# design 1

File: config.mk
export PLATFORM = sky130hd
export DESIGN_NAME = dispatch_ctrl
export DESIGN_NICKNAME = d
export VERILOG_FILES = /design/src/rtl/dispatch_ctrl.sv
export SDC_FILE = /design/constraint.sdc
export NUM_CORES = 1
export LEC_CHECK = 0
export CAP_MARGIN = 20
export CORE_AREA = 2 2 200 202
export DETAILED_ROUTE_END_ITERATION = 16
export DIE_AREA = 0 0 202 204
export SLEW_MARGIN = 0
export SYNTH_ARGS = -nofsm -noshare
export SYNTH_HDL_FRONTEND = slang
export SYNTH_SLANG_ARGS = --single-unit
export TNS_END_PERCENT = 100
File: constraint.sdc
create_clock -name clk -period 25.5 [get_ports clk]
set_input_delay 3.825 -clock clk [delete_from_list [all_inputs] [get_ports clk]]
set_output_delay 3.825 -clock clk [all_outputs]
set_load 0.02 [all_outputs]
File: src/rtl/dispatch_ctrl.sv
// In-order 2-wide dispatch buffer between decode and the RS/ROB.
// Releases the oldest buffered entries when their RS and ROB credits allow.
package dispatch_pkg;
    typedef struct packed {
        logic        is_valid;
        logic [31:0] pc;
        logic [5:0]  Op;
        logic [2:0]  Unit;
        logic [3:0]  Qj;
        logic [3:0]  Qk;
        logic [31:0] Vj;
        logic [31:0] Vk;
        logic [3:0]  dest;
    } decode_result_t;
endpackage

module dispatch_ctrl
    import dispatch_pkg::*;
#(
    parameter  int N_UNITS   = 4,
    parameter  int RS_DEPTH  = 4,
    parameter  int ROB_DEPTH = 16,
    localparam int CW        = $clog2(RS_DEPTH + 1),
    localparam int RW        = $clog2(ROB_DEPTH + 1)
) (
    input  logic                        clk,
    input  logic                        rst_n,
    input  logic                        flush,
    input  decode_result_t              dec_in [2],
    output logic                        in_ready,
    input  logic [N_UNITS-1:0][CW-1:0]  rs_free_cnt,
    input  logic [RW-1:0]               rob_free_cnt,
    output logic [1:0]                  issue_valid,
    output decode_result_t              issue_out [2],
    output logic [15:0]                 stall_cnt
);

    typedef enum logic [1:0] {
        S_EMPTY = 2'd0,
        S_ONE   = 2'd1,
        S_TWO   = 2'd2
    } state_t;

    state_t         state_q, state_d;
    decode_result_t slot_q [2];
    decode_result_t slot_d [2];
    logic [15:0]    stall_q, stall_d;
    logic           occ0, occ1, same_unit, ok0, ok1;

    // Units outside the RS range only need a ROB entry.
    function automatic logic rs_ok(input logic [2:0] u, input int need,
                                   input logic [N_UNITS-1:0][CW-1:0] cnt);
        logic ok;
        ok = 1'b1;
        for (int i = 0; i < N_UNITS; i++) begin
            if (int'(u) == i) ok = (int'(cnt[i]) >= need);
        end
        return ok;
    endfunction

    always_ff @(posedge clk) begin
        if (!rst_n) begin
            state_q <= S_EMPTY;
            stall_q <= '0;
        end else begin
            state_q <= state_d;
            stall_q <= stall_d;
        end
    end

    always_ff @(posedge clk) begin
        slot_q[0] <= slot_d[0];
        slot_q[1] <= slot_d[1];
    end

    always_comb begin
        state_d   = state_q;
        slot_d[0] = slot_q[0];
        slot_d[1] = slot_q[1];
        stall_d   = stall_q;
        if (flush) begin
            state_d = S_EMPTY;
        end else if (in_ready) begin
            // Compact valid entries toward slot0, preserving age order.
            if (dec_in[0].is_valid) begin
                slot_d[0] = dec_in[0];
                slot_d[1] = dec_in[1];
                state_d   = dec_in[1].is_valid ? S_TWO : S_ONE;
            end else if (dec_in[1].is_valid) begin
                slot_d[0] = dec_in[1];
                state_d   = S_ONE;
            end else begin
                state_d = S_EMPTY;
            end
        end else if (issue_valid[0]) begin
            slot_d[0] = slot_q[1];
            state_d   = S_ONE;
        end else if (stall_q != 16'hFFFF) begin
            stall_d = stall_q + 16'd1;
        end
    end

    always_comb begin
        occ0        = (state_q != S_EMPTY);
        occ1        = (state_q == S_TWO);
        same_unit   = (slot_q[1].Unit == slot_q[0].Unit);
        ok0         = occ0 && (int'(rob_free_cnt) >= 1) && rs_ok(slot_q[0].Unit, 1, rs_free_cnt);
        ok1         = ok0 && occ1 && (int'(rob_free_cnt) >= 2)
                      && rs_ok(slot_q[1].Unit, same_unit ? 2 : 1, rs_free_cnt);
        issue_valid = 2'b00;
        in_ready    = 1'b0;
        if (!flush) begin
            issue_valid = {ok1, ok0};
            case (state_q)
                S_EMPTY: in_ready = 1'b1;
                S_ONE:   in_ready = ok0;
                S_TWO:   in_ready = ok1;
                default: in_ready = 1'b0;
            endcase
        end
        issue_out[0] = slot_q[0];
        issue_out[1] = slot_q[1];
        stall_cnt    = stall_q;
    end

endmodule
# design 2

**config.mk**
```make
export PLATFORM = sky130hd
export DESIGN_NAME = direction_input
export DESIGN_NICKNAME = d
export VERILOG_FILES = /design/src/rtl/direction_input_pkg.sv /design/src/rtl/direction_input_button_debounce.sv /design/src/rtl/direction_input.sv
export SDC_FILE = /design/constraint.sdc
export NUM_CORES = 1
export LEC_CHECK = 0
export ABC_AREA = 1
export CAP_MARGIN = 20
export CELL_PAD_IN_SITES_DETAIL_PLACEMENT = 0
export CELL_PAD_IN_SITES_GLOBAL_PLACEMENT = 1
export CORE_MARGIN = 2
export CORE_UTILIZATION = 45
export CTS_BUF_LIST = sky130_fd_sc_hd__clkbuf_8
export DETAILED_ROUTE_END_ITERATION = 12
export DONT_BUFFER_PORTS = 1
export GPL_ROUTABILITY_DRIVEN = 0
export PLACE_DENSITY_LB_ADDON = 0.1
export SLEW_MARGIN = 20
export SYNTH_ARGS = -nofsm -noshare
export SYNTH_HDL_FRONTEND = slang
export SYNTH_HIERARCHICAL = 1
export SYNTH_SLANG_ARGS = --single-unit
```
**constraint.sdc**
```tcl
create_clock -name clk -period 2.1 [get_ports clk]
set_input_delay 0.42 -clock clk [delete_from_list [all_inputs] [get_ports clk]]
set_output_delay 0.42 -clock clk [all_outputs]
set_load 0.02 [all_outputs]
```
**src/rtl/direction_input_pkg.sv**
```systemverilog
// -----------------------------------------------------------------------------
// direction_input_pkg
//   Shared game definitions used by the input front end and the snake core:
//   direction encoding, the reversal test, the seed reset value and the seed
//   shift step.
// -----------------------------------------------------------------------------
package direction_input_pkg;

    // Direction encoding. Opposite pairs differ only in bit 0.
    typedef enum logic [1:0] {
        DIR_UP    = 2'd0,
        DIR_DOWN  = 2'd1,
        DIR_LEFT  = 2'd2,
        DIR_RIGHT = 2'd3
    } dir_t;

    // Seed reset value. Also substituted whenever a seed update would yield 0.
    localparam logic [15:0] SEED_INIT = 16'hACE1;

    // True when a and b point in opposite directions (up/down or left/right).
    function automatic logic is_opposite(input dir_t a, input dir_t b);
        return (a[1] == b[1]) && (a[0] != b[0]);
    endfunction

    // One left-shift step of the 16-bit Fibonacci LFSR (taps 16,14,13,11).
    function automatic logic [15:0] seed_shift(input logic [15:0] s);
        return {s[14:0], s[15] ^ s[13] ^ s[12] ^ s[10]};
    endfunction

endpackage

```
**src/rtl/direction_input_button_debounce.sv**
```systemverilog
// -----------------------------------------------------------------------------
// button_debounce
//   One raw push button to a clean, polarity-normalized level.
//   Chain: 2-FF synchronizer -> polarity XOR -> run-length debounce counter.
//
// Parameters
//   DEBOUNCE_CYCLES  consecutive differing samples needed to flip level (>= 2)
//   ACTIVE_LOW       1: the raw pin reads 0 while the button is pressed
//
// Ports
//   clk    system clock
//   reset  asynchronous, active-high reset
//   raw    raw button pin, asynchronous to clk
//   level  debounced level, 1 = pressed
// -----------------------------------------------------------------------------
module button_debounce #(
    parameter int unsigned DEBOUNCE_CYCLES = 200_000,
    parameter bit          ACTIVE_LOW      = 1'b0
) (
    input  logic clk,
    input  logic reset,
    input  logic raw,
    output logic level
);

    localparam int unsigned          CNT_W    = $clog2(DEBOUNCE_CYCLES);
    localparam logic [CNT_W-1:0]     CNT_LAST = CNT_W'(DEBOUNCE_CYCLES - 1);

    logic             sync_a;
    logic             sync_b;
    logic             sample;
    logic [CNT_W-1:0] cnt;

    // The synchronizer resets to the released pin level so that releasing
    // reset never looks like a press.
    // NOTE: every clocked register here uses non-blocking (<=) assignments so
    // that all flops sample their inputs from the same clock edge; blocking
    // assignments would let sync_b see the new sync_a in the same edge.
    always_ff @(posedge clk or posedge reset) begin
        if (reset) begin
            sync_a <= ACTIVE_LOW;
            sync_b <= ACTIVE_LOW;
        end else begin
            sync_a <= raw;
            sync_b <= sync_a;
        end
    end

    // Normalize polarity: 1 always means pressed from here on.
    assign sample = sync_b ^ ACTIVE_LOW;

    // Count consecutive samples that disagree with the current level; any
    // agreeing sample restarts the run, so short glitches are absorbed.
    always_ff @(posedge clk or posedge reset) begin
        if (reset) begin
            cnt   <= '0;
            level <= 1'b0;
        end else if (sample == level) begin
            cnt <= '0;
        end else if (cnt == CNT_LAST) begin
            cnt   <= '0;
            level <= ~level;
        end else begin
            cnt <= cnt + 1'b1;
        end
    end

endmodule

```
**src/rtl/direction_input.sv**
```systemverilog
// -----------------------------------------------------------------------------
// direction_input
//   Input front end for the snake game. Four raw arrow buttons become a
//   legal, step-aligned direction command, and press timing stirs a
//   never-zero random seed for the apple generator.
//
// Parameters
//   DEBOUNCE_CYCLES  debounce run length per button (>= 2)
//   ACTIVE_LOW_MASK  per-button polarity, bit0 up .. bit3 right; 1 = pressed low
//   SEED_INIT        seed reset value and zero-substitute
//
// Ports
//   clk          system clock
//   reset        asynchronous, active-high reset
//   arrow_up     raw up button
//   arrow_down   raw down button
//   arrow_left   raw left button
//   arrow_right  raw right button
//   step         one-cycle game tick; commits the pending request
//   clear        synchronous restart of dire/arrow_req to up
//   dire         committed direction (0 up, 1 down, 2 left, 3 right)
//   arrow_req    pending accepted request
//   press_pulse  one-cycle pulse per accepted press
//   pressed      debounced, polarity-normalized button levels
//   seed         16-bit random seed, never 0
// -----------------------------------------------------------------------------
module direction_input #(
    parameter int unsigned DEBOUNCE_CYCLES = 200_000,
    parameter logic [3:0]  ACTIVE_LOW_MASK = 4'b0011,
    parameter logic [15:0] SEED_INIT       = direction_input_pkg::SEED_INIT
) (
    input  logic        clk,
    input  logic        reset,
    input  logic        arrow_up,
    input  logic        arrow_down,
    input  logic        arrow_left,
    input  logic        arrow_right,
    input  logic        step,
    input  logic        clear,
    output logic [1:0]  dire,
    output logic [1:0]  arrow_req,
    output logic        press_pulse,
    output logic [3:0]  pressed,
    output logic [15:0] seed
);

    import direction_input_pkg::*;

    logic [3:0]  raw;
    logic [3:0]  pressed_d;
    logic [3:0]  rise;
    logic        any_rise;
    dir_t        cand;
    dir_t        dire_q;
    dir_t        req_q;
    dir_t        dire_next;
    logic        accept;
    logic [15:0] free_cnt;
    logic [15:0] seed_mix;
    logic [15:0] seed_new;

    assign raw = {arrow_right, arrow_left, arrow_down, arrow_up};

    // -------------------------------------------------------------------------
    // Per-button synchronizer + debounce
    // -------------------------------------------------------------------------
    for (genvar k = 0; k < 4; k++) begin : g_btn
        button_debounce #(
            .DEBOUNCE_CYCLES (DEBOUNCE_CYCLES),
            .ACTIVE_LOW      (ACTIVE_LOW_MASK[k])
        ) u_debounce (
            .clk   (clk),
            .reset (reset),
            .raw   (raw[k]),
            .level (pressed[k])
        );
    end

    // Press events are 0->1 transitions of the debounced level; releases are
    // ignored.
    always_ff @(posedge clk or posedge reset) begin
        if (reset) begin
            pressed_d <= '0;
        end else begin
            pressed_d <= pressed;
        end
    end

    assign rise     = pressed & ~pressed_d;
    assign any_rise = |rise;

    // -------------------------------------------------------------------------
    // Candidate selection, reversal filter and seed mixing
    // -------------------------------------------------------------------------
    // NOTE: every signal assigned in this always_comb gets a default first, so
    // no path leaves it unassigned and no latch is inferred.
    always_comb begin
        cand = DIR_UP;
        if      (rise[0]) cand = DIR_UP;
        else if (rise[1]) cand = DIR_DOWN;
        else if (rise[2]) cand = DIR_LEFT;
        else if (rise[3]) cand = DIR_RIGHT;

        // The reversal test looks at where the snake will be heading after
        // this cycle, so a same-cycle step makes arrow_req the reference.
        dire_next = step ? req_q : dire_q;

        accept = any_rise && !clear && !is_opposite(cand, dire_next);

        seed_mix = seed_shift(seed) ^ free_cnt;
        seed_new = (seed_mix == 16'd0) ? SEED_INIT : seed_mix;
    end

    // -------------------------------------------------------------------------
    // Direction state
    // -------------------------------------------------------------------------
    // clear wins over both step and an accepted press (accept already excludes
    // clear). step commits the pre-update arrow_req, so a request accepted in
    // the same cycle waits for the next step.
    always_ff @(posedge clk or posedge reset) begin
        if (reset) begin
            dire_q      <= DIR_UP;
            req_q       <= DIR_UP;
            press_pulse <= 1'b0;
        end else if (clear) begin
            dire_q      <= DIR_UP;
            req_q       <= DIR_UP;
            press_pulse <= 1'b0;
        end else begin
            if (step) begin
                dire_q <= req_q;
            end
            if (accept) begin
                req_q <= cand;
            end
            press_pulse <= accept;
        end
    end

    assign dire      = dire_q;
    assign arrow_req = req_q;

    // -------------------------------------------------------------------------
    // Random seed
    // -------------------------------------------------------------------------
    // The free-running counter makes the seed depend on exactly when presses
    // land, which is the only entropy source available.
    always_ff @(posedge clk or posedge reset) begin
        if (reset) begin
            free_cnt <= '0;
            seed     <= SEED_INIT;
        end else begin
            free_cnt <= free_cnt + 16'd1;
            if (accept) begin
                seed <= seed_new;
            end
        end
    end

endmodule

```

## Gallery

A small window of the routed layout.
image #1
Window x 136 to 166, y 36 to 66 um. Cells in grey, sequential cells in the stronger grey; small squares are vias.
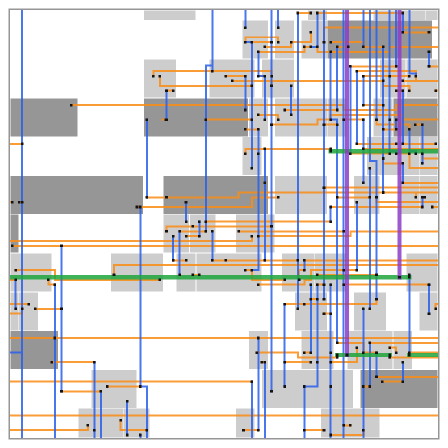
image #2
Window x 79 to 109, y 16 to 46 um. Cells in grey, sequential cells in the stronger grey; small squares are vias.
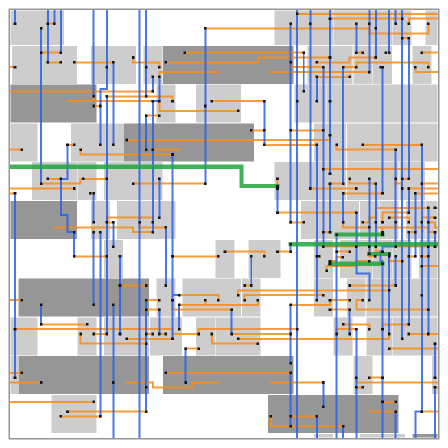
design 1: image #1
design 2: image #2

Key to image #2:
- met1: orange
- met2: blue
- met3: green
- most frequent: nand2_1 (10), nor2_1 (10), dfrtp_1 (8)
- sequential cells in the window: 8
- cells with their middle in the window: 63
- netlist names of flops here include: `g_btn.u_debounce/cnt` (8)

Figure 1. Clock routing (design 2).
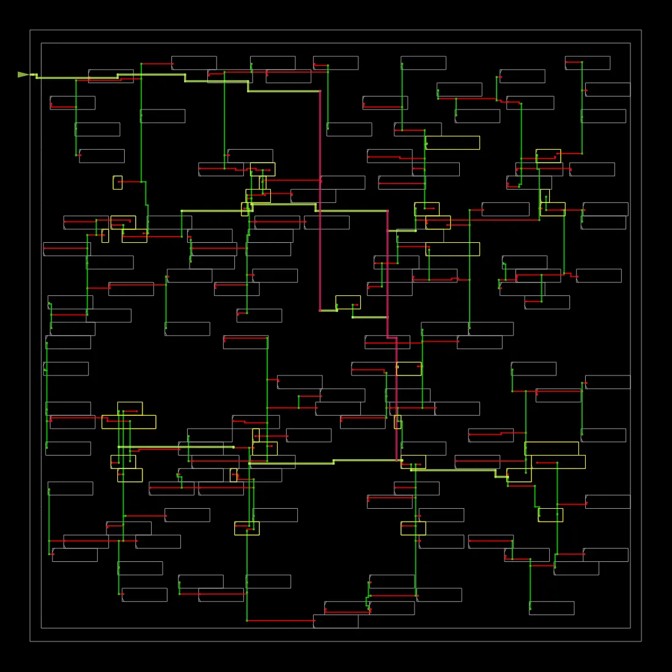
seq_cells: 125
Insertion Delay late pin: 430 ps

==> impl_metrics.toml, design 2 <==
# synthesis and place-and-route metrics
[setup_path]
timing.rr.start = "g_btn[0].u_debounce/level"
worstRegToRegCells = 11
rrSetupSlack_ps = 400

[outcome]
status = "completed"

[global_route]
track_usage_pct = 17.9
grt_pass1_wl_mm = 22.8

[cts]
htreeDepth = 4
cts_hold_buf = 5

[floorplanning]
die_h_um = 125
nWellTaps = 184

[synth]
ys_seq_share_pct = 47.6
synth_area_leader_cell = "dfrtp_1"
synth-seq-cells = 125
syn-instance-count = 763

[finish]
seq-cell-share_pct = 42.8
clockBufferCount = 19
synthToLayoutAreaGrowth_pct = 11.3
comb_area_mm2 = 0.00309
clkCellAreaFrac_pct = 6.05
largestRegisters = "g_btn.u_debounce/cnt x72, free_cnt x16, seed x16"

[timing]
finClkSkew_ps = 9.68

[placed_design]
placed_area_mm2 = 0.00685

[power]
totalPowerFinal_mw = 4.96
==> design 2: cell families (layout without fill, tap and decap cells) <==
group | count (synthesis) | in the layout | share of synthesized area, %
buffers and inverters | 92 | 132 | 5.44
adder cells (fa/ha/maj) | 5 | 5 | 0.948
XOR/XNOR | 73 | 73 | 10.1
AND/OR/NAND/NOR | 449 | 449 | 34.3
flip-flops | 125 | 125 | 47.6
AND-OR/OR-AND | 19 | 19 | 1.50
==> design 2: power breakdown <==
part,total (mW),switching [mW],internal (mW),leakage (nW)
registers,2.46,0.0219,2.44,1.67
clock network,2.36,0.911,1.45,0.247
logic,0.142,0.103,0.0397,1.39
total,4.96,1.04,3.93,3.31
==> design 2: metrics by stage <==
step | utilization, % | setup slack, ps
6_report | 50.9 | 398
5_1_grt | 50.9 | 221
4_1_cts | 50.9 | 358
3_5_place_dp | 47.5 | 387
3_3_place_gp | 47.5 | 428
2_1_floorplan | - | 600
==> design 2: critical path, stage by stage (launching register included) <==
cell	delay [ps]
dfrtp_1	590
nand2_2	130
nand2_1	110
inv_2	50
nand2_1	50
nand2_1	50
nand2_1	70
nand2_2	80
nand2_4	200
inv_4	130
nand2_1	80
nand2_1	50
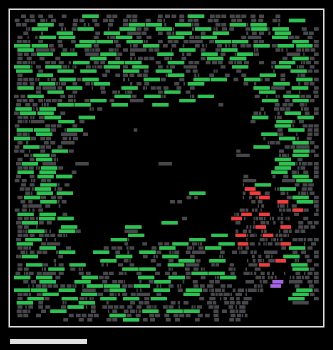
Figure 2: design 1, where the registers sit.
The bar under the picture is 50 um long.
- `state_q`: purple (placed flops 2)
- `slot_q`: green (placed flops 236; where spread over the die)
- `stall_cnt`: red (placed flops 16)
Seq power: 525 uW
final core occ: 44.3%
Storage cell area: 0.00745 mm^2
flop share of the area: 42.9%

==> impl_metrics.toml, design 1 <==
# synthesis and place-and-route metrics
[cts]
htreeDepth = 1
cts_tree = "built"

[finish]
fin_area_mm2 = 0.0174
fill_cells = 3601

[placed_design]
dp_hpwl_mm = 25.8
placed_area_mm2 = 0.0165
pre_cts_ws_ps = 14240

[synth]
flop_cell = "edfxtp_1"
ys_seq_share_pct = 68.8

[routing]
routed_wl_mm = 35.7
num_vias = 8302

[global_route]
grt_overflow = 0
track_usage_pct = 16.6

[setup_path]
crit_arrival_ps = 7380
end_kind = "primary output"

[floorplanning]
fp-utilization_pct = 27.6

[timing]
layout_min_cycle_time_ps = 11210

[outcome]
status = "completed"
[design 1: flip-flops by register name (all words and copies together) (netlist names)]
signal     flops
slot_q       236
state_q        2
stall_cnt     16
[design 1: layer usage]
metal / part of all wire (%) / vias up / track usage [%] / wire length (um)
met2: 49 / 375 / 28.1 / 17300
met5: 0 / - / 0 / 0
met4: 3.2 / 0 / 5.28 / 1140
met1: 39 / 3887 / 19.6 / 13900
li1: - / 3986 / - / -
met3: 9.5 / 54 / 6.04 / 3380
[design 1: power groups by stage]
stage	Sequential, mW	Combinational, mW	Clock [mW]
global placement	0.532	0.255	0
floorplan	0.584	0.0654	0
detailed placement	0.533	0.256	0
CTS	0.525	0.257	0.419
global route	0.529	0.271	0.434
finish	0.525	0.254	0.406
[design 1: cell type report]
class / count / area share, %
sequential: 254 / 42.9
timing repair buffer: 516 / 29.6
multi-input combinational: 486 / 18.2
clock buffer: 32 / 4.24
tap: 525 / 3.78
clock inverter: 19 / 0.994
inverter: 11 / 0.238
antenna: 1 / 0.0144
[design 1: worst max-delay path: cells and delay by family]
family                   cells  cell delay, ps
adder cells (fa/ha/maj)      1             270
AND-OR/OR-AND                2            1250
buffers and inverters        3            1190
AND/OR/NAND/NOR              3             810

# design 3

Figure 3. Where the registers sit (design 3).
The bar under the picture is 50 um long.
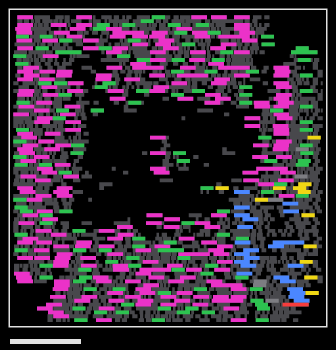

`src/rtl/eviction_buffer.sv`:
```
`default_nettype none
// ============================================================================
// Module      : eviction_buffer
// Description : Write-back FIFO for dirty cache lines. Accepts evicted lines
//               (merging into a matching queued entry when possible), drains
//               the oldest entry to physical memory over a write handshake,
//               and answers line lookups so misses to in-flight lines are
//               refilled with current data.
// Revision    : 1.0 - initial release
// ============================================================================
module eviction_buffer #(
    parameter int DEPTH = 2
) (
    input  logic                             clk,
    input  logic                             rst,
    input  logic                             evict_req,
    input  logic [15:0]                      evict_addr,
    input  logic [127:0]                     evict_line,
    output logic                             evict_ack,
    input  logic                             drain_en,
    output logic                             pmem_write,
    output logic [15:0]                      pmem_address,
    output logic [127:0]                     pmem_wdata,
    input  logic                             pmem_resp,
    input  logic [15:0]                      lookup_addr,
    output logic                             lookup_hit,
    output logic [127:0]                     lookup_line,
    output logic                             empty,
    output logic                             full,
    output logic [$clog2(DEPTH+1)-1:0]       count
);

    localparam int CW = $clog2(DEPTH + 1);
    localparam int PW = (DEPTH > 1) ? $clog2(DEPTH) : 1;

    typedef enum logic [0:0] {
        S_IDLE  = 1'b0,
        S_WRITE = 1'b1
    } state_t;

    // Entry storage
    logic [DEPTH-1:0]  r_valid;
    logic [11:0]       r_addr [DEPTH];
    logic [127:0]      r_line [DEPTH];

    logic [PW-1:0]     r_head;
    logic [PW-1:0]     r_tail;
    logic [CW-1:0]     r_count;
    state_t            r_state;

    logic              r_pmem_write;
    logic [15:0]       r_pmem_address;
    logic [127:0]      r_pmem_wdata;

    logic              w_merge_hit;
    logic [PW-1:0]     w_merge_idx;
    logic              w_lk_hit;
    logic [PW-1:0]     w_lk_idx;
    logic              w_full;
    logic              w_alloc;
    logic              w_merge_we;
    logic              w_pop;
    logic              w_unused;

    // Pointer arithmetic that wraps modulo DEPTH (DEPTH need not be a power of two)
    function automatic logic [PW-1:0] f_wrap(input logic [PW-1:0] base, input int off);
        int s;
        s = (int'(base) + off) % DEPTH;
        return PW'(s);
    endfunction

    // Low address bits select a word within the line and play no part here
    assign w_unused = ^{evict_addr[3:0], lookup_addr[3:0]};

    // Scan entries oldest to youngest so the last match found is the youngest.
    // The head being written to memory is never a merge target, so its
    // in-flight data stays frozen; lookup still sees it.
    always_comb begin
        logic [PW-1:0] idx;
        w_merge_hit = 1'b0;
        w_merge_idx = '0;
        w_lk_hit    = 1'b0;
        w_lk_idx    = '0;
        idx         = '0;
        for (int k = 0; k < DEPTH; k++) begin
            idx = f_wrap(r_head, k);
            if (r_valid[idx] && (r_addr[idx] == evict_addr[15:4]) &&
                !((r_state == S_WRITE) && (idx == r_head))) begin
                w_merge_hit = 1'b1;
                w_merge_idx = idx;
            end
            if (r_valid[idx] && (r_addr[idx] == lookup_addr[15:4])) begin
                w_lk_hit = 1'b1;
                w_lk_idx = idx;
            end
        end
    end

    // Accept/merge/pop decisions; a full buffer refuses allocation even when
    // the head retires in the same cycle
    assign w_full     = (r_count == CW'(DEPTH));
    assign w_merge_we = evict_req && w_merge_hit && !rst;
    assign w_alloc    = evict_req && !w_merge_hit && !w_full && !rst;
    assign w_pop      = (r_state == S_WRITE) && pmem_resp;
    assign evict_ack  = w_merge_we || w_alloc;

    // Entry payload: written on allocate at tail or merged in place
    always_ff @(posedge clk) begin
        if (w_alloc) begin
            r_addr[r_tail] <= evict_addr[15:4];
            r_line[r_tail] <= evict_line;
        end else if (w_merge_we) begin
            r_line[w_merge_idx] <= evict_line;
        end
    end

    // Valid bits, FIFO pointers and occupancy count
    always_ff @(posedge clk or posedge rst) begin
        if (rst) begin
            r_valid <= '0;
            r_head  <= '0;
            r_tail  <= '0;
            r_count <= '0;
        end else begin
            if (w_alloc) begin
                r_valid[r_tail] <= 1'b1;
                r_tail          <= f_wrap(r_tail, 1);
            end
            if (w_pop) begin
                r_valid[r_head] <= 1'b0;
                r_head          <= f_wrap(r_head, 1);
            end
            case ({w_alloc, w_pop})
                2'b10:   r_count <= r_count + CW'(1);
                2'b01:   r_count <= r_count - CW'(1);
                default: r_count <= r_count;
            endcase
        end
    end

    // Drain FSM: latch the head into the memory port and hold it until
    // the write completes; always pass through IDLE between writes
    always_ff @(posedge clk or posedge rst) begin
        if (rst) begin
            r_state        <= S_IDLE;
            r_pmem_write   <= 1'b0;
            r_pmem_address <= '0;
            r_pmem_wdata   <= '0;
        end else begin
            case (r_state)
                S_IDLE: begin
                    if (r_valid[r_head] && drain_en) begin
                        r_state        <= S_WRITE;
                        r_pmem_write   <= 1'b1;
                        r_pmem_address <= {r_addr[r_head], 4'b0000};
                        r_pmem_wdata   <= r_line[r_head];
                    end
                end
                S_WRITE: begin
                    if (pmem_resp) begin
                        r_state        <= S_IDLE;
                        r_pmem_write   <= 1'b0;
                        r_pmem_address <= '0;
                        r_pmem_wdata   <= '0;
                    end
                end
                default: begin
                    r_state      <= S_IDLE;
                    r_pmem_write <= 1'b0;
                end
            endcase
        end
    end

    assign pmem_write   = r_pmem_write;
    assign pmem_address = r_pmem_address;
    assign pmem_wdata   = r_pmem_wdata;

    assign lookup_hit   = w_lk_hit;
    assign lookup_line  = w_lk_hit ? r_line[w_lk_idx] : 128'd0;

    assign count        = r_count;
    assign full         = w_full;
    assign empty        = (r_count == '0);

endmodule
`default_nettype wire

```
`config.mk`:
```
export PLATFORM = sky130hd
export DESIGN_NAME = eviction_buffer
export DESIGN_NICKNAME = d
export VERILOG_FILES = /design/src/rtl/eviction_buffer.sv
export SDC_FILE = /design/constraint.sdc
export NUM_CORES = 1
export LEC_CHECK = 0
export CAP_MARGIN = 5
export CORE_MARGIN = 2
export CORE_UTILIZATION = 44
export DETAILED_ROUTE_END_ITERATION = 10
export HOLD_SLACK_MARGIN = 0.06
export PLACE_DENSITY = 0.83
export SETUP_SLACK_MARGIN = 0.3
export SYNTH_ARGS = -nofsm -noshare
export SYNTH_HDL_FRONTEND = slang
export SYNTH_SLANG_ARGS = --single-unit
```
`constraint.sdc`:
```
create_clock -name clk -period 6.6 [get_ports clk]
set_input_delay 1.32 -clock clk [delete_from_list [all_inputs] [get_ports clk]]
set_output_delay 1.32 -clock clk [all_outputs]
set_load 0.03 [all_outputs]
```
# design 4

--- config.mk ---
export PLATFORM = sky130hd
export DESIGN_NAME = csa_multiword_seq
export DESIGN_NICKNAME = d
export VERILOG_FILES = /design/src/rtl/csa_multiword_seq.sv
export SDC_FILE = /design/constraint.sdc
export NUM_CORES = 1
export LEC_CHECK = 0
export CAP_MARGIN = 25
export CORE_ASPECT_RATIO = 0.5
export CORE_MARGIN = 2
export CORE_UTILIZATION = 45
export DETAILED_ROUTE_END_ITERATION = 10
export PLACE_DENSITY_LB_ADDON = 0.05
export SLEW_MARGIN = 10
export SYNTH_ARGS = -nofsm -noshare
export SYNTH_HDL_FRONTEND = slang
export SYNTH_SLANG_ARGS = --single-unit
--- constraint.sdc ---
create_clock -name clk_i -period 1.9 [get_ports clk_i]
set_input_delay 0.38 -clock clk_i [delete_from_list [all_inputs] [get_ports clk_i]]
set_output_delay 0.38 -clock clk_i [all_outputs]
set_load 0.01 [all_outputs]
--- src/rtl/csa_multiword_seq.sv ---
// Multi-precision add/subtract sequencer. It drives one external WIDE-bit adder,
// one slice per cycle, starting with the LSB word, and chains the carry through a register.
module csa_multiword_seq #(
  parameter int WIDE  = 4,
  parameter int WORDS = 4
) (
  input  logic                  clk_i,
  input  logic                  reset_i,
  input  logic                  start_i,
  input  logic                  sub_i,
  input  logic                  cin_i,
  input  logic [WIDE*WORDS-1:0] op_a_i,
  input  logic [WIDE*WORDS-1:0] op_b_i,
  output logic                  ready_o,
  output logic [WIDE-1:0]       add_a_o,
  output logic [WIDE-1:0]       add_b_o,
  output logic                  add_cin_o,
  input  logic [WIDE-1:0]       add_sum_i,
  input  logic                  add_cout_i,
  output logic [WIDE*WORDS-1:0] result_o,
  output logic                  cout_o,
  output logic                  ovf_o,
  output logic                  done_o
);

  localparam int N  = WIDE * WORDS;
  localparam int IW = (WORDS > 1) ? $clog2(WORDS) : 1;
  localparam logic [IW-1:0] LAST = IW'(WORDS - 1);

  typedef enum logic [1:0] {IDLE, RUN, DONE} state_t;

  state_t        state_q;
  logic [N-1:0]  a_q, b_q, result_q;
  logic [IW-1:0] idx_q;
  logic          carry_q, cout_q, ovf_q, done_q, ready_q;

  // The adder sees live operand slices only while running; it sees zero otherwise.
  always_comb begin
    add_a_o   = '0;
    add_b_o   = '0;
    add_cin_o = 1'b0;
    if (state_q == RUN) begin
      add_a_o   = a_q[idx_q*WIDE +: WIDE];
      add_b_o   = b_q[idx_q*WIDE +: WIDE];
      add_cin_o = carry_q;
    end
  end

  always_ff @(posedge clk_i) begin
    if (reset_i) begin
      state_q  <= IDLE;
      a_q      <= '0;
      b_q      <= '0;
      result_q <= '0;
      idx_q    <= '0;
      carry_q  <= 1'b0;
      cout_q   <= 1'b0;
      ovf_q    <= 1'b0;
      done_q   <= 1'b0;
      ready_q  <= 1'b1;
    end else begin
      done_q <= 1'b0;
      case (state_q)
        IDLE: begin
          if (start_i) begin
            // Subtraction is A + ~B + 1, so B is inverted once and the carry is forced high.
            a_q      <= op_a_i;
            b_q      <= sub_i ? ~op_b_i : op_b_i;
            carry_q  <= sub_i | cin_i;
            idx_q    <= '0;
            result_q <= '0;
            ready_q  <= 1'b0;
            state_q  <= RUN;
          end
        end
        RUN: begin
          result_q[idx_q*WIDE +: WIDE] <= add_sum_i;
          carry_q <= add_cout_i;
          idx_q   <= idx_q + 1'b1;
          if (idx_q == LAST) begin
            cout_q  <= add_cout_i;
            ovf_q   <= (a_q[N-1] == b_q[N-1]) && (add_sum_i[WIDE-1] != a_q[N-1]);
            done_q  <= 1'b1;
            state_q <= DONE;
          end
        end
        DONE: begin
          ready_q <= 1'b1;
          state_q <= IDLE;
        end
        default: begin
          ready_q <= 1'b1;
          state_q <= IDLE;
        end
      endcase
    end
  end

  assign ready_o  = ready_q;
  assign done_o   = done_q;
  assign result_o = result_q;
  assign cout_o   = cout_q;
  assign ovf_o    = ovf_q;

endmodule
# design 5

### config.mk
export PLATFORM = sky130hd
export DESIGN_NAME = de_scoreboard_ctrl
export DESIGN_NICKNAME = d
export VERILOG_FILES = /design/src/rtl/de_scoreboard_ctrl.sv
export SDC_FILE = /design/constraint.sdc
export NUM_CORES = 1
export LEC_CHECK = 0
export ABC_AREA = 1
export CELL_PAD_IN_SITES_DETAIL_PLACEMENT = 1
export CELL_PAD_IN_SITES_GLOBAL_PLACEMENT = 1
export CORE_ASPECT_RATIO = 0.5
export CORE_MARGIN = 3
export CORE_UTILIZATION = 40
export CTS_CLUSTER_SIZE = 10
export DETAILED_ROUTE_END_ITERATION = 8
export PLACE_DENSITY = 0.84
export SLEW_MARGIN = 0
export SYNTH_ARGS = -nofsm -noshare
export SYNTH_HDL_FRONTEND = slang
export SYNTH_SLANG_ARGS = --single-unit
### constraint.sdc
create_clock -name clk -period 9.8 [get_ports clk]
set_clock_uncertainty 0.1 [all_clocks]
set_input_delay 0.98 -clock clk [delete_from_list [all_inputs] [get_ports clk]]
set_output_delay 0.98 -clock clk [all_outputs]
set_load 0.02 [all_outputs]
### src/rtl/de_scoreboard_ctrl.sv
// Decode-stage issue controller: per-register in-flight write scoreboard,
// control-flow pending flag, and DE stall/issue/flush qualifiers.
module de_scoreboard_ctrl #(
    parameter int NREGS     = 32,
    parameter int REGNOBITS = 5,
    parameter int CNTBITS   = 2,
    parameter int PERFBITS  = 16
) (
    input  logic                 clk,
    input  logic                 reset,
    input  logic                 de_valid,
    input  logic [REGNOBITS-1:0] de_rs1,
    input  logic                 de_rs1_read,
    input  logic [REGNOBITS-1:0] de_rs2,
    input  logic                 de_rs2_read,
    input  logic [REGNOBITS-1:0] de_rd,
    input  logic                 de_wr_reg,
    input  logic                 de_is_ctrl,
    input  logic                 wb_wr_reg,
    input  logic [REGNOBITS-1:0] wb_rd,
    input  logic                 br_resolve,
    input  logic                 br_mispredict,
    output logic                 stall_DE,
    output logic                 issue_DE,
    output logic                 flush_DE,
    output logic [NREGS-1:0]     busy_regs,
    output logic                 br_pending,
    output logic [PERFBITS-1:0]  stall_count,
    output logic                 sb_error
);

    localparam logic [CNTBITS-1:0]  CNT_MAX  = {CNTBITS{1'b1}};
    localparam logic [PERFBITS-1:0] PERF_MAX = {PERFBITS{1'b1}};

    logic [CNTBITS-1:0] cnt [NREGS];
    logic [CNTBITS-1:0] eff [NREGS];
    logic [NREGS-1:0]   dec;
    logic [NREGS-1:0]   inc;
    logic               rel_err;
    logic               raw_hz;
    logic               cap_hz;

    // A WB in the same cycle satisfies the read since the RF writes on negedge.
    always_comb begin
        rel_err = 1'b0;
        for (int i = 0; i < NREGS; i++) begin
            dec[i] = 1'b0;
            if (i != 0 && wb_wr_reg && wb_rd == REGNOBITS'(i)) begin
                dec[i]  = (cnt[i] != '0);
                rel_err = (cnt[i] == '0);
            end
            eff[i] = cnt[i] - CNTBITS'(dec[i]);
        end
    end

    always_comb begin
        raw_hz = 1'b0;
        if (de_rs1_read && de_rs1 != '0 && eff[de_rs1] != '0)
            raw_hz = 1'b1;
        if (de_rs2_read && de_rs2 != '0 && eff[de_rs2] != '0)
            raw_hz = 1'b1;
        cap_hz = de_wr_reg && de_rd != '0 && eff[de_rd] == CNT_MAX;
    end

    assign flush_DE = br_resolve & br_mispredict;
    assign stall_DE = de_valid & ~flush_DE & (raw_hz | cap_hz | br_pending);
    assign issue_DE = de_valid & ~stall_DE & ~flush_DE;

    always_comb begin
        for (int i = 0; i < NREGS; i++) begin
            inc[i] = (i != 0) && issue_DE && de_wr_reg
                     && de_rd == REGNOBITS'(i);
            busy_regs[i] = (cnt[i] != '0);
        end
    end

    always_ff @(posedge clk or negedge reset) begin
        if (!reset) begin
            for (int i = 0; i < NREGS; i++)
                cnt[i] <= '0;
        end else begin
            for (int i = 0; i < NREGS; i++)
                cnt[i] <= cnt[i] + CNTBITS'(inc[i]) - CNTBITS'(dec[i]);
        end
    end

    always_ff @(posedge clk or negedge reset) begin
        if (!reset) begin
            br_pending  <= 1'b0;
            stall_count <= '0;
            sb_error    <= 1'b0;
        end else begin
            if (issue_DE && de_is_ctrl)
                br_pending <= 1'b1;
            else if (br_resolve)
                br_pending <= 1'b0;
            if (stall_DE && stall_count != PERF_MAX)
                stall_count <= stall_count + 1'b1;
            if (rel_err)
                sb_error <= 1'b1;
        end
    end

endmodule

# design 6

## src/rtl/cache_defs_pkg.sv

```systemverilog
// Shared cache subsystem definitions: line width and memory-arbiter state encoding.
package cache_defs;

  localparam int ARB_LINE_WIDTH = 128;
  localparam int ARB_ADDR_WIDTH = 32;

  typedef enum logic [1:0] {
    IDLE     = 2'd0,
    IC_BUSY  = 2'd1,
    DC_BUSY  = 2'd2,
    IC_DRAIN = 2'd3
  } type_arb_state_e;

endpackage

```

## src/rtl/cache_mem_arbiter.sv

```systemverilog
// Arbitrates icache refills and dcache refills/writebacks onto one non-abortable memory bus.
// One grant per IDLE visit, round-robin on ties; bus outputs registered at grant, acks combinational from mem_ack.
module cache_mem_arbiter
  import cache_defs::*;
(
  input  logic                      clk,
  input  logic                      rst_n,
  input  logic                      ic_req,
  input  logic [ARB_ADDR_WIDTH-1:0] ic_addr,
  input  logic                      ic_kill,
  output logic                      ic_ack,
  output logic [ARB_LINE_WIDTH-1:0] ic_rdata,
  input  logic                      dc_req,
  input  logic                      dc_w_en,
  input  logic [ARB_ADDR_WIDTH-1:0] dc_addr,
  input  logic [ARB_LINE_WIDTH-1:0] dc_wdata,
  output logic                      dc_ack,
  output logic [ARB_LINE_WIDTH-1:0] dc_rdata,
  output logic                      mem_req,
  output logic                      mem_w_en,
  output logic [ARB_ADDR_WIDTH-1:0] mem_addr,
  output logic [ARB_LINE_WIDTH-1:0] mem_wdata,
  input  logic                      mem_ack,
  input  logic [ARB_LINE_WIDTH-1:0] mem_rdata
);

  type_arb_state_e state, state_nxt;
  logic            last_dc;
  logic            ic_ok;
  logic            grant_ic;
  logic            grant_dc;

  // A refill killed in the same cycle it is requested is never granted.
  assign ic_ok = ic_req & ~ic_kill;

  always_ff @(posedge clk or negedge rst_n) begin
    if (!rst_n) begin
      state   <= IDLE;
      last_dc <= 1'b0;
    end else begin
      state <= state_nxt;
      if (grant_ic || grant_dc) begin
        last_dc <= grant_dc;
      end
    end
  end

  always_comb begin
    state_nxt = state;
    grant_ic  = 1'b0;
    grant_dc  = 1'b0;
    ic_ack    = 1'b0;
    dc_ack    = 1'b0;
    case (state)
      IDLE: begin
        if (ic_ok && dc_req) begin
          grant_ic = last_dc;
          grant_dc = ~last_dc;
        end else begin
          grant_ic = ic_ok;
          grant_dc = dc_req & ~ic_ok;
        end
        if (grant_ic) begin
          state_nxt = IC_BUSY;
        end else if (grant_dc) begin
          state_nxt = DC_BUSY;
        end
      end
      IC_BUSY: begin
        ic_ack = mem_ack;
        if (mem_ack) begin
          state_nxt = IDLE;
        end else if (ic_kill) begin
          state_nxt = IC_DRAIN;
        end
      end
      DC_BUSY: begin
        dc_ack = mem_ack;
        if (mem_ack) begin
          state_nxt = IDLE;
        end
      end
      IC_DRAIN: begin
        // Bus cannot be aborted: wait out the access and swallow its ack.
        if (mem_ack) begin
          state_nxt = IDLE;
        end
      end
      default: state_nxt = IDLE;
    endcase
  end

  always_ff @(posedge clk or negedge rst_n) begin
    if (!rst_n) begin
      mem_req   <= 1'b0;
      mem_w_en  <= 1'b0;
      mem_addr  <= '0;
      mem_wdata <= '0;
    end else if (grant_ic) begin
      mem_req   <= 1'b1;
      mem_w_en  <= 1'b0;
      mem_addr  <= ic_addr;
      mem_wdata <= '0;
    end else if (grant_dc) begin
      mem_req   <= 1'b1;
      mem_w_en  <= dc_w_en;
      mem_addr  <= dc_addr;
      mem_wdata <= dc_wdata;
    end else if (state != IDLE && mem_ack) begin
      mem_req <= 1'b0;
    end
  end

  assign ic_rdata = mem_rdata;
  assign dc_rdata = mem_rdata;

endmodule

```

## config.mk

```make
export PLATFORM = sky130hd
export DESIGN_NAME = cache_mem_arbiter
export DESIGN_NICKNAME = d
export VERILOG_FILES = /design/src/rtl/cache_defs_pkg.sv /design/src/rtl/cache_mem_arbiter.sv
export SDC_FILE = /design/constraint.sdc
export NUM_CORES = 1
export LEC_CHECK = 0
export CAP_MARGIN = 20
export CORE_AREA = 2 2 287 289
export DETAILED_ROUTE_END_ITERATION = 8
export DIE_AREA = 0 0 289 291
export SYNTH_ARGS = -nofsm -noshare
export SYNTH_HDL_FRONTEND = slang
export SYNTH_SLANG_ARGS = --single-unit
```

## constraint.sdc

```tcl
create_clock -name clk -period 1.5 [get_ports clk]
set_input_delay 0.3 -clock clk [delete_from_list [all_inputs] [get_ports clk]]
set_output_delay 0.3 -clock clk [all_outputs]
set_load 0.02 [all_outputs]
```

# design 7

===== config.mk =====
export PLATFORM = sky130hd
export DESIGN_NAME = dr_receiver
export DESIGN_NICKNAME = d
export VERILOG_FILES = /design/src/rtl/dr_receiver.sv
export SDC_FILE = /design/constraint.sdc
export NUM_CORES = 1
export LEC_CHECK = 0
export CAP_MARGIN = 20
export CORE_ASPECT_RATIO = 0.7
export CORE_UTILIZATION = 56
export CTS_CLUSTER_SIZE = 20
export DETAILED_ROUTE_END_ITERATION = 16
export GPL_TIMING_DRIVEN = 0
export HOLD_SLACK_MARGIN = 0.02
export PLACE_DENSITY = 0.84
export SYNTH_ARGS = -nofsm -noshare
export SYNTH_HDL_FRONTEND = slang
export SYNTH_SLANG_ARGS = --single-unit
export TNS_END_PERCENT = 50

===== constraint.sdc =====
create_clock -name clk -period 3.8 [get_ports clk]
set_clock_uncertainty 0.2 [all_clocks]
set_input_delay 0.76 -clock clk [delete_from_list [all_inputs] [get_ports clk]]
set_output_delay 0.76 -clock clk [all_outputs]
set_load 0.005 [all_outputs]

===== src/rtl/dr_receiver.sv =====
// Dual-rail, four-phase receiver: synchronizes both rails, assembles MSB-first
// words of WIDTH bits, and acknowledges every codeword/spacer transition.
module dr_receiver #(
  parameter int WIDTH       = 8,
  parameter int SYNC_STAGES = 2
) (
  input  logic             clk,
  input  logic             reset,
  input  logic             bit0,
  input  logic             bit1,
  output logic             ack,
  output logic [WIDTH-1:0] data_out,
  output logic             data_valid,
  output logic             err
);

  localparam int CW = $clog2(WIDTH + 1);

  typedef enum logic [1:0] {
    WAIT_DATA,
    WAIT_SPACER,
    ERROR
  } state_t;

  logic [SYNC_STAGES-1:0] sync0, sync1;
  logic                   s0, s1;
  logic [1:0]             code;
  state_t                 state;
  logic [CW-1:0]          count;
  // The oldest bit is shifted out before it is ever read, so only WIDTH-1
  // bits of history are needed to form the assembled word.
  logic [WIDTH-2:0]       shreg;
  logic [WIDTH-1:0]       next_word;

  always_ff @(posedge clk) begin
    if (reset) begin
      sync0 <= '0;
      sync1 <= '0;
    end else begin
      sync0 <= {sync0[SYNC_STAGES-2:0], bit0};
      sync1 <= {sync1[SYNC_STAGES-2:0], bit1};
    end
  end

  assign s0        = sync0[SYNC_STAGES-1];
  assign s1        = sync1[SYNC_STAGES-1];
  assign code      = {s1, s0};
  assign next_word = {shreg, s1};

  // NOTE: all state below uses non-blocking assignments so every register
  // samples pre-edge values; blocking here would chain updates within a cycle.
  always_ff @(posedge clk) begin
    if (reset) begin
      state      <= WAIT_DATA;
      ack        <= 1'b0;
      data_out   <= '0;
      data_valid <= 1'b0;
      err        <= 1'b0;
      shreg      <= '0;
      count      <= '0;
    end else begin
      data_valid <= 1'b0;
      case (state)
        WAIT_DATA: begin
          if (code == 2'b11) begin
            state <= ERROR;
            err   <= 1'b1;
            ack   <= 1'b0;
          end else if (code != 2'b00) begin
            shreg <= next_word[WIDTH-2:0];
            ack   <= 1'b1;
            state <= WAIT_SPACER;
            if (count == CW'(WIDTH - 1)) begin
              data_out   <= next_word;
              data_valid <= 1'b1;
              count      <= '0;
            end else begin
              count <= count + CW'(1);
            end
          end
        end
        WAIT_SPACER: begin
          // A codeword still held here was already captured; only a spacer
          // or an illegal code moves the FSM on.
          if (code == 2'b11) begin
            state <= ERROR;
            err   <= 1'b1;
            ack   <= 1'b0;
          end else if (code == 2'b00) begin
            ack   <= 1'b0;
            state <= WAIT_DATA;
          end
        end
        ERROR: begin
          err <= 1'b1;
          ack <= 1'b0;
        end
        default: state <= WAIT_DATA;
      endcase
    end
  end

endmodule



## Gallery

Where the registers sit.
Plate I
The bar under the picture is 20 um long.
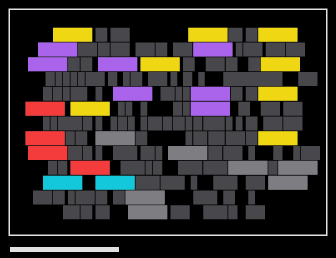
Plate II
The bar under the picture is 20 um long.
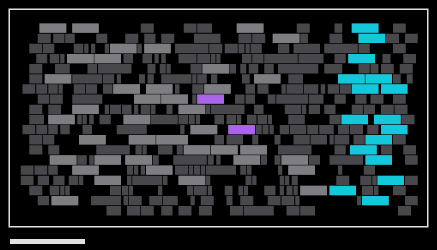
Plate III
The bar under the picture is 50 um long.
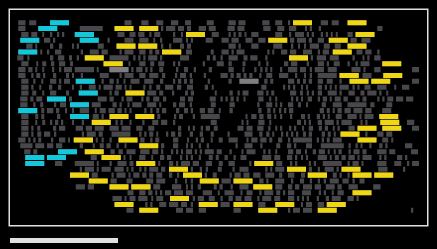
Plate IV
The bar under the picture is 100 um long.
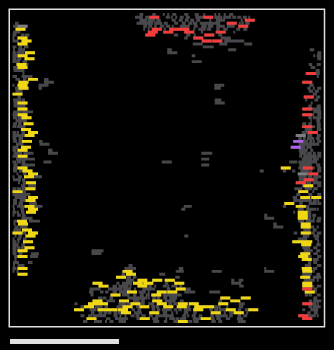
Plate III comes from design 5.
Plate II comes from design 4.
Plate IV comes from design 6.
Plate I comes from design 7.
The one with the most cells is Plate IV.

Figure 4. Cell sizes after repair (design 5).
The bar under the picture is 50 um long.
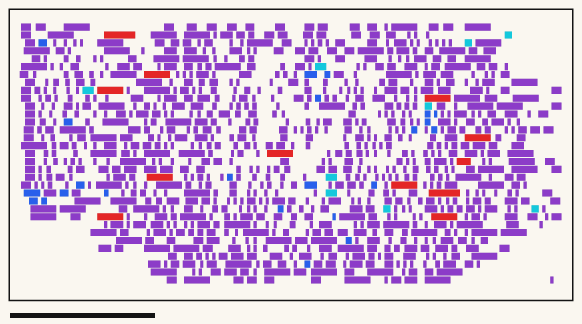
- drive 1 or less: purple (cells 932)
- drive 3 to 4: cyan (cells 9)
- drive 6 and up: red (cells 12)
- drive 2: blue (cells 23)

==> impl_metrics.toml, design 5 <==
# synthesis and place-and-route metrics
[global_route]
grt_pass1_vias = 7204
use_met1_pct = 31.6

[routing]
post_drt_wl_per_cell_um = 19.6
drtAntennaViolNets = 0
firstDrtPassIters = 5

[outcome]
status = "completed"

[synth]
synth_area_mm2 = 0.00703
synth.logic.top_family = "simple AND/OR/NAND/NOR gates"
ys_sh_xor_pct = 13.6

[setup_path]
path_buffers = 3
path_cells = "clkdlybuf4s50_1 > nand2_1 > inv_1 > nand2_1 > a21oi_1 > ha_1 > or2_2 > a22oi_1 > a31oi_1 > nor4_2 > o2111ai_1 > nand2_1 > nand3_1 > nand4_2 > and3_4 > clkdlybuf4s50_1"
crit_arrival_ps = 5040
required_ps = 8720

[power]
pwr-share-comb_pct = 50.3
clock_power_share_pct = 20.1

[cts]
cts_hold_buf = 0

[finish]
register_area_mm2 = 0.00200
nets = 1095

[timing]
setup_violations = 0
worst_pin_slew_ps = 837
==> design 5: sequential cells by signal, summed over array words and instances, names as in the netlist <==
signal	flops
cnt	62
stall_count	16
br_pending	1
sb_error	1
==> design 5: how the worst min path moves through the flow <==
stage	endpoint	slack, ps	cells past startpoint
2_1_floorplan	cnt[0]	380	1
3_3_place_gp	cnt[12]	390	1
3_5_place_dp	cnt[18]	400	1
4_1_cts	cnt[18]	410	1
5_1_grt	cnt[18]	420	1
6_report	cnt[20]	410	1
==> design 5: layout make-up <==
cell class	count	share of cell area (%)
Timing Repair Buffer	83	9.84
Tap cell	227	3.39
Sequential cell	80	23.9
Multi-Input combinational cell	642	52.0
Inverter	155	6.95
Clock inverter	5	0.957
Clock buffer	11	2.90
==> design 5: per-stage QoR <==
stage          power (mW)  hold slack [ps]  instances  instance area, um^2  util, %
2_1_floorplan        1.12              378        890                 7030        -
3_3_place_gp         1.46              386       1187                 8050     47.9
6_report             1.90              407       1203                 8370     49.8
3_5_place_dp         1.51              399       1187                 8050     47.9
4_1_cts              1.90              413       1203                 8370     49.8
5_1_grt              2.03              421       1203                 8370     49.8
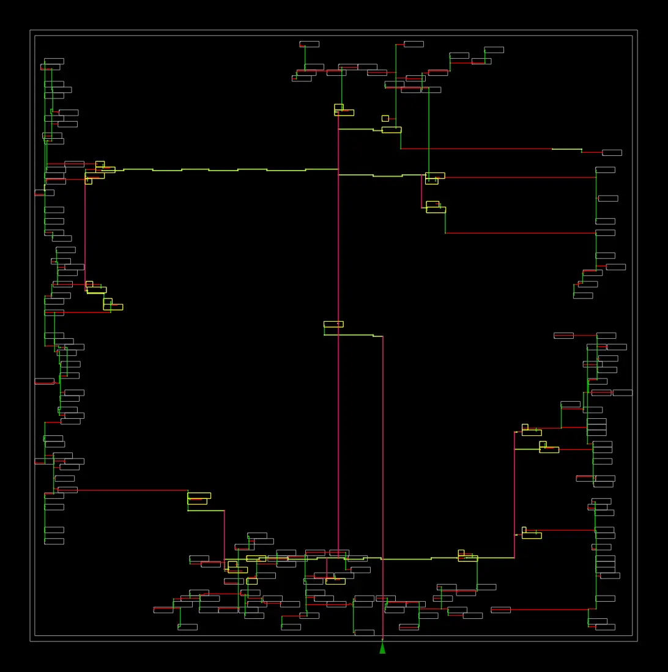
Figure 5: design 6, clock routing.
Sink Count: 165
Insertion Delay late pin: 480 ps
seq_cells: 165

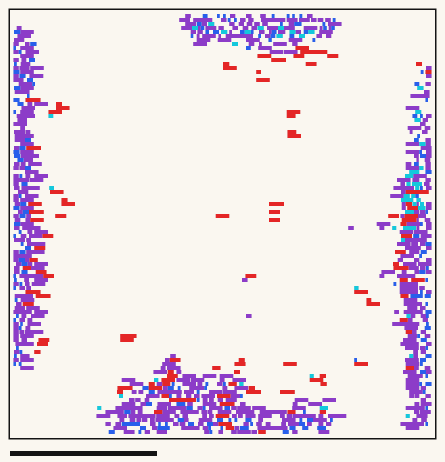
Figure 6: design 6, cell sizes after repair.
The bar under the picture is 100 um long.
- drive 6 and up: red (cells 105)
- drive 2: blue (cells 181)
- drive 3 to 4: cyan (cells 49)
- drive 1 or less: purple (cells 565)
Final Instance Area: 0.0130 mm^2
Final WS setup: -208 ps
Area Overhead vs Synth: 60.8%

==> impl_metrics.toml, design 6 <==
# synthesis and place-and-route metrics
[power]
p_leak_nw = 5.56
ir_drop_mv = 0.811
p_sw_mw = 9.81
power_leader = "combinational logic"
totalPowerFinal_mw = 24.7

[finish]
register_area_mm2 = 0.00413
final_cell_mix = "clkdlybuf4s50_1, dfrtp_1, a22o_1, buf_2, clkdlybuf4s15_2"
fin_util_pct = 16.1
drive_gt1_share_pct = 37.2

[outcome]
status = "finished, violations left"
failed_checks = "negative setup slack"

[synth]
yosys_area_mm2 = 0.00811
synthAdderAreaFrac_pct = 0
yosys-mux-area-fraction_pct = 3.95
yosysWarnings = 0
ys_seq_share_pct = 50.9
ys_cells = 702
synth_area_mm2 = 0.00811
synth.logic.top_family = "buffers and inverters"

[routing]
post_drt_wl_per_cell_um = 16.4
drt_iter0_markers = 185
firstDrtPassIters = 4
drc = 0
num_vias = 6017

[setup_path]
cpPeakStageDelay_ps = 410
crit_family = "flip-flops"
cp_common_cell = "buf_6"
worstRegToRegCells = 10

[timing]
fmax_mhz = 586
worst_pin_slew_ps = 281
setup_slack_ps = -208
slew_violations = 0
setup_violations = 154

[placed_design]
dp_hpwl_mm = 19.8
place_congestion = 0.754

[cts]
max-clock-path-buffers = 2
post_cts_resized = 564

[floorplanning]
die_h_um = 291
core-area_mm2 = 0.0812
die-width_um = 289
ios = 747
die-area_mm2 = 0.0841
## design 6: synth_stat cells, drive strengths merged
cell type,instances,area (um^2)
a21boi,1,7.51
a21o,1,7.51
a21oi,2,13.8
a22o,130,1140
buf,289,2120
clkbuf,6,22.5
dfrtp,165,4130
inv,2,7.51
mux2i,32,320
nand2,34,128
nor2,2,10.0
nor2b,1,13.8
nor3b,1,7.51
o21a,1,7.51
o21ai,33,165
o21bai,1,7.51
o22a,1,8.76
## design 6: cell type report
cell class	count	share of cell area, %
inverters	2	0.0575
multi-input cells	240	15.8
clock buffers	18	3.37
well taps	1070	10.3
flip-flops and latches	165	31.6
clock inverters	14	1.25
diodes	1	0.0192
repair buffers	461	37.6
## design 6: registers in the layout, indices dropped and copies added, names as in the netlist
register / cells
mem_addr: 32
mem_w_en: 1
mem_wdata: 128
last_dc: 1
mem_req: 1
state: 2
## design 6: layer usage
layer,track usage (%),wire [um],vias up
li1,-,-,2566
met1,6.00,11300,2858
met2,10.8,15300,428
met3,2.83,3110,163
met4,6.99,2540,2
met5,0,19,-
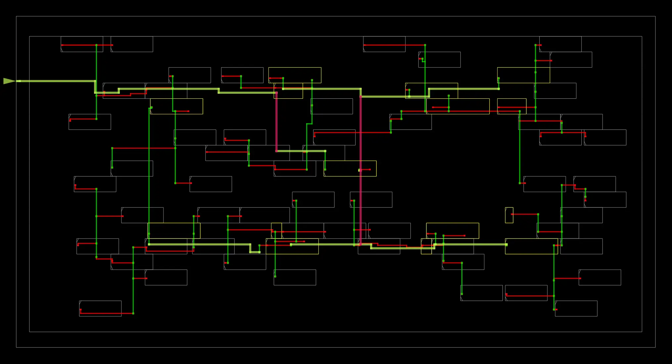
Figure 7: design 4, clock routing.
clk_buf instances: 12
Insertion Delay late pin: 320 ps
Clk. pwr: 1.58 mW
clk_skew: 7.16 ps

==> impl_metrics.toml, design 4 <==
# synthesis and place-and-route metrics
[timing]
setup_violations = 8
setup_slack_ps = -38.8
slew_violations = 0
worst_pin_slew_ps = 355

[synth]
synth_nets = 312
synth-seq-cells = 57
synthAdderAreaFrac_pct = 2.87
edf_count = 0
post_synth_and_or_nand_nor_area_fraction_pct = 16.9

[power]
seq_power_share_pct = 38.7
p_sw_share_pct = 22.4
powerDensity_mw_per_mm2 = 895

[finish]
final_cells = 418
lay_top_count = "clkdlybuf4s50_1"
ff_count = 57
logic_gates = 181
signal_buffers = 85
fin_area_mm2 = 0.00375

[setup_path]
cpPeakStageDelay_ps = 480
crit_family = "multiplexers"
path_max_fanout = 4
crit_arrival_ps = 1560
worstSetupPathType = "reg2out"

[placed_design]
placed_cells = 403

[floorplanning]
core-area_mm2 = 0.00554
die-area_mm2 = 0.00648
rows = 19

[outcome]
status = "finished, violations left"
failed_checks = "negative setup slack"

[global_route]
grt_overflow = 0
grt_pass1_wl_mm = 9.98

[routing]
drc = 0

[job]
cap_violations = 0

[cts]
max-clock-path-buffers = 2
cts_tree = "built"
-- design 4: cell usage after synthesis, types with 2 or more instances --
cell type / number / share of area (%)
buf_2: 4 / 0.77
a21oi_1: 20 / 3.8
nor3b_2: 2 / 0.96
o2bb2ai_1: 3 / 1.0
clkbuf_1: 5 / 0.72
nor2_1: 21 / 3.0
ha_1: 6 / 2.9
buf_4: 3 / 0.86
mux4_2: 8 / 6.9
inv_1: 7 / 1.0
xnor2_1: 16 / 5.4
a21oi_2: 4 / 1.3
dfxtp_1: 57 / 44
nor2b_1: 4 / 0.96
a22o_1: 12 / 4.0
mux2_2: 4 / 1.7
and4_1: 2 / 0.67
nand2b_1: 2 / 0.48
a211oi_1: 17 / 4.9
buf_6: 5 / 2.2
nand3_1: 3 / 0.57
nand4b_1: 2 / 0.67
nand2_1: 35 / 5.0
and2_1: 9 / 2.2
-- design 4: path summary, 6_finish.rpt --
| kind | from | to | slack (ps) | cells after the start |
|---|---|---|---|---|
| max | idx_q[0] | add_a_o[2] | -40 | 4 |
| min | a_q[12] | a_q[12] | 450 | 2 |
| max reg2reg | idx_q[0] | result_o[15] | 130 | 6 |
| min reg2reg | a_q[12] | a_q[12] | 450 | 2 |
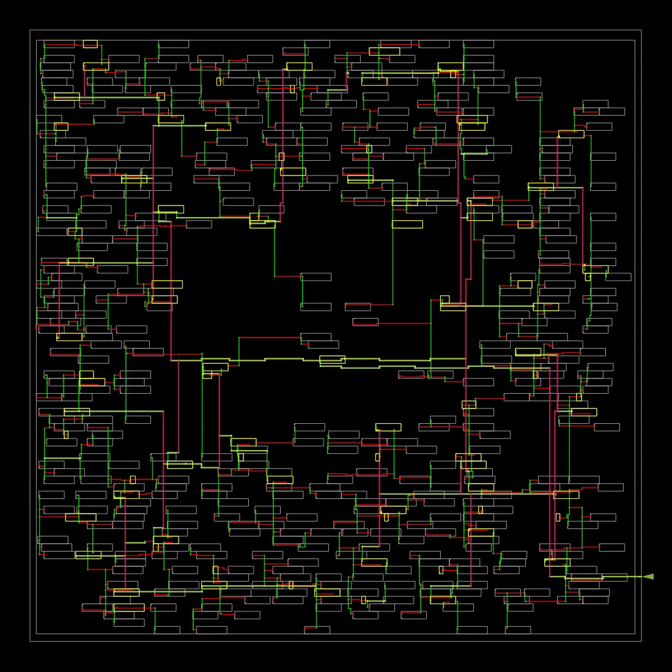
Figure 8: design 3, clock routing.
seq_cells: 428
CTS buffer count: 47
Insertion Delay late pin: 580 ps
Sink Count: 428

## Picture notes: Figure 3
- `pmem_address`: yellow (placed flops 12; where middle right)
- `r_line`: magenta (placed flops 256; where spread over the die)
- `r_addr`: blue (placed flops 24; where lower right)
- `count`: red (placed flops 2)
- `pmem_wdata`: green (placed flops 128; where spread over the die)
- not coloured: 6
flop share of the area: 44.7%
Storage cell area: 0.0121 mm^2
Seq power: 3.99 mW

==> impl_metrics.toml, design 3 <==
# synthesis and place-and-route metrics
[timing]
tns_ps = 0
layout_min_cycle_time_ps = 5990
slew_violations = 0

[global_route]
grt_pass1_wl_mm = 100
track_usage_pct = 25.8
busiest_layer = "met2"
antenna_found_initial = 10
grt_pass1_vias = 17200
met3_usage_pct = 6.08

[cts]
htreeDepth = 2
cts_tree = "built"
clock-root-buffer = "clkbuf_16"

[power]
powerDensity_mw_per_mm2 = 487
p_comb_mw = 6.45
seq_power_share_pct = 30.2
clock_power_share_pct = 20.9

[placed_design]
placed_cells = 2705
pre_cts_ws_ps = 646
placed_area_mm2 = 0.0255

[routing]
wirelength_met1_mm = 24.7
firstDrtPassIters = 6
drt_iter0_markers = 1774
wl_met2_mm = 32.3
num_vias = 17900
wl_met3_mm = 5.97

[finish]
final_cell_mix = "clkdlybuf4s50_1, edfxtp_1, a21oi_1, nand4_1, mux2i_1"
final_cells = 2798
drive_gt1_share_pct = 5.86
fin_area_mm2 = 0.0271

[job]
cap_violations = 0

[setup_path]
path_cells = "clkdlybuf4s50_1 > xnor2_1 > a32oi_1 > nor3_1 > and4_4 > buf_12 > buf_12 > a21oi_1 > a22oi_1 > clkdlybuf4s50_1"
crit_arrival_ps = 4670
cpPeakStageDelay_ps = 720
required_ps = 5280

[synth]
synth_area_leader_cell = "edfxtp_1"
yosys-top-cells-area = "edfxtp_1, dfrtp_1, nand4_1, mux2i_1, a21oi_1"
synthDistinctLibCells = 39
postSynthAreaPerCell_um2 = 11.3
yosysWarnings = 0
edf_count = 280
ys_cells = 1836

[floorplanning]
die-width_um = 221
rows = 79
fp-utilization_pct = 44.6

[outcome]
status = "completed"
## design 3: path summary, 6_finish.rpt
check / from / to / slack (ps) / cells past startpoint
max: lookup_addr[9] / lookup_line[7] / 610 / 10
min in group asynchronous: rst / pmem_wdata[112] / 1270 / 2
max reg2reg: r_head / r_line[0][110] / 2530 / 7
max in group asynchronous: rst / pmem_wdata[53] / 4280 / 3
min: pmem_wdata[92] / pmem_wdata[92] / 480 / 2
min reg2reg: pmem_wdata[92] / pmem_wdata[92] / 480 / 2
## design 3: timing repair
item	in CTS	in global routing
setup endpoints to repair	0	1
hold buffers	0	0
resized	0	1
## design 3: layout make-up
class | count | area, um^2
clock buffer | 67 | 1360
tap | 607 | 759
inverter | 8 | 37.5
antenna | 7 | 17.5
multi-input combinational | 1195 | 7740
timing repair buffer | 467 | 4810
clock inverter | 19 | 259
fill | 3653 | 19400
sequential | 428 | 12100
## design 3: state kept, by name, indices dropped and copies added, names as in the netlist
name	cells
r_line	256
r_tail	1
pmem_address	12
r_addr	24
r_valid	2
pmem_wdata	128
r_state	1
pmem_write	1
r_head	1
count	2
## design 3: tightest hold or removal path, stage by stage, from the launching register on
cell and delay, ps:
dfrtp_1 340, nand2_1 50, o31ai_1 50
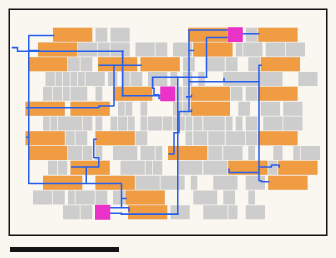
Figure 9: design 7, clock wires, drivers and flops.
The bar under the picture is 20 um long.
- cells driving clock nets: magenta (count 3)
- clock wires: blue (length 302 um)
- flip-flops: orange (count 28)
- flops lie: spread over the die
clock share of power: 33.4%
Insertion Delay late pin: 340 ps
Clk. pwr: 194 uW

==> impl_metrics.toml, design 7 <==
# synthesis and place-and-route metrics
[outcome]
status = "finished, violations left"
failed_checks = "design-rule violations"

[synth]
synth_nets = 147
synthMostInstantiatedCell = "dfxtp_1"
ys_sh_xor_pct = 0.711
edf_count = 0
synth.logic.top_family = "simple AND/OR/NAND/NOR gates"
syn-instance-count = 133
top_area_share_pct = 45.5
postSynthAreaPerCell_um2 = 9.27
ys_seq_share_pct = 45.5
ys_cells = 133

[cts]
cts_sinks = 28
post_cts_resized = 0
max-clock-path-buffers = 2

[setup_path]
worstSetupPathType = "reg2reg"
slowest_stage = "or4b_1"

[routing]
wl_met2_mm = 1.04
drc = 1
drt_iter0_markers = 41

[floorplanning]
die-area_mm2 = 0.00240
ios = 15
die-width_um = 58.1

[power]
p_comb_uw = 76.9
totalPowerFinal_uw = 581
seq_power_share_pct = 53.4

[timing]
rsz0062_at_grt = "no"
relSlewSlack_pct = 68.0
tns_ps = 0

[placed_design]
pre_cts_ws_ps = 1570
place_congestion = 0.762
port_buffers = 13

[global_route]
busiest_layer = "met2"
met2_usage_pct = 36.2
grt_pass1_wl_mm = 3.59

[hold_path]
min_path_type = "reg2reg"

[finish]
nets = 165
==> design 7: worst paths after layout <==
path / cells after the start / slack [ps] / end / from
max: 5 / 1630 / state[0] / sync1[1]
min: 2 / 260 / err / err
max reg2reg: 5 / 1630 / state[0] / sync1[1]
min reg2reg: 2 / 260 / err / err
==> design 7: flip-flops by register name, summed over array words and instances (netlist names) <==
| signal | cells |
|---|---|
| data_out | 8 |
| shreg | 7 |
| count | 4 |
| state | 2 |
| sync0 | 2 |
| sync1 | 2 |
| ack | 1 |
| data_valid | 1 |
| err | 1 |
==> design 7: layout make-up <==
class	count	area [um^2]	share of cell area (%)
Multi-Input combinational cell	93	626	43.1
Buffer	7	27.5	1.89
Clock inverter	1	30.0	2.07
Inverter	5	18.8	1.29
Clock buffer	3	22.5	1.55
Sequential cell	28	561	38.6
Timing Repair Buffer	13	130	8.96
Tap cell	30	37.5	2.58
==> design 7: placed cells by master (no fill, tap or decap), types with 4 or more instances in the layout <==
master	instances
nand2b_1	16
nand2_1	20
clkbuf_1	6
mux2i_1	9
clkdlybuf4s50_1	13
inv_1	5
nor2b_1	4
dfxtp_1	28
a21oi_1	13
ha_1	10

# design 8

Figure 10. Clock wires, drivers and flops (design 8).
The bar under the picture is 50 um long.
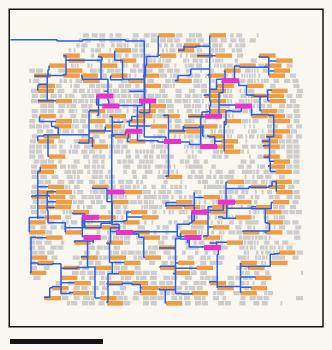

===== config.mk =====
export PLATFORM = sky130hd
export DESIGN_NAME = mem_access_unit
export DESIGN_NICKNAME = d
export VERILOG_FILES = /design/src/rtl/mem_access_unit_pkg.sv /design/src/rtl/mem_byte_lane.sv /design/src/rtl/mem_access_unit.sv
export SDC_FILE = /design/constraint.sdc
export NUM_CORES = 1
export LEC_CHECK = 0
export CAP_MARGIN = 5
export CORE_AREA = 10 10 158 160
export DETAILED_ROUTE_END_ITERATION = 7
export DIE_AREA = 0 0 168 170
export PLACE_DENSITY_LB_ADDON = 0.25
export SKIP_LAST_GASP = 1
export SLEW_MARGIN = 20
export SYNTH_ARGS = -nofsm -noshare
export SYNTH_HDL_FRONTEND = slang
export SYNTH_SLANG_ARGS = --single-unit

===== constraint.sdc =====
create_clock -name clock -period 3.7 [get_ports clock]
set_clock_uncertainty 0.2 [all_clocks]
set_input_delay 0.74 -clock clock [delete_from_list [all_inputs] [get_ports clock]]
set_output_delay 0.74 -clock clock [all_outputs]
set_load 0.01 [all_outputs]

===== src/rtl/mem_access_unit_pkg.sv =====
// Shared types for the memory-access stage: FSM states, access sizes and bus commands.
package mem_access_unit_pkg;

   typedef enum logic [2:0] {
      IDLE,
      LD_REQ,
      LD_WAIT,
      ST_REQ,
      COMPLETE,
      DRAIN
   } MEM_ACC_STATE;

   typedef enum logic [1:0] {
      MEM_BYTE = 2'd0,
      MEM_HALF = 2'd1,
      MEM_WORD = 2'd2,
      MEM_RSVD = 2'd3
   } MEM_SIZE;

   typedef enum logic [1:0] {
      BUS_NONE  = 2'd0,
      BUS_LOAD  = 2'd1,
      BUS_STORE = 2'd2
   } BUS_COMMAND;

   // True when the low address bits are not a multiple of the access size.
   function automatic logic is_misaligned(input MEM_SIZE size, input logic [1:0] lo);
      case (size)
         MEM_BYTE: return 1'b0;
         MEM_HALF: return lo[0];
         default:  return (lo != 2'b00);
      endcase
   endfunction

endpackage


===== src/rtl/mem_byte_lane.sv =====
// Byte-lane steering for the 64-bit memory line: load extraction with sign/zero
// extension, and read-modify-write merge of store data.
module mem_byte_lane
   import mem_access_unit_pkg::*;
(
   input  logic [63:0] line,
   input  logic [2:0]  addr_lo,
   input  MEM_SIZE     size,
   input  logic        is_unsigned,
   input  logic [31:0] store_data,
   output logic [31:0] load_value,
   output logic [63:0] merged_line
);

   logic [31:0] word;
   logic [15:0] half;
   logic [7:0]  byte_val;

   always_comb begin
      word        = addr_lo[2] ? line[63:32] : line[31:0];
      half        = addr_lo[1] ? word[31:16] : word[15:0];
      byte_val    = word[{addr_lo[1:0], 3'b000} +: 8];
      load_value  = word;
      merged_line = line;
      case (size)
         MEM_BYTE: begin
            load_value = {{24{byte_val[7] & ~is_unsigned}}, byte_val};
            merged_line[{addr_lo, 3'b000} +: 8] = store_data[7:0];
         end
         MEM_HALF: begin
            load_value = {{16{half[15] & ~is_unsigned}}, half};
            merged_line[{addr_lo[2:1], 4'b0000} +: 16] = store_data[15:0];
         end
         default: begin
            load_value = word;
            merged_line[{addr_lo[2], 5'b00000} +: 32] = store_data;
         end
      endcase
   end

endmodule


===== src/rtl/mem_access_unit.sv =====
// Load/store memory-access stage: one outstanding bus transaction, RMW stores,
// held completion. Optional MEM_ALIGN_CHECK_EN raises exceptions on misaligned access.
module mem_access_unit
   import mem_access_unit_pkg::*;
#(
   parameter int PREG_W = 6,
   parameter int ROB_W  = 5
)
(
   input  logic              clock,
   input  logic              reset,
   input  logic              issue_valid_in,
   output logic              issue_ready_out,
   input  logic [31:0]       address_in,
   input  logic [31:0]       store_data_in,
   input  logic              rd_mem_in,
   input  logic              wr_mem_in,
   input  logic [1:0]        mem_size_in,
   input  logic              mem_unsigned_in,
   input  logic [PREG_W-1:0] dest_tag_in,
   input  logic [ROB_W-1:0]  rob_idx_in,
   input  logic              squash_in,
   output logic [1:0]        proc2mem_command,
   output logic [31:0]       proc2mem_addr,
   output logic [63:0]       proc2mem_data,
   input  logic [3:0]        mem2proc_response,
   input  logic [63:0]       mem2proc_data,
   input  logic [3:0]        mem2proc_tag,
   output logic              done_valid_out,
   output logic              done_is_store_out,
   output logic              done_exc_out,
   output logic [PREG_W-1:0] done_tag_out,
   output logic [ROB_W-1:0]  done_rob_idx_out,
   output logic [31:0]       done_value_out,
   input  logic              done_grant_in
);

   MEM_ACC_STATE      state, next_state;
   BUS_COMMAND        cmd;

   logic [31:0]       addr_q;
   logic [31:0]       sdata_q;
   logic              is_store_q;
   logic              unsigned_q;
   MEM_SIZE           size_q;
   logic [PREG_W-1:0] dtag_q;
   logic [ROB_W-1:0]  rob_q;
   logic [3:0]        mem_tag_q;
   logic [63:0]       line_q;
   logic [31:0]       value_q;
`ifdef MEM_ALIGN_CHECK_EN
   logic              exc_q;
`endif

   logic              accept;
   logic              misalign_in;
   logic              resp_ok;
   logic              tag_hit;
   logic              load_squash;
   logic [31:0]       lane_value;
   logic [63:0]       lane_line;

`ifdef MEM_ALIGN_CHECK_EN
   assign misalign_in = is_misaligned(MEM_SIZE'(mem_size_in), address_in[1:0]);
`else
   assign misalign_in = 1'b0;
`endif

   assign accept      = issue_valid_in && (rd_mem_in || wr_mem_in) && !squash_in;
   assign resp_ok     = (mem2proc_response != 4'd0);
   assign tag_hit     = (mem_tag_q != 4'd0) && (mem2proc_tag == mem_tag_q);
   assign load_squash = squash_in && !is_store_q;

   mem_byte_lane u_lane (
      .line        (mem2proc_data),
      .addr_lo     (addr_q[2:0]),
      .size        (size_q),
      .is_unsigned (unsigned_q),
      .store_data  (sdata_q),
      .load_value  (lane_value),
      .merged_line (lane_line)
   );

   always_ff @(posedge clock or negedge reset) begin
      if (!reset) state <= IDLE;
      else        state <= next_state;
   end

   always_comb begin
      next_state = state;
      case (state)
         IDLE:
            if (accept) next_state = misalign_in ? COMPLETE : LD_REQ;
         LD_REQ:
            // A squash racing an accepted request must still drain its response.
            if (load_squash)  next_state = resp_ok ? DRAIN : IDLE;
            else if (resp_ok) next_state = LD_WAIT;
         LD_WAIT:
            if (load_squash)  next_state = tag_hit ? IDLE : DRAIN;
            else if (tag_hit) next_state = is_store_q ? ST_REQ : COMPLETE;
         ST_REQ:
            if (resp_ok) next_state = COMPLETE;
         COMPLETE:
            if (done_grant_in || load_squash) next_state = IDLE;
         DRAIN:
            if (tag_hit) next_state = IDLE;
         default:
            next_state = IDLE;
      endcase
   end

   always_ff @(posedge clock or negedge reset) begin
      if (!reset) begin
         addr_q     <= '0;
         sdata_q    <= '0;
         is_store_q <= 1'b0;
         unsigned_q <= 1'b0;
         size_q     <= MEM_BYTE;
         dtag_q     <= '0;
         rob_q      <= '0;
         mem_tag_q  <= '0;
         line_q     <= '0;
         value_q    <= '0;
`ifdef MEM_ALIGN_CHECK_EN
         exc_q      <= 1'b0;
`endif
      end else begin
         case (state)
            IDLE:
               if (accept) begin
                  addr_q     <= address_in;
                  sdata_q    <= store_data_in;
                  is_store_q <= wr_mem_in;
                  unsigned_q <= mem_unsigned_in;
                  size_q     <= MEM_SIZE'(mem_size_in);
                  dtag_q     <= dest_tag_in;
                  rob_q      <= rob_idx_in;
                  mem_tag_q  <= '0;
                  value_q    <= '0;
`ifdef MEM_ALIGN_CHECK_EN
                  exc_q      <= misalign_in;
`endif
               end
            LD_REQ:
               if (resp_ok) mem_tag_q <= mem2proc_response;
            LD_WAIT:
               if (tag_hit) begin
                  line_q  <= lane_line;
                  value_q <= is_store_q ? '0 : lane_value;
               end
            default: ;
         endcase
      end
   end

   always_comb begin
      cmd             = BUS_NONE;
      proc2mem_addr   = '0;
      proc2mem_data   = '0;
      issue_ready_out = (state == IDLE);
      done_valid_out  = (state == COMPLETE);
      case (state)
         LD_REQ: begin
            cmd           = BUS_LOAD;
            proc2mem_addr = {addr_q[31:3], 3'b000};
         end
         ST_REQ: begin
            cmd           = BUS_STORE;
            proc2mem_addr = {addr_q[31:3], 3'b000};
            proc2mem_data = line_q;
         end
         default: ;
      endcase
      proc2mem_command = cmd;
   end

   assign done_is_store_out = is_store_q;
   assign done_tag_out      = dtag_q;
   assign done_rob_idx_out  = rob_q;
   assign done_value_out    = value_q;
`ifdef MEM_ALIGN_CHECK_EN
   assign done_exc_out      = exc_q;
`else
   assign done_exc_out      = 1'b0;
`endif

endmodule


# design 9

<file path="src/rtl/vga_apb_pkg.sv">
// Shared definitions for the APB blocks of the VGA subsystem:
// transfer FSM encoding and default bus widths.
package vga_apb_pkg;

  localparam int APB_DATA_W = 32;
  localparam int APB_ADDR_W = 32;

  typedef enum logic [1:0] {
    ST_IDLE   = 2'd0,
    ST_SETUP  = 2'd1,
    ST_ACCESS = 2'd2,
    ST_RESP   = 2'd3
  } apb_state_e;

endpackage

</file>
<file path="src/rtl/apb_cfg_master.sv">
// Single-outstanding APB requester: turns one command into one SETUP/ACCESS
// transfer and returns a response, with a bounded wait on pready.
module apb_cfg_master
  import vga_apb_pkg::*;
#(
  parameter int DATA_WIDTH = APB_DATA_W,
  parameter int ADDR_WIDTH = APB_ADDR_W,
  parameter int TIMEOUT    = 16
) (
  input  logic                  clk,
  input  logic                  resetn,
  input  logic                  cmd_valid_i,
  output logic                  cmd_ready_o,
  input  logic                  cmd_write_i,
  input  logic [ADDR_WIDTH-1:0] cmd_addr_i,
  input  logic [DATA_WIDTH-1:0] cmd_wdata_i,
  output logic                  rsp_valid_o,
  input  logic                  rsp_ready_i,
  output logic [DATA_WIDTH-1:0] rsp_rdata_o,
  output logic                  rsp_err_o,
  output logic [ADDR_WIDTH-1:0] paddr_o,
  output logic [DATA_WIDTH-1:0] pwdata_o,
  output logic                  psel_o,
  output logic                  penable_o,
  output logic                  pwrite_o,
  input  logic                  pready_i,
  input  logic                  pslverr_i,
  input  logic [DATA_WIDTH-1:0] prdata_i
);

  localparam int CNT_W = (TIMEOUT > 2) ? $clog2(TIMEOUT) : 1;
  typedef logic [CNT_W-1:0] cnt_t;
  localparam cnt_t CNT_LAST = cnt_t'(TIMEOUT - 1);

  apb_state_e            state_q, state_d;
  cnt_t                  cnt_q, cnt_d;
  logic [ADDR_WIDTH-1:0] paddr_q, paddr_d;
  logic [DATA_WIDTH-1:0] pwdata_q, pwdata_d;
  logic                  pwrite_q, pwrite_d;
  logic [DATA_WIDTH-1:0] rdata_q, rdata_d;
  logic                  err_q, err_d;

  always_ff @(posedge clk) begin
    if (!resetn) begin
      state_q  <= ST_IDLE;
      cnt_q    <= '0;
      paddr_q  <= '0;
      pwdata_q <= '0;
      pwrite_q <= 1'b0;
      rdata_q  <= '0;
      err_q    <= 1'b0;
    end else begin
      state_q  <= state_d;
      cnt_q    <= cnt_d;
      paddr_q  <= paddr_d;
      pwdata_q <= pwdata_d;
      pwrite_q <= pwrite_d;
      rdata_q  <= rdata_d;
      err_q    <= err_d;
    end
  end

  always_comb begin
    state_d  = state_q;
    cnt_d    = cnt_q;
    paddr_d  = paddr_q;
    pwdata_d = pwdata_q;
    pwrite_d = pwrite_q;
    rdata_d  = rdata_q;
    err_d    = err_q;
    unique case (state_q)
      ST_IDLE: begin
        if (cmd_valid_i) begin
          paddr_d  = cmd_addr_i;
          pwdata_d = cmd_wdata_i;
          pwrite_d = cmd_write_i;
          cnt_d    = '0;
          state_d  = ST_SETUP;
        end
      end
      ST_SETUP: begin
        cnt_d   = '0;
        state_d = ST_ACCESS;
      end
      ST_ACCESS: begin
        // pready wins over an expiring timeout in the same cycle
        if (pready_i) begin
          rdata_d = pwrite_q ? '0 : prdata_i;
          err_d   = pslverr_i;
          state_d = ST_RESP;
        end else if (cnt_q == CNT_LAST) begin
          rdata_d = '0;
          err_d   = 1'b1;
          state_d = ST_RESP;
        end else begin
          cnt_d = cnt_q + cnt_t'(1);
        end
      end
      ST_RESP: begin
        if (rsp_ready_i) state_d = ST_IDLE;
      end
      default: state_d = ST_IDLE;
    endcase
  end

  assign cmd_ready_o = (state_q == ST_IDLE);
  assign rsp_valid_o = (state_q == ST_RESP);
  assign rsp_rdata_o = rdata_q;
  assign rsp_err_o   = err_q;
  assign psel_o      = (state_q == ST_SETUP) || (state_q == ST_ACCESS);
  assign penable_o   = (state_q == ST_ACCESS);
  assign paddr_o     = paddr_q;
  assign pwdata_o    = pwdata_q;
  assign pwrite_o    = pwrite_q;

endmodule

</file>
<file path="config.mk">
export PLATFORM = sky130hd
export DESIGN_NAME = apb_cfg_master
export DESIGN_NICKNAME = d
export VERILOG_FILES = /design/src/rtl/vga_apb_pkg.sv /design/src/rtl/apb_cfg_master.sv
export SDC_FILE = /design/constraint.sdc
export NUM_CORES = 1
export LEC_CHECK = 0
export CORE_ASPECT_RATIO = 0.6
export CORE_UTILIZATION = 43
export DETAILED_ROUTE_END_ITERATION = 12
export PLACE_DENSITY = 0.86
export SETUP_SLACK_MARGIN = 0.05
export SYNTH_ARGS = -nofsm -noshare
export SYNTH_HDL_FRONTEND = slang
export SYNTH_SLANG_ARGS = --single-unit
</file>
<file path="constraint.sdc">
create_clock -name clk -period 3.95 [get_ports clk]
set_input_delay 0.395 -clock clk [delete_from_list [all_inputs] [get_ports clk]]
set_output_delay 0.395 -clock clk [all_outputs]
set_load 0.05 [all_outputs]
</file>
# design 10

[config.mk]
export PLATFORM = sky130hd
export DESIGN_NAME = ecc_decode_ctrl
export DESIGN_NICKNAME = d
export VERILOG_FILES = /design/src/rtl/ecc_decode_ctrl_pkg.sv /design/src/rtl/ecc_decode_ctrl_syndrome.sv /design/src/rtl/ecc_decode_ctrl.sv
export SDC_FILE = /design/constraint.sdc
export NUM_CORES = 1
export LEC_CHECK = 0
export ABC_AREA = 1
export CORE_AREA = 2 2 107 109
export CTS_CLUSTER_DIAMETER = 60
export DETAILED_ROUTE_END_ITERATION = 8
export DIE_AREA = 0 0 109 111
export SLEW_MARGIN = 20
export SYNTH_ARGS = -nofsm -noshare
export SYNTH_HDL_FRONTEND = slang
export SYNTH_SLANG_ARGS = --single-unit
[constraint.sdc]
create_clock -name clk -period 2.5 [get_ports clk]
set_clock_uncertainty 0.1 [all_clocks]
set_input_delay 0.5 -clock clk [delete_from_list [all_inputs] [get_ports clk]]
set_output_delay 0.5 -clock clk [all_outputs]
set_load 0.01 [all_outputs]
[src/rtl/ecc_decode_ctrl_pkg.sv]
// ecc_pkg: shared types and constants for the SECDED (16,11) decode slice.
//   ecc_state_t    - sequencer states of ecc_decode_ctrl
//   ECC_*          - 2-bit error flag written in the decoded MSW
//   *_POS_*        - Hamming position layout of the encoded {MSW,LSW} word
//   ecc_data_bits  - gathers b11..b1 out of a 16-bit codeword
package ecc_pkg;

  typedef enum logic [2:0] {
    ST_IDLE,
    ST_RD_LO,
    ST_RD_HI,
    ST_CHECK,
    ST_WR_LO,
    ST_WR_HI,
    ST_DONE
  } ecc_state_t;

  localparam logic [1:0] ECC_OK  = 2'b00;
  localparam logic [1:0] ECC_SEC = 2'b01;
  localparam logic [1:0] ECC_DED = 2'b10;

  // In {MSW,LSW} the bit index equals the Hamming position: LSW bit i is
  // position i (bit 0 = p0, the overall parity), MSW bit i is position i+8.
  localparam int unsigned LSW_POS_BASE = 0;
  localparam int unsigned MSW_POS_BASE = 8;

  // Positions of the parity bits.
  localparam int unsigned POS_P1 = 1;
  localparam int unsigned POS_P2 = 2;
  localparam int unsigned POS_P4 = 4;
  localparam int unsigned POS_P8 = 8;

  // Positions of the data bits.
  localparam int unsigned POS_B1  = 3;
  localparam int unsigned POS_B2  = 5;
  localparam int unsigned POS_B3  = 6;
  localparam int unsigned POS_B4  = 7;
  localparam int unsigned POS_B5  = 9;
  localparam int unsigned POS_B6  = 10;
  localparam int unsigned POS_B7  = 11;
  localparam int unsigned POS_B8  = 12;
  localparam int unsigned POS_B9  = 13;
  localparam int unsigned POS_B10 = 14;
  localparam int unsigned POS_B11 = 15;

  // Returns {b11,...,b1}; bit 0 of the result is b1.
  function automatic logic [10:0] ecc_data_bits(input logic [15:0] cw);
    logic [10:0] d;
    d[0]  = cw[POS_B1];
    d[1]  = cw[POS_B2];
    d[2]  = cw[POS_B3];
    d[3]  = cw[POS_B4];
    d[4]  = cw[POS_B5];
    d[5]  = cw[POS_B6];
    d[6]  = cw[POS_B7];
    d[7]  = cw[POS_B8];
    d[8]  = cw[POS_B9];
    d[9]  = cw[POS_B10];
    d[10] = cw[POS_B11];
    return d;
  endfunction

endpackage

[src/rtl/ecc_decode_ctrl_syndrome.sv]
// ecc_syndrome: combinational SECDED (16,11) check and single-bit correction.
//   code_i [15:0] - encoded word {MSW,LSW}; bit index == Hamming position
//   data_o [10:0] - decoded data {b11..b1}, corrected when flag_o is SEC
//   flag_o [1:0]  - ECC_OK / ECC_SEC / ECC_DED
module ecc_syndrome
  import ecc_pkg::*;
(
  input  logic [15:0] code_i,
  output logic [10:0] data_o,
  output logic [1:0]  flag_o
);

  logic [3:0]  syn;
  logic        par;
  logic [15:0] fixed;

  always_comb begin
    syn = '0;
    for (int unsigned i = 1; i < 16; i++) begin
      if (code_i[i]) begin
        syn = syn ^ 4'(i);
      end
    end
    par   = ^code_i;
    fixed = code_i;
    flag_o = ECC_OK;
    if (par) begin
      // Odd overall parity: single error. s==0 means only p0 flipped,
      // which carries no data, so nothing needs inverting.
      flag_o = ECC_SEC;
      if (syn != '0) begin
        fixed[syn] = ~fixed[syn];
      end
    end else if (syn != '0) begin
      flag_o = ECC_DED;
    end
    data_o = ecc_data_bits(fixed);
  end

endmodule

[src/rtl/ecc_decode_ctrl.sv]
// ecc_decode_ctrl: sequencer for the SECDED (16,11) decode job.
// On an accepted start it decodes `count` encoded 16-bit words starting at
// src_base (LSW, MSW byte pairs) and writes decoded pairs starting at
// dst_base, counting corrected and uncorrectable words.
//   clk, rst_n          - clock, synchronous active-low reset
//   start               - job request, honoured only in IDLE
//   src_base, dst_base  - byte addresses of the first source / result LSW
//   count               - number of words in the job
//   mem_addr/we/wdata   - data-memory request port (owned during a job)
//   mem_rdata           - read data, one cycle after the address
//   busy, done          - job active / one-cycle completion pulse
//   n_single, n_double  - corrected / uncorrectable word counts (saturating)
module ecc_decode_ctrl
  import ecc_pkg::*;
#(
  parameter int unsigned CNT_W  = 8,
  parameter int unsigned ADDR_W = 8
) (
  input  logic              clk,
  input  logic              rst_n,
  input  logic              start,
  input  logic [ADDR_W-1:0] src_base,
  input  logic [ADDR_W-1:0] dst_base,
  input  logic [CNT_W-1:0]  count,
  output logic [ADDR_W-1:0] mem_addr,
  output logic              mem_we,
  output logic [7:0]        mem_wdata,
  input  logic [7:0]        mem_rdata,
  output logic              busy,
  output logic              done,
  output logic [CNT_W-1:0]  n_single,
  output logic [CNT_W-1:0]  n_double
);

  ecc_state_t        state_q, state_d;
  logic [ADDR_W-1:0] src_q, src_d;
  logic [ADDR_W-1:0] dst_q, dst_d;
  logic [CNT_W-1:0]  rem_q, rem_d;
  logic [7:0]        lsw_q, lsw_d;
  logic [10:0]       dec_data_q, dec_data_d;
  logic [1:0]        dec_flag_q, dec_flag_d;
  logic [CNT_W-1:0]  n_single_q, n_single_d;
  logic [CNT_W-1:0]  n_double_q, n_double_d;

  logic [10:0] syn_data;
  logic [1:0]  syn_flag;

  // In CHECK the MSW is on mem_rdata; the decode result is registered there,
  // so mem_rdata only ever reaches flops, never an output.
  ecc_syndrome u_syndrome (
    .code_i ({mem_rdata, lsw_q}),
    .data_o (syn_data),
    .flag_o (syn_flag)
  );

  always_ff @(posedge clk) begin
    if (!rst_n) begin
      state_q    <= ST_IDLE;
      src_q      <= '0;
      dst_q      <= '0;
      rem_q      <= '0;
      lsw_q      <= '0;
      dec_data_q <= '0;
      dec_flag_q <= '0;
      n_single_q <= '0;
      n_double_q <= '0;
    end else begin
      state_q    <= state_d;
      src_q      <= src_d;
      dst_q      <= dst_d;
      rem_q      <= rem_d;
      lsw_q      <= lsw_d;
      dec_data_q <= dec_data_d;
      dec_flag_q <= dec_flag_d;
      n_single_q <= n_single_d;
      n_double_q <= n_double_d;
    end
  end

  always_comb begin
    state_d    = state_q;
    src_d      = src_q;
    dst_d      = dst_q;
    rem_d      = rem_q;
    lsw_d      = lsw_q;
    dec_data_d = dec_data_q;
    dec_flag_d = dec_flag_q;
    n_single_d = n_single_q;
    n_double_d = n_double_q;
    mem_addr   = '0;
    mem_we     = 1'b0;
    mem_wdata  = '0;
    busy       = 1'b0;
    done       = 1'b0;

    case (state_q)
      ST_IDLE: begin
        if (start) begin
          src_d      = src_base;
          dst_d      = dst_base;
          rem_d      = count;
          n_single_d = '0;
          n_double_d = '0;
          state_d    = (count == '0) ? ST_DONE : ST_RD_LO;
        end
      end
      ST_RD_LO: begin
        busy     = 1'b1;
        mem_addr = src_q;
        state_d  = ST_RD_HI;
      end
      ST_RD_HI: begin
        busy     = 1'b1;
        mem_addr = src_q + ADDR_W'(1);
        lsw_d    = mem_rdata;
        state_d  = ST_CHECK;
      end
      ST_CHECK: begin
        busy       = 1'b1;
        dec_data_d = syn_data;
        dec_flag_d = syn_flag;
        state_d    = ST_WR_LO;
      end
      ST_WR_LO: begin
        busy      = 1'b1;
        mem_addr  = dst_q;
        mem_we    = 1'b1;
        mem_wdata = dec_data_q[7:0];
        state_d   = ST_WR_HI;
      end
      ST_WR_HI: begin
        busy      = 1'b1;
        mem_addr  = dst_q + ADDR_W'(1);
        mem_we    = 1'b1;
        mem_wdata = {dec_flag_q, 3'b000, dec_data_q[10:8]};
        if (dec_flag_q == ECC_SEC && n_single_q != '1) begin
          n_single_d = n_single_q + CNT_W'(1);
        end
        if (dec_flag_q == ECC_DED && n_double_q != '1) begin
          n_double_d = n_double_q + CNT_W'(1);
        end
        src_d   = src_q + ADDR_W'(2);
        dst_d   = dst_q + ADDR_W'(2);
        rem_d   = rem_q - CNT_W'(1);
        state_d = (rem_q == CNT_W'(1)) ? ST_DONE : ST_RD_LO;
      end
      ST_DONE: begin
        done    = 1'b1;
        state_d = ST_IDLE;
      end
      default: begin
        state_d = ST_IDLE;
      end
    endcase
  end

  assign n_single = n_single_q;
  assign n_double = n_double_q;

endmodule
Figure 11. Clock routing (design 9).
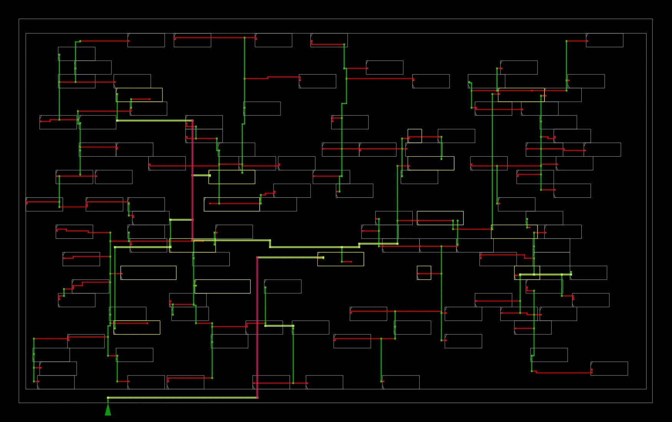
clk_skew: 5.03 ps
clk_buf instances: 10
Insertion Delay late pin: 340 ps

==> impl_metrics.toml, design 9 <==
# synthesis and place-and-route metrics
[setup_path]
path_max_fanout = 5
crit_start = "state_q[1]"

[floorplanning]
die_h_um = 76.3
die-width_um = 126

[timing]
fin_crit_sh_pct = 59.1
slew_violations = 0
layout_min_cycle_time_ps = 2330
finalHoldViolCount = 0
rsz0062_at_grt = "no"
worst_pin_slew_ps = 1210

[finish]
fin_util_pct = 72.5

[routing]
drt_iter0_markers = 202
firstDrtPassIters = 4
num_vias = 3907

[cts]
clock-root-buffer = "clkbuf_16"
cts_buffers = 9

[global_route]
busiest_layer = "met2"

[outcome]
status = "completed"
-- design 9: layout make-up --
type	instances	area share (%)
clock buffers	10	3.78
clock inverters	5	1.66
inverters	6	0.356
multi-input cells	331	26.3
flip-flops and latches	104	32.9
well taps	112	2.22
repair buffers	208	32.8
-- design 9: layout by cell type, fill, tap and decap left out, drive strengths merged, types with 3 or more instances in the layout --
cell,instances
a21oi,98
a31o,34
and2,3
buf,4
bufinv,3
clkbuf,10
clkdlybuf4s50,204
dfxtp,104
ha,5
inv,6
nand2,172
-- design 9: where the power goes --
| part | internal (mW) | switching (mW) | leakage, nW |
|---|---|---|---|
| clock | 0.633 | 0.379 | 0.161 |
| combinational | 0.525 | 1.08 | 1.33 |
| sequential | 1.21 | 0.0890 | 0.848 |
-- design 9: critical path, cell delays in order, from the launching register on --
cell and delay, ps:
dfxtp_1 420, inv_1 70, ha_1 290, clkdlybuf4s50_1 820
-- design 9: flip-flops by register name, summed over array words and instances, names as in the netlist --
name,count
cnt_q,4
paddr_o,32
pwdata_o,32
pwrite_o,1
rsp_err_o,1
rsp_rdata_o,32
state_q,2
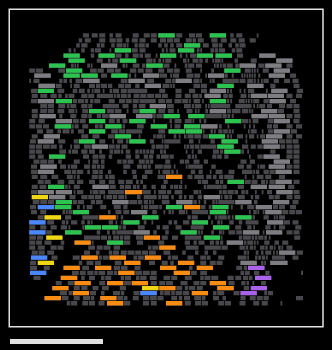
Figure 12: design 8, where the registers sit.
The bar under the picture is 50 um long.
- `done_tag_out`: blue (placed flops 6; where lower left)
- `mem_tag_q`: purple (placed flops 4; where lower right)
- `done_rob_idx_out`: yellow (placed flops 5; where lower left)
- `addr_q`: orange (placed flops 32)
- `line_q`: green (placed flops 64)
- not coloured: 71

Notes on Figure 10 above:
- cells driving clock nets: magenta (count 17)
- clock wires: blue (length 2290 um)
- flip-flops: orange (count 182)
- routed clock nets: 18
- flops lie: spread over the die
clock share of power: 17.3%
Insertion Delay late pin: 430 ps
Clk. pwr: 1.84 mW

==> impl_metrics.toml, design 8 <==
# synthesis and place-and-route metrics
[power]
p_comb_mw = 5.28
pg_seq_mw = 3.53
p_leak_nw = 6.31

[global_route]
use_met1_pct = 31.4
track_usage_pct = 25.9
grt_pass1_wl_mm = 58.0
grt_max_degree = 99
met3_usage_pct = 9.65

[timing]
setup_slack_ps = 193

[cts]
max-clock-path-buffers = 2
postCtsSetupBuffers = 0
cts_tree = "built"
cts_sinks = 182
clock-root-buffer = "clkbuf_16"

[setup_path]
path_max_fanout = 38
slowest_stage = "clkdlybuf4s50_1"
crit_cells = 4
worstRegToRegCells = 8
crit_arrival_ps = 2570

[synth]
synth.logic.top_family = "multiplexers"
yosysWarnings = 0
synth_area_leader_cell = "dfrtp_1"
synthAdderAreaFrac_pct = 1.33
yosys-mux-area-fraction_pct = 17.7

[finish]
clockBufferCount = 22
drive_gt1_share_pct = 14.0
signal_buffers = 328
ff_count = 182

[outcome]
failed_checks = "design-rule violations"
status = "finished, violations left"

[floorplanning]
nWellTaps = 280
rows = 54

[routing]
drc = 1
via_per_inst = 6.05
## design 8: cell usage after synthesis (2+ instances only)
cell type and n:
o21ai_1 8, nor3_1 5, a31oi_1 2, mux2_4 2
a21oi_1 13, o211a_1 15, mux2_2 100, mux4_2 2
and2_1 41, nor2b_1 4, mux2i_1 63, or2_2 5
inv_1 15, and3_1 76, buf_6 2, o221ai_1 4
nor3b_1 5, buf_2 13, a22o_1 25, dfrtp_1 182
nand3_1 8, ha_1 11, o21bai_1 5, a221oi_1 4
o21ai_0 78, xor2_1 4, nor2_1 21, a21o_1 3
a32o_1 9, o22ai_1 3, nand2b_1 5, a22oi_1 31
clkbuf_1 61, nor4_1 2, buf_1 2, nand2_1 130
o41ai_1 3, buf_4 4, a222oi_1 30
## design 8: path summary, 6_finish.rpt
| path | end |
|---|---|
| setup / recovery | proc2mem_data[62] |
| hold / removal | mem_tag_q[2] |
| setup reg to reg | line_q[32] |
| hold reg to reg | line_q[63] |
| max in group asynchronous | line_q[52] |
| min in group clock | line_q[63] |
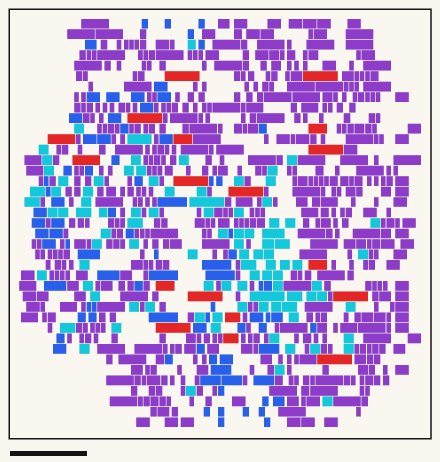
Figure 13: design 10, cell sizes after repair.
The bar under the picture is 20 um long.
- drive 6 and up: red (cells 18)
- drive 3 to 4: cyan (cells 95)
- drive 2: blue (cells 84)
- drive 1 or less: purple (cells 626)

==> impl_metrics.toml, design 10 <==
# synthesis and place-and-route metrics
[global_route]
track_usage_pct = 22.7
antenna_found_initial = 0
met2_usage_pct = 37.9
grt_pass1_vias = 4681

[synth]
async_flop_share_pct = 0
syn-instance-count = 677
synthMostInstantiatedCell = "nand2_1"
flop_cell = "dfxtp_1"
ys_seq_share_pct = 29.7
edf_count = 0

[routing]
drc = 0
routed_wl_mm = 13.4
drtAntennaViolNets = 0
post_drt_wl_per_cell_um = 13.9
via_per_inst = 5.10
wirelength_met1_mm = 5.80
drt_iter0_markers = 270

[finish]
synthToLayoutAreaGrowth_pct = 44.3
fill_cells = 1085
comb_area_mm2 = 0.00275
top_register = "dec_data_q"
num-nonclk-inverters = 106
sh_comb_area_pct = 44.2
seq-cell-share_pct = 20.7

[power]
totalPowerFinal_mw = 3.96
powerDensity_mw_per_mm2 = 636

[setup_path]
rr_endpoint = "dec_data_q[0]"
required_ps = 1900
cpPeakStageDelay_ps = 340

[floorplanning]
die_h_um = 111
rows = 39
nWellTaps = 143
die-width_um = 109

[hold_path]
min_path_type = "reg2reg"
hp-start = "dec_data_q[2]"

[placed_design]
placed_cells = 940

[cts]
cts_sinks = 64
cts_buffers = 9

[timing]
setup_slack_ps = -428
worst_pin_slew_ps = 481
setup_violations = 5

[outcome]
failed_checks = "negative setup slack"
status = "finished, violations left"
## design 10: power breakdown
part | switching, mW | total, mW | leakage, nW | internal, mW
Sequential | 0.0624 | 1.16 | 0.524 | 1.10
Clock | 0.440 | 1.21 | 0.144 | 0.771
Combinational | 0.886 | 1.59 | 2.04 | 0.703
Total | 1.39 | 3.96 | 2.70 | 2.57
## design 10: critical path: cells and delay by family, from the launching register on
family | cells | cell delay (ps)
buf+inv | 8 | 620
simple gates | 8 | 620
flops | 1 | 340
xor+xnor | 1 | 180
fa+ha+maj | 1 | 130
compound gates | 1 | 120
## design 10: cell families (layout without fill, tap and decap cells)
logic type               count (synthesis)  after routing  share of synthesized area (%)
XOR/XNOR                                19             19                           4.21
buffers and inverters                  127            273                           11.5
flip-flops                              64             64                           29.7
AND-OR/OR-AND                          133            133                           18.0
adder cells (fa/ha/maj)                  9              9                           2.61
AND/OR/NAND/NOR                        325            325                           34.0
## design 10: what timing repair did
action / 4_1_cts / 5_1_grt
gates resized: 81 / 47
cloned: 0 / 1
setup endpoints to repair: 24 / 31
pin swaps: 9 / 13
setup buffers: 8 / 2

# design 11

Figure 14. Where the registers sit (design 11).
The bar under the picture is 50 um long.
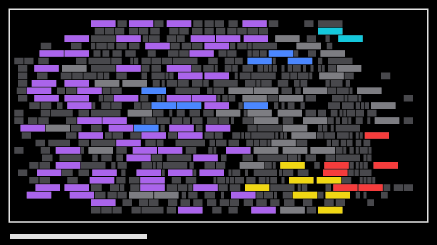

===== config.mk =====
export PLATFORM = sky130hd
export DESIGN_NAME = spi_regfile_receiver
export DESIGN_NICKNAME = d
export VERILOG_FILES = /design/src/rtl/spi_regfile_receiver.sv
export SDC_FILE = /design/constraint.sdc
export NUM_CORES = 1
export LEC_CHECK = 0
export CORE_ASPECT_RATIO = 0.5
export CORE_UTILIZATION = 49
export DETAILED_ROUTE_END_ITERATION = 7
export PLACE_DENSITY = 0.81
export SLEW_MARGIN = 10
export SYNTH_ARGS = -nofsm -noshare
export SYNTH_HDL_FRONTEND = slang
export SYNTH_SLANG_ARGS = --single-unit

===== constraint.sdc =====
create_clock -name clk -period 3.4 [get_ports clk]
set_input_delay 0.34 -clock clk [delete_from_list [all_inputs] [get_ports clk]]
set_output_delay 0.34 -clock clk [all_outputs]
set_load 0.005 [all_outputs]

===== src/rtl/spi_regfile_receiver.sv =====
// SPI slave: NUM_REGS x DATA_W register bank with MISO readback plus a bit-stream channel.
// Define SPI_REGFILE_AUTOINC_EN for burst writes/reads with address auto-increment.
module spi_regfile_receiver #(
  parameter int unsigned                NUM_REGS     = 8,
  parameter int unsigned                DATA_W       = 8,
  parameter logic [NUM_REGS*DATA_W-1:0] RESET_VALUES = '0,
  parameter logic [6:0]                 STREAM_ADDR  = 7'h7F,
  parameter int unsigned                SYNC_STAGES  = 2
) (
  input  logic                         clk,
  input  logic                         reset,
  input  logic                         spi_sclk,
  input  logic                         spi_mosi,
  input  logic                         spi_cs,
  output logic                         spi_miso,
  input  logic                         stream_in,
  output logic                         stream_shift,
  output logic                         stream_bit,
  output logic [NUM_REGS*DATA_W-1:0]   regs,
  output logic                         wr_strobe,
  output logic [6:0]                   wr_addr,
  output logic                         busy
);

  typedef enum logic [1:0] {S_IDLE, S_CMD, S_DATA, S_STREAM} state_t;

  logic [SYNC_STAGES-1:0] sclk_q, mosi_q, cs_q;
  logic                   sclk_dly_q;
  logic                   sclk_sync, mosi_sync, cs_sync;
  logic                   sample, drive;

  // cs chain resets to "selected" so a frame already in progress at reset release is not joined.
  always_ff @(posedge clk or posedge reset) begin
    if (reset) begin
      sclk_q     <= '0;
      mosi_q     <= '0;
      cs_q       <= '0;
      sclk_dly_q <= 1'b0;
    end else begin
      sclk_q     <= {sclk_q[SYNC_STAGES-2:0], spi_sclk};
      mosi_q     <= {mosi_q[SYNC_STAGES-2:0], spi_mosi};
      cs_q       <= {cs_q[SYNC_STAGES-2:0], spi_cs};
      sclk_dly_q <= sclk_q[SYNC_STAGES-1];
    end
  end

  assign sclk_sync = sclk_q[SYNC_STAGES-1];
  assign mosi_sync = mosi_q[SYNC_STAGES-1];
  assign cs_sync   = cs_q[SYNC_STAGES-1];
  assign sample    = sclk_dly_q & ~sclk_sync & ~cs_sync;
  assign drive     = ~sclk_dly_q & sclk_sync & ~cs_sync;

  state_t                       state_q;
  logic                         armed_q;
  logic [6:0]                   cmd_q;
  logic [6:0]                   addr_q;
  logic                         wr_q;
  logic [5:0]                   cnt_q;
  logic [DATA_W-1:0]            hold_q;
  logic [DATA_W-1:0]            miso_sh_q;
  logic                         miso_q;
  logic [NUM_REGS*DATA_W-1:0]   regs_q;
  logic                         wr_strobe_q;
  logic [6:0]                   wr_addr_q;
  logic                         stream_shift_q;
  logic                         stream_bit_q;

  logic [6:0]        cmd_addr;
  logic [DATA_W-1:0] word_next;
  logic [DATA_W-1:0] cmd_rd;
  logic              addr_in_range;

  assign cmd_addr      = {cmd_q[5:0], mosi_sync};
  assign word_next     = (hold_q << 1) | DATA_W'(mosi_sync);
  assign addr_in_range = 32'(addr_q) < NUM_REGS;

`ifdef SPI_REGFILE_AUTOINC_EN
  logic [6:0]        inc_addr;
  logic [DATA_W-1:0] inc_rd;
  assign inc_addr = (32'(addr_q) == NUM_REGS - 1) ? '0 : addr_q + 7'd1;

  always_comb begin
    inc_rd = '0;
    for (int unsigned i = 0; i < NUM_REGS; i++)
      if (32'(inc_addr) == i) inc_rd = regs_q[i*DATA_W +: DATA_W];
  end
`endif

  always_comb begin
    cmd_rd = '0;
    for (int unsigned i = 0; i < NUM_REGS; i++)
      if (32'(cmd_addr) == i) cmd_rd = regs_q[i*DATA_W +: DATA_W];
  end

  always_ff @(posedge clk or posedge reset) begin
    if (reset) begin
      state_q        <= S_IDLE;
      armed_q        <= 1'b0;
      cmd_q          <= '0;
      addr_q         <= '0;
      wr_q           <= 1'b0;
      cnt_q          <= '0;
      hold_q         <= '0;
      miso_sh_q      <= '0;
      miso_q         <= 1'b0;
      regs_q         <= RESET_VALUES;
      wr_strobe_q    <= 1'b0;
      wr_addr_q      <= '0;
      stream_shift_q <= 1'b0;
      stream_bit_q   <= 1'b0;
    end else begin
      wr_strobe_q    <= 1'b0;
      stream_shift_q <= 1'b0;
      case (state_q)
        S_IDLE: begin
          // A frame starts only after cs has been seen high at least once.
          if (cs_sync) begin
            armed_q <= 1'b1;
          end else if (armed_q) begin
            armed_q <= 1'b0;
            cnt_q   <= '0;
            state_q <= S_CMD;
          end
        end
        S_CMD: begin
          if (cs_sync) begin
            state_q <= S_IDLE;
          end else if (sample) begin
            if (cnt_q == 6'd7) begin
              cnt_q  <= '0;
              addr_q <= cmd_addr;
              wr_q   <= cmd_q[6];
              if (cmd_addr == STREAM_ADDR) begin
                state_q <= S_STREAM;
              end else begin
                miso_sh_q <= cmd_rd;
                state_q   <= S_DATA;
              end
            end else begin
              cmd_q <= {cmd_q[5:0], mosi_sync};
              cnt_q <= cnt_q + 6'd1;
            end
          end
        end
        S_DATA: begin
          if (cs_sync) begin
            state_q <= S_IDLE;
          end else begin
            if (drive) begin
              miso_q    <= miso_sh_q[DATA_W-1];
              miso_sh_q <= miso_sh_q << 1;
            end
            if (sample) begin
              if (32'(cnt_q) == DATA_W - 1) begin
                cnt_q <= '0;
                if (wr_q && addr_in_range) begin
                  for (int unsigned i = 0; i < NUM_REGS; i++)
                    if (32'(addr_q) == i) regs_q[i*DATA_W +: DATA_W] <= word_next;
                  wr_strobe_q <= 1'b1;
                  wr_addr_q   <= addr_q;
                end
`ifdef SPI_REGFILE_AUTOINC_EN
                addr_q    <= inc_addr;
                miso_sh_q <= inc_rd;
`else
                state_q   <= S_CMD;
`endif
              end else begin
                hold_q <= word_next;
                cnt_q  <= cnt_q + 6'd1;
              end
            end
          end
        end
        S_STREAM: begin
          if (cs_sync) begin
            state_q <= S_IDLE;
          end else begin
            if (drive) miso_q <= stream_in;
            if (sample) begin
              stream_shift_q <= 1'b1;
              stream_bit_q   <= mosi_sync;
            end
          end
        end
        default: state_q <= S_IDLE;
      endcase
    end
  end

  assign spi_miso     = miso_q;
  assign stream_shift = stream_shift_q;
  assign stream_bit   = stream_bit_q;
  assign regs         = regs_q;
  assign wr_strobe    = wr_strobe_q;
  assign wr_addr      = wr_addr_q;
  assign busy         = ~cs_sync;

endmodule


# design 12

--- src/rtl/i2s2_tx_if.sv ---
// Sample handshake between the synthesizer and the I2S transmitter.
// A sample moves on every rising clk_in edge where sample_valid_in and sample_ready_out are both high; the master holds sample_in and valid steady until then.
interface i2s2_tx_if #(
  parameter int WIDTH = 16
);
  logic [WIDTH-1:0] sample_in;
  logic             sample_valid_in;
  logic             sample_ready_out;

  modport master (
    output sample_in,
    output sample_valid_in,
    input  sample_ready_out
  );

  modport slave (
    input  sample_in,
    input  sample_valid_in,
    output sample_ready_out
  );
endinterface

--- src/rtl/i2s2_tx.sv ---
// Mono I2S transmitter: one held sample per 1024-cycle frame, sent on both channels, 24-bit slots, MSB first.
// Build option I2S2_MUTE_ON_UNDERRUN_EN: on an underrun frame send silence instead of repeating the last sample.
module i2s2_tx #(
  parameter int WIDTH = 16
) (
  input  logic      clk_in,
  input  logic      rst_in,
  i2s2_tx_if.slave  up,
  output logic      mclk_out,
  output logic      lrck_out,
  output logic      sclk_out,
  output logic      sdin_out,
  output logic      underrun_out
);

  if (WIDTH < 8 || WIDTH > 24) begin : g_bad_width
    $error("i2s2_tx: WIDTH must be in 8..24");
  end

  logic [9:0]       cnt_q, cnt_d;
  logic [WIDTH-1:0] hold_q, hold_d;
  logic             hold_full_q, hold_full_d;
  logic [WIDTH-1:0] active_q, active_d;
  logic             sdin_q, sdin_d;
  logic             underrun_q, underrun_d;

  logic             frame_load;
  logic             bit_edge;
  logic             accept;
  logic [4:0]       next_slot;
  logic [4:0]       bit_idx;
  logic [23:0]      word;

  assign up.sample_ready_out = !hold_full_q && !rst_in;

  // The codec clocks are plain counter bits, so they come straight off flops.
  assign mclk_out     = cnt_q[1];
  assign sclk_out     = cnt_q[3];
  assign lrck_out     = cnt_q[9];
  assign sdin_out     = sdin_q;
  assign underrun_out = underrun_q;

  always_comb begin
    cnt_d       = cnt_q + 10'd1;
    frame_load  = (cnt_q == 10'd1023);
    bit_edge    = (cnt_q[3:0] == 4'hF);
    accept      = up.sample_valid_in && up.sample_ready_out;

    hold_d      = hold_q;
    hold_full_d = hold_full_q;
    active_d    = active_q;
    underrun_d  = 1'b0;

    if (frame_load) begin
      if (hold_full_q) begin
        active_d    = hold_q;
        hold_full_d = 1'b0;
      end else begin
        underrun_d = 1'b1;
`ifdef I2S2_MUTE_ON_UNDERRUN_EN
        active_d   = '0;
`else
        active_d   = active_q;
`endif
      end
    end

    // Hold is only empty-and-ready here, so a capture on the load edge waits a frame.
    if (accept) begin
      hold_d      = up.sample_in;
      hold_full_d = 1'b1;
    end
  end

  // Serialiser: slot 0 is the I2S delay bit, slots 1..24 the left-justified word.
  always_comb begin
    word      = 24'(active_q) << (24 - WIDTH);
    next_slot = cnt_d[8:4];
    bit_idx   = 5'd24 - next_slot;
    sdin_d    = sdin_q;
    if (bit_edge) begin
      if (next_slot >= 5'd1 && next_slot <= 5'd24) begin
        sdin_d = word[bit_idx];
      end else begin
        sdin_d = 1'b0;
      end
    end
  end

  always_ff @(posedge clk_in or posedge rst_in) begin
    if (rst_in) begin
      cnt_q       <= '0;
      hold_q      <= '0;
      hold_full_q <= 1'b0;
      active_q    <= '0;
      sdin_q      <= 1'b0;
      underrun_q  <= 1'b0;
    end else begin
      cnt_q       <= cnt_d;
      hold_q      <= hold_d;
      hold_full_q <= hold_full_d;
      active_q    <= active_d;
      sdin_q      <= sdin_d;
      underrun_q  <= underrun_d;
    end
  end

endmodule
--- src/flat_wrapper.sv ---
// flat-port wrapper written by rule: the top's interface ports become plain ports
module i2s2_tx_flat 
#(
  parameter int WIDTH = 16
)
  (clk_in, rst_in, mclk_out, lrck_out, sclk_out, sdin_out, underrun_out, up_sample_in, up_sample_valid_in, up_sample_ready_out);
  i2s2_tx_if #(.WIDTH(WIDTH)) up_i ();
  input  logic clk_in;
  input  logic rst_in;
  output logic mclk_out;
  output logic lrck_out;
  output logic sclk_out;
  output logic sdin_out;
  output logic underrun_out;
  input wire logic [$bits(up_i.sample_in)-1:0] up_sample_in;
  input wire logic [$bits(up_i.sample_valid_in)-1:0] up_sample_valid_in;
  output wire logic [$bits(up_i.sample_ready_out)-1:0] up_sample_ready_out;
  assign up_i.sample_in = up_sample_in;
  assign up_i.sample_valid_in = up_sample_valid_in;
  assign up_sample_ready_out = up_i.sample_ready_out;
  i2s2_tx #(.WIDTH(WIDTH)) u_core (.clk_in(clk_in), .rst_in(rst_in), .up(up_i), .mclk_out(mclk_out), .lrck_out(lrck_out), .sclk_out(sclk_out), .sdin_out(sdin_out), .underrun_out(underrun_out));
endmodule
--- config.mk ---
export PLATFORM = sky130hd
export DESIGN_NAME = i2s2_tx_flat
export DESIGN_NICKNAME = d
export VERILOG_FILES = /design/src/rtl/i2s2_tx_if.sv /design/src/rtl/i2s2_tx.sv /design/src/flat_wrapper.sv
export SDC_FILE = /design/constraint.sdc
export NUM_CORES = 1
export LEC_CHECK = 0
export ABC_AREA = 1
export ABC_CLOCK_PERIOD_IN_PS = 2100
export CAP_MARGIN = 20
export CORE_MARGIN = 3
export CORE_UTILIZATION = 50
export DETAILED_ROUTE_END_ITERATION = 8
export HOLD_SLACK_MARGIN = 0.08
export PLACE_DENSITY_LB_ADDON = 0.08
export SLEW_MARGIN = 20
export SYNTH_ARGS = -nofsm -noshare
export SYNTH_HDL_FRONTEND = slang
export SYNTH_SLANG_ARGS = --single-unit
export TNS_END_PERCENT = 10
--- constraint.sdc ---
create_clock -name clk_in -period 2.1 [get_ports clk_in]
set_clock_uncertainty 0.1 [all_clocks]
set_input_delay 0.42 -clock clk_in [delete_from_list [all_inputs] [get_ports clk_in]]
set_output_delay 0.42 -clock clk_in [all_outputs]
set_load 0.01 [all_outputs]
Figure 15. Clock routing (design 11).
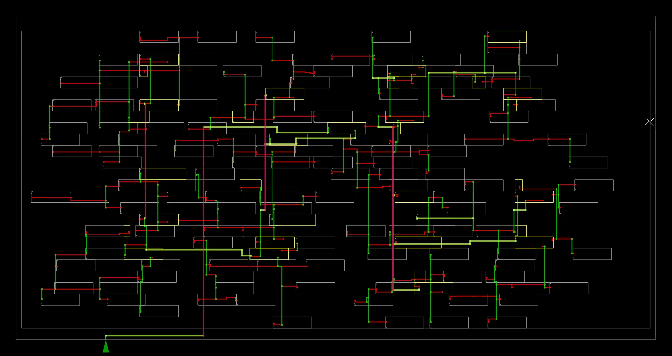
clk_buf instances: 21
Sink Count: 121
Clk. pwr: 1.86 mW
seq_cells: 121

## Picture notes: Figure 14
- `regs`: purple (placed flops 64)
- `cnt_q`: red (placed flops 6; where lower right)
- `miso_sh_q`: blue (placed flops 8; where centre)
- `cs_q`: cyan (placed flops 2)
- `wr_addr`: yellow (placed flops 7)
- not coloured: 34

==> impl_metrics.toml, design 11 <==
# synthesis and place-and-route metrics
[synth]
ys_cells = 442
yosys-top-cells-area = "dfrtp_1, mux2_2, mux2i_1, nand2_1, mux4_2"
ys_sh_aoi_pct = 8.09

[hold_path]
hp-start = "cs_q[0]"

[placed_design]
dp_hpwl_mm = 8.74

[finish]
antenna_cells = 0
drive_gt1_share_pct = 27.8
synthToLayoutAreaGrowth_pct = 29.3

[job]
tool_warnings = 30

[floorplanning]
rows = 26

[setup_path]
worstSetupPathType = "reg2reg"
rrSetupSlack_ps = 520
timing.rr.start = "cnt_q[3]"

[cts]
htreeDepth = 4

[routing]
drc = 2

[outcome]
failed_checks = "design-rule violations"
status = "finished, violations left"
## design 11: flip-flops by register name, indices dropped and copies added (netlist names)
name          count
regs             64
miso_sh_q         8
addr_q            7
cmd_q             7
hold_q            7
wr_addr           7
cnt_q             6
cs_q              2
mosi_q            2
sclk_q            2
state_q           2
armed_q           1
sclk_dly_q        1
spi_miso          1
stream_bit        1
stream_shift      1
wr_q              1
wr_strobe         1
## design 11: Yosys cell counts, types with 3 or more instances
| cell | count |
|---|---|
| inv_1 | 11 |
| buf_1 | 9 |
| nand2_1 | 33 |
| a21oi_1 | 15 |
| ha_1 | 6 |
| mux2i_1 | 16 |
| mux4_2 | 5 |
| o31ai_1 | 3 |
| nor2b_1 | 7 |
| clkbuf_1 | 17 |
| and2_1 | 6 |
| nor2_1 | 20 |
| a211oi_1 | 3 |
| nand2b_1 | 5 |
| nand3_1 | 8 |
| o21ai_0 | 14 |
| mux2_2 | 87 |
| dfrtp_1 | 121 |
| a211o_1 | 3 |
## design 11: power breakdown
part | switching [mW] | leakage (nW) | total [mW] | internal [mW]
registers | 0.204 | 1.65 | 1.76 | 1.56
logic | 0.449 | 1.36 | 0.830 | 0.381
clock network | 0.649 | 0.295 | 1.86 | 1.21
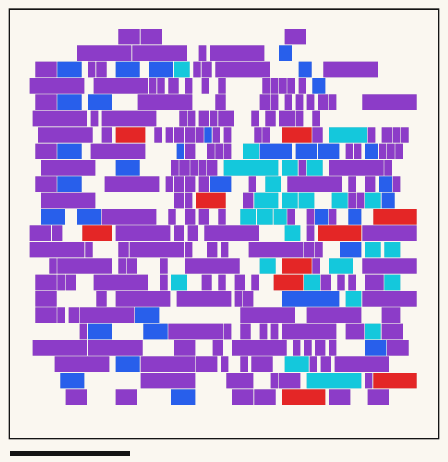
Figure 16: design 12, cell sizes after repair.
The bar under the picture is 20 um long.
- drive 3 to 4: cyan (cells 27)
- drive 1 or less: purple (cells 204)
- drive 2: blue (cells 33)
- drive 6 and up: red (cells 10)

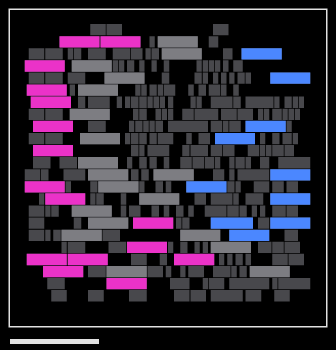
Figure 17: design 12, where the registers sit.
The bar under the picture is 20 um long.
- `u_core.hold_q`: magenta (placed flops 16)
- `u_core.cnt_q`: blue (placed flops 10)

==> impl_metrics.toml, design 12 <==
# synthesis and place-and-route metrics
[outcome]
status = "completed"

[finish]
final_cell_mix = "nand2_1, dfrtp_1, inv_1, clkdlybuf4s50_1, nand3_1"
sh_comb_area_pct = 33.3
fill_cells = 331
register_area_mm2 = 0.00113
clkCellAreaFrac_pct = 3.29
clockBufferCount = 6
lay_top_count = "nand2_1"
fin_util_pct = 68.0

[routing]
top_layer = "met4"
via_per_inst = 4.94
drc = 0

[timing]
whs_ps = 395
relSlewSlack_pct = 83.5
worst_pin_slew_ps = 248

[power]
powerClk_uw = 539
powerDensity_mw_per_mm2 = 542
pg_seq_uw = 881

[synth]
synth_nets = 248
ys_cells = 226
postSynthAreaPerCell_um2 = 9.37
yosys_area_mm2 = 0.00212

[setup_path]
start_kind = "flop"
slowest_stage = "dfrtp_1"
cpPeakStageDelay_ps = 430

[job]
tool_warnings = 28

[cts]
cts.clk_slew.worst_paths_ps = 80
cts_tree = "built"

[global_route]
grt_max_degree = 46
-- design 12: per-layer routing --
layer / up-vias / global-route usage [%]
met5: - / 0
met4: 0 / 3.97
met3: 4 / 5.54
met2: 16 / 29.8
met1: 762 / 22.0
li1: 818 / -
-- design 12: stage by stage --
stage          setup WS, ps  cells  cell area [um^2]
2_1_floorplan          6.39    226              2120
3_3_place_gp           12.0    314              2570
3_5_place_dp           12.7    314              2570
4_1_cts                7.44    321              2660
5_1_grt               -42.2    324              2740
6_report                148    324              2740
-- design 12: worst paths after layout --
path                                  from             endpoint  slack [ps]  cells past startpoint
max                        u_core.cnt_q[1]      u_core.sdin_out         150                     15
min                                 rst_in  u_core.underrun_out         400                      3
max reg2reg                u_core.cnt_q[1]      u_core.sdin_out         150                     15
min reg2reg                u_core.sdin_out      u_core.sdin_out         400                      2
max in group asynchronous           rst_in     u_core.hold_q[1]        1280                      3
min in group clk_in        u_core.sdin_out      u_core.sdin_out         400                      2
-- design 12: flip-flops by register name (all words and copies together) (netlist names) --
signal / cells
u_core.active_q: 16
u_core.hold_q: 16
u_core.cnt_q: 10
u_core.hold_full_q: 1
u_core.sdin_out: 1
u_core.underrun_out: 1

==> gallery <==
Clock wires, drivers and flops.
picture 1
The bar under the picture is 50 um long.
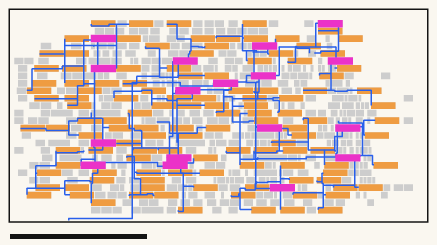
picture 2
The bar under the picture is 20 um long.
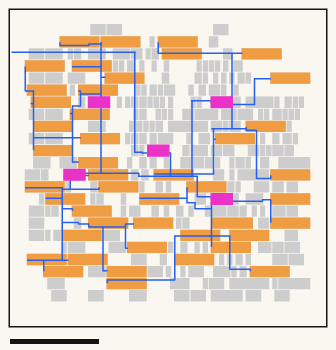
- design 11 = picture 1
- design 12 = picture 2
- largest die: picture 1
- most sequential cells: picture 1



## Gallery

Clock routing.
(a)
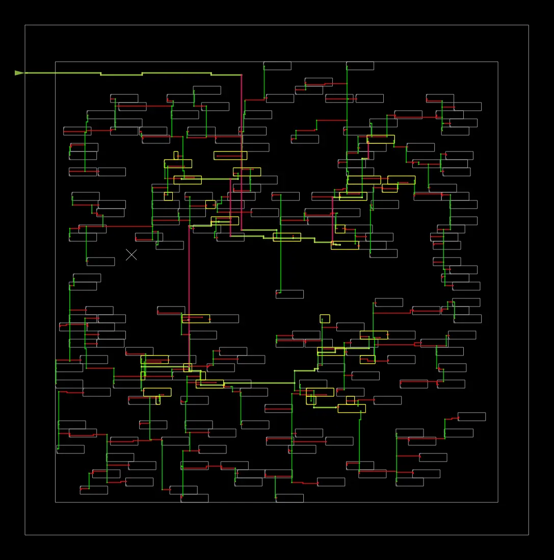
(b)
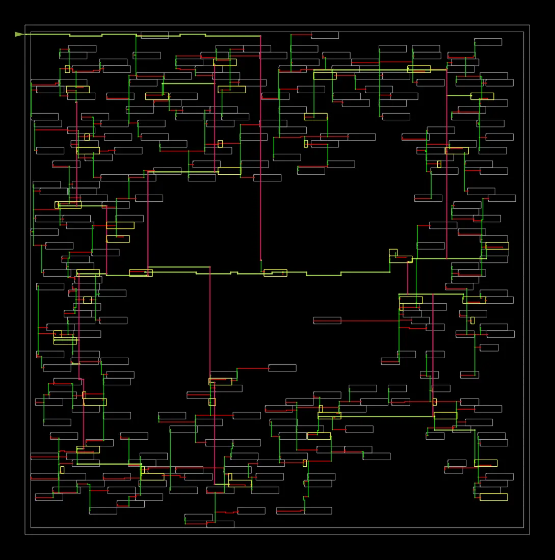
(c)
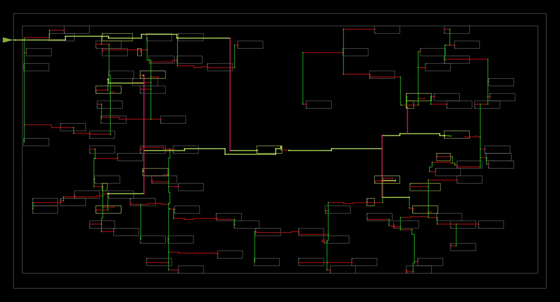
(d)
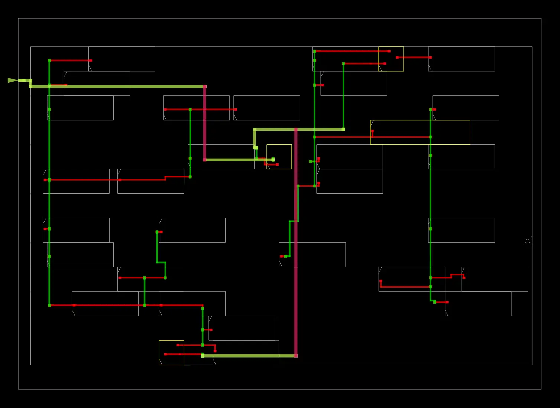
(e)
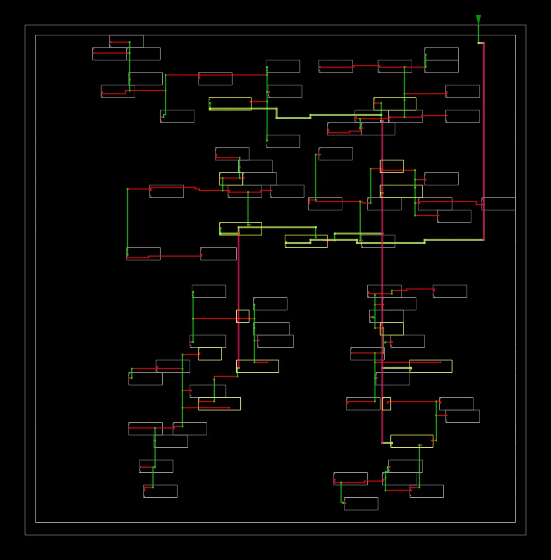
(f)
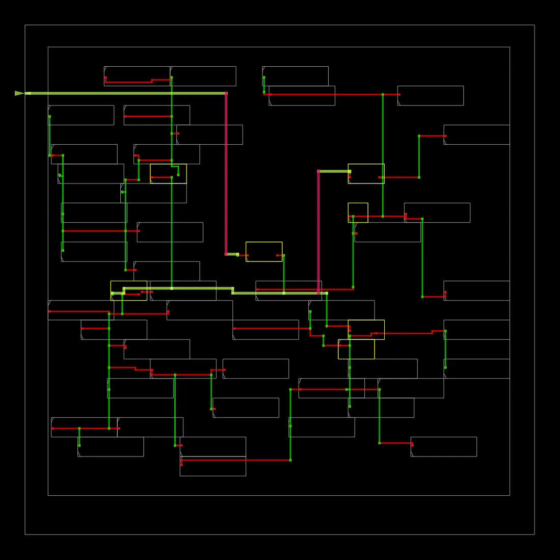
The one with the most clock buffers is (b).
The one with the most sequential cells is (b).
- (d) = design 7
- (e) = design 10
- (f) = design 12
- (a) = design 8
- (b) = design 1
- (c) = design 5


## Gallery

Cell sizes after repair.
shot_01.png
The bar under the picture is 20 um long.
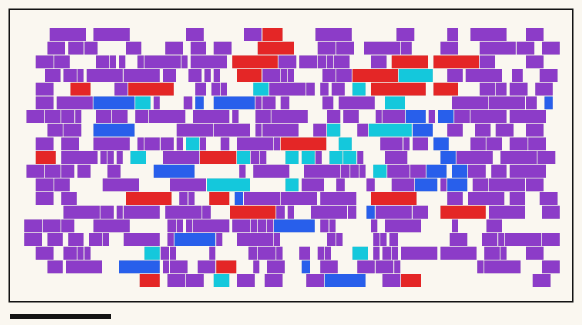
shot_02.png
The bar under the picture is 50 um long.
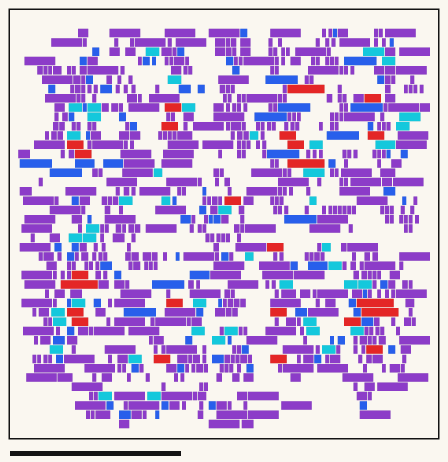
shot_03.png
The bar under the picture is 50 um long.
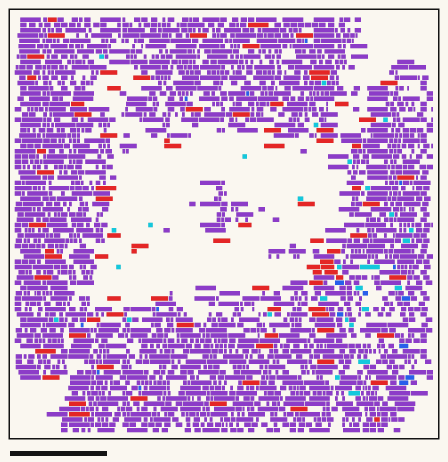
shot_04.png
The bar under the picture is 20 um long.
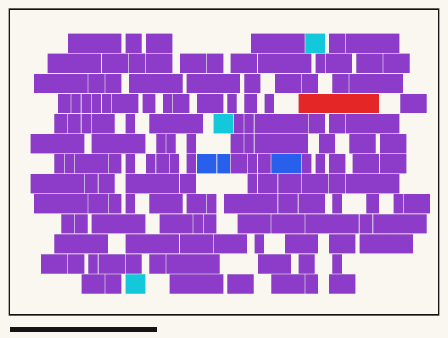
shot_05.png
The bar under the picture is 50 um long.
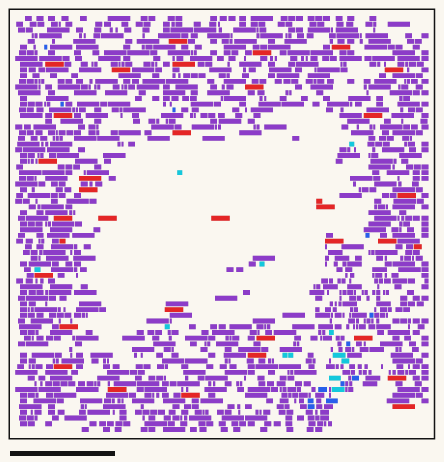
shot_06.png
The bar under the picture is 50 um long.
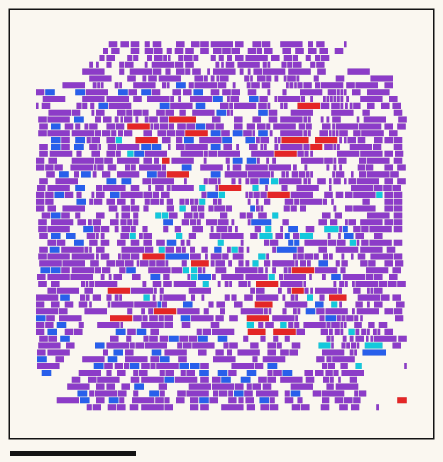
Design 7 is shot_04.png.
Design 3 is shot_03.png.
Design 4 is shot_01.png.
Design 1 is shot_05.png.
Design 8 is shot_06.png.
Design 2 is shot_02.png.
The one with the fewest cells is shot_04.png.
The one with the most cells is shot_03.png.

Key to shot_04.png:
- drive 3 to 4: cyan (cells 3)
- drive 6 and up: red (cells 1)
- drive 2: blue (cells 3)
- drive 1 or less: purple (cells 143)

No activity file was given, so power comes from the tool's default toggle rates.
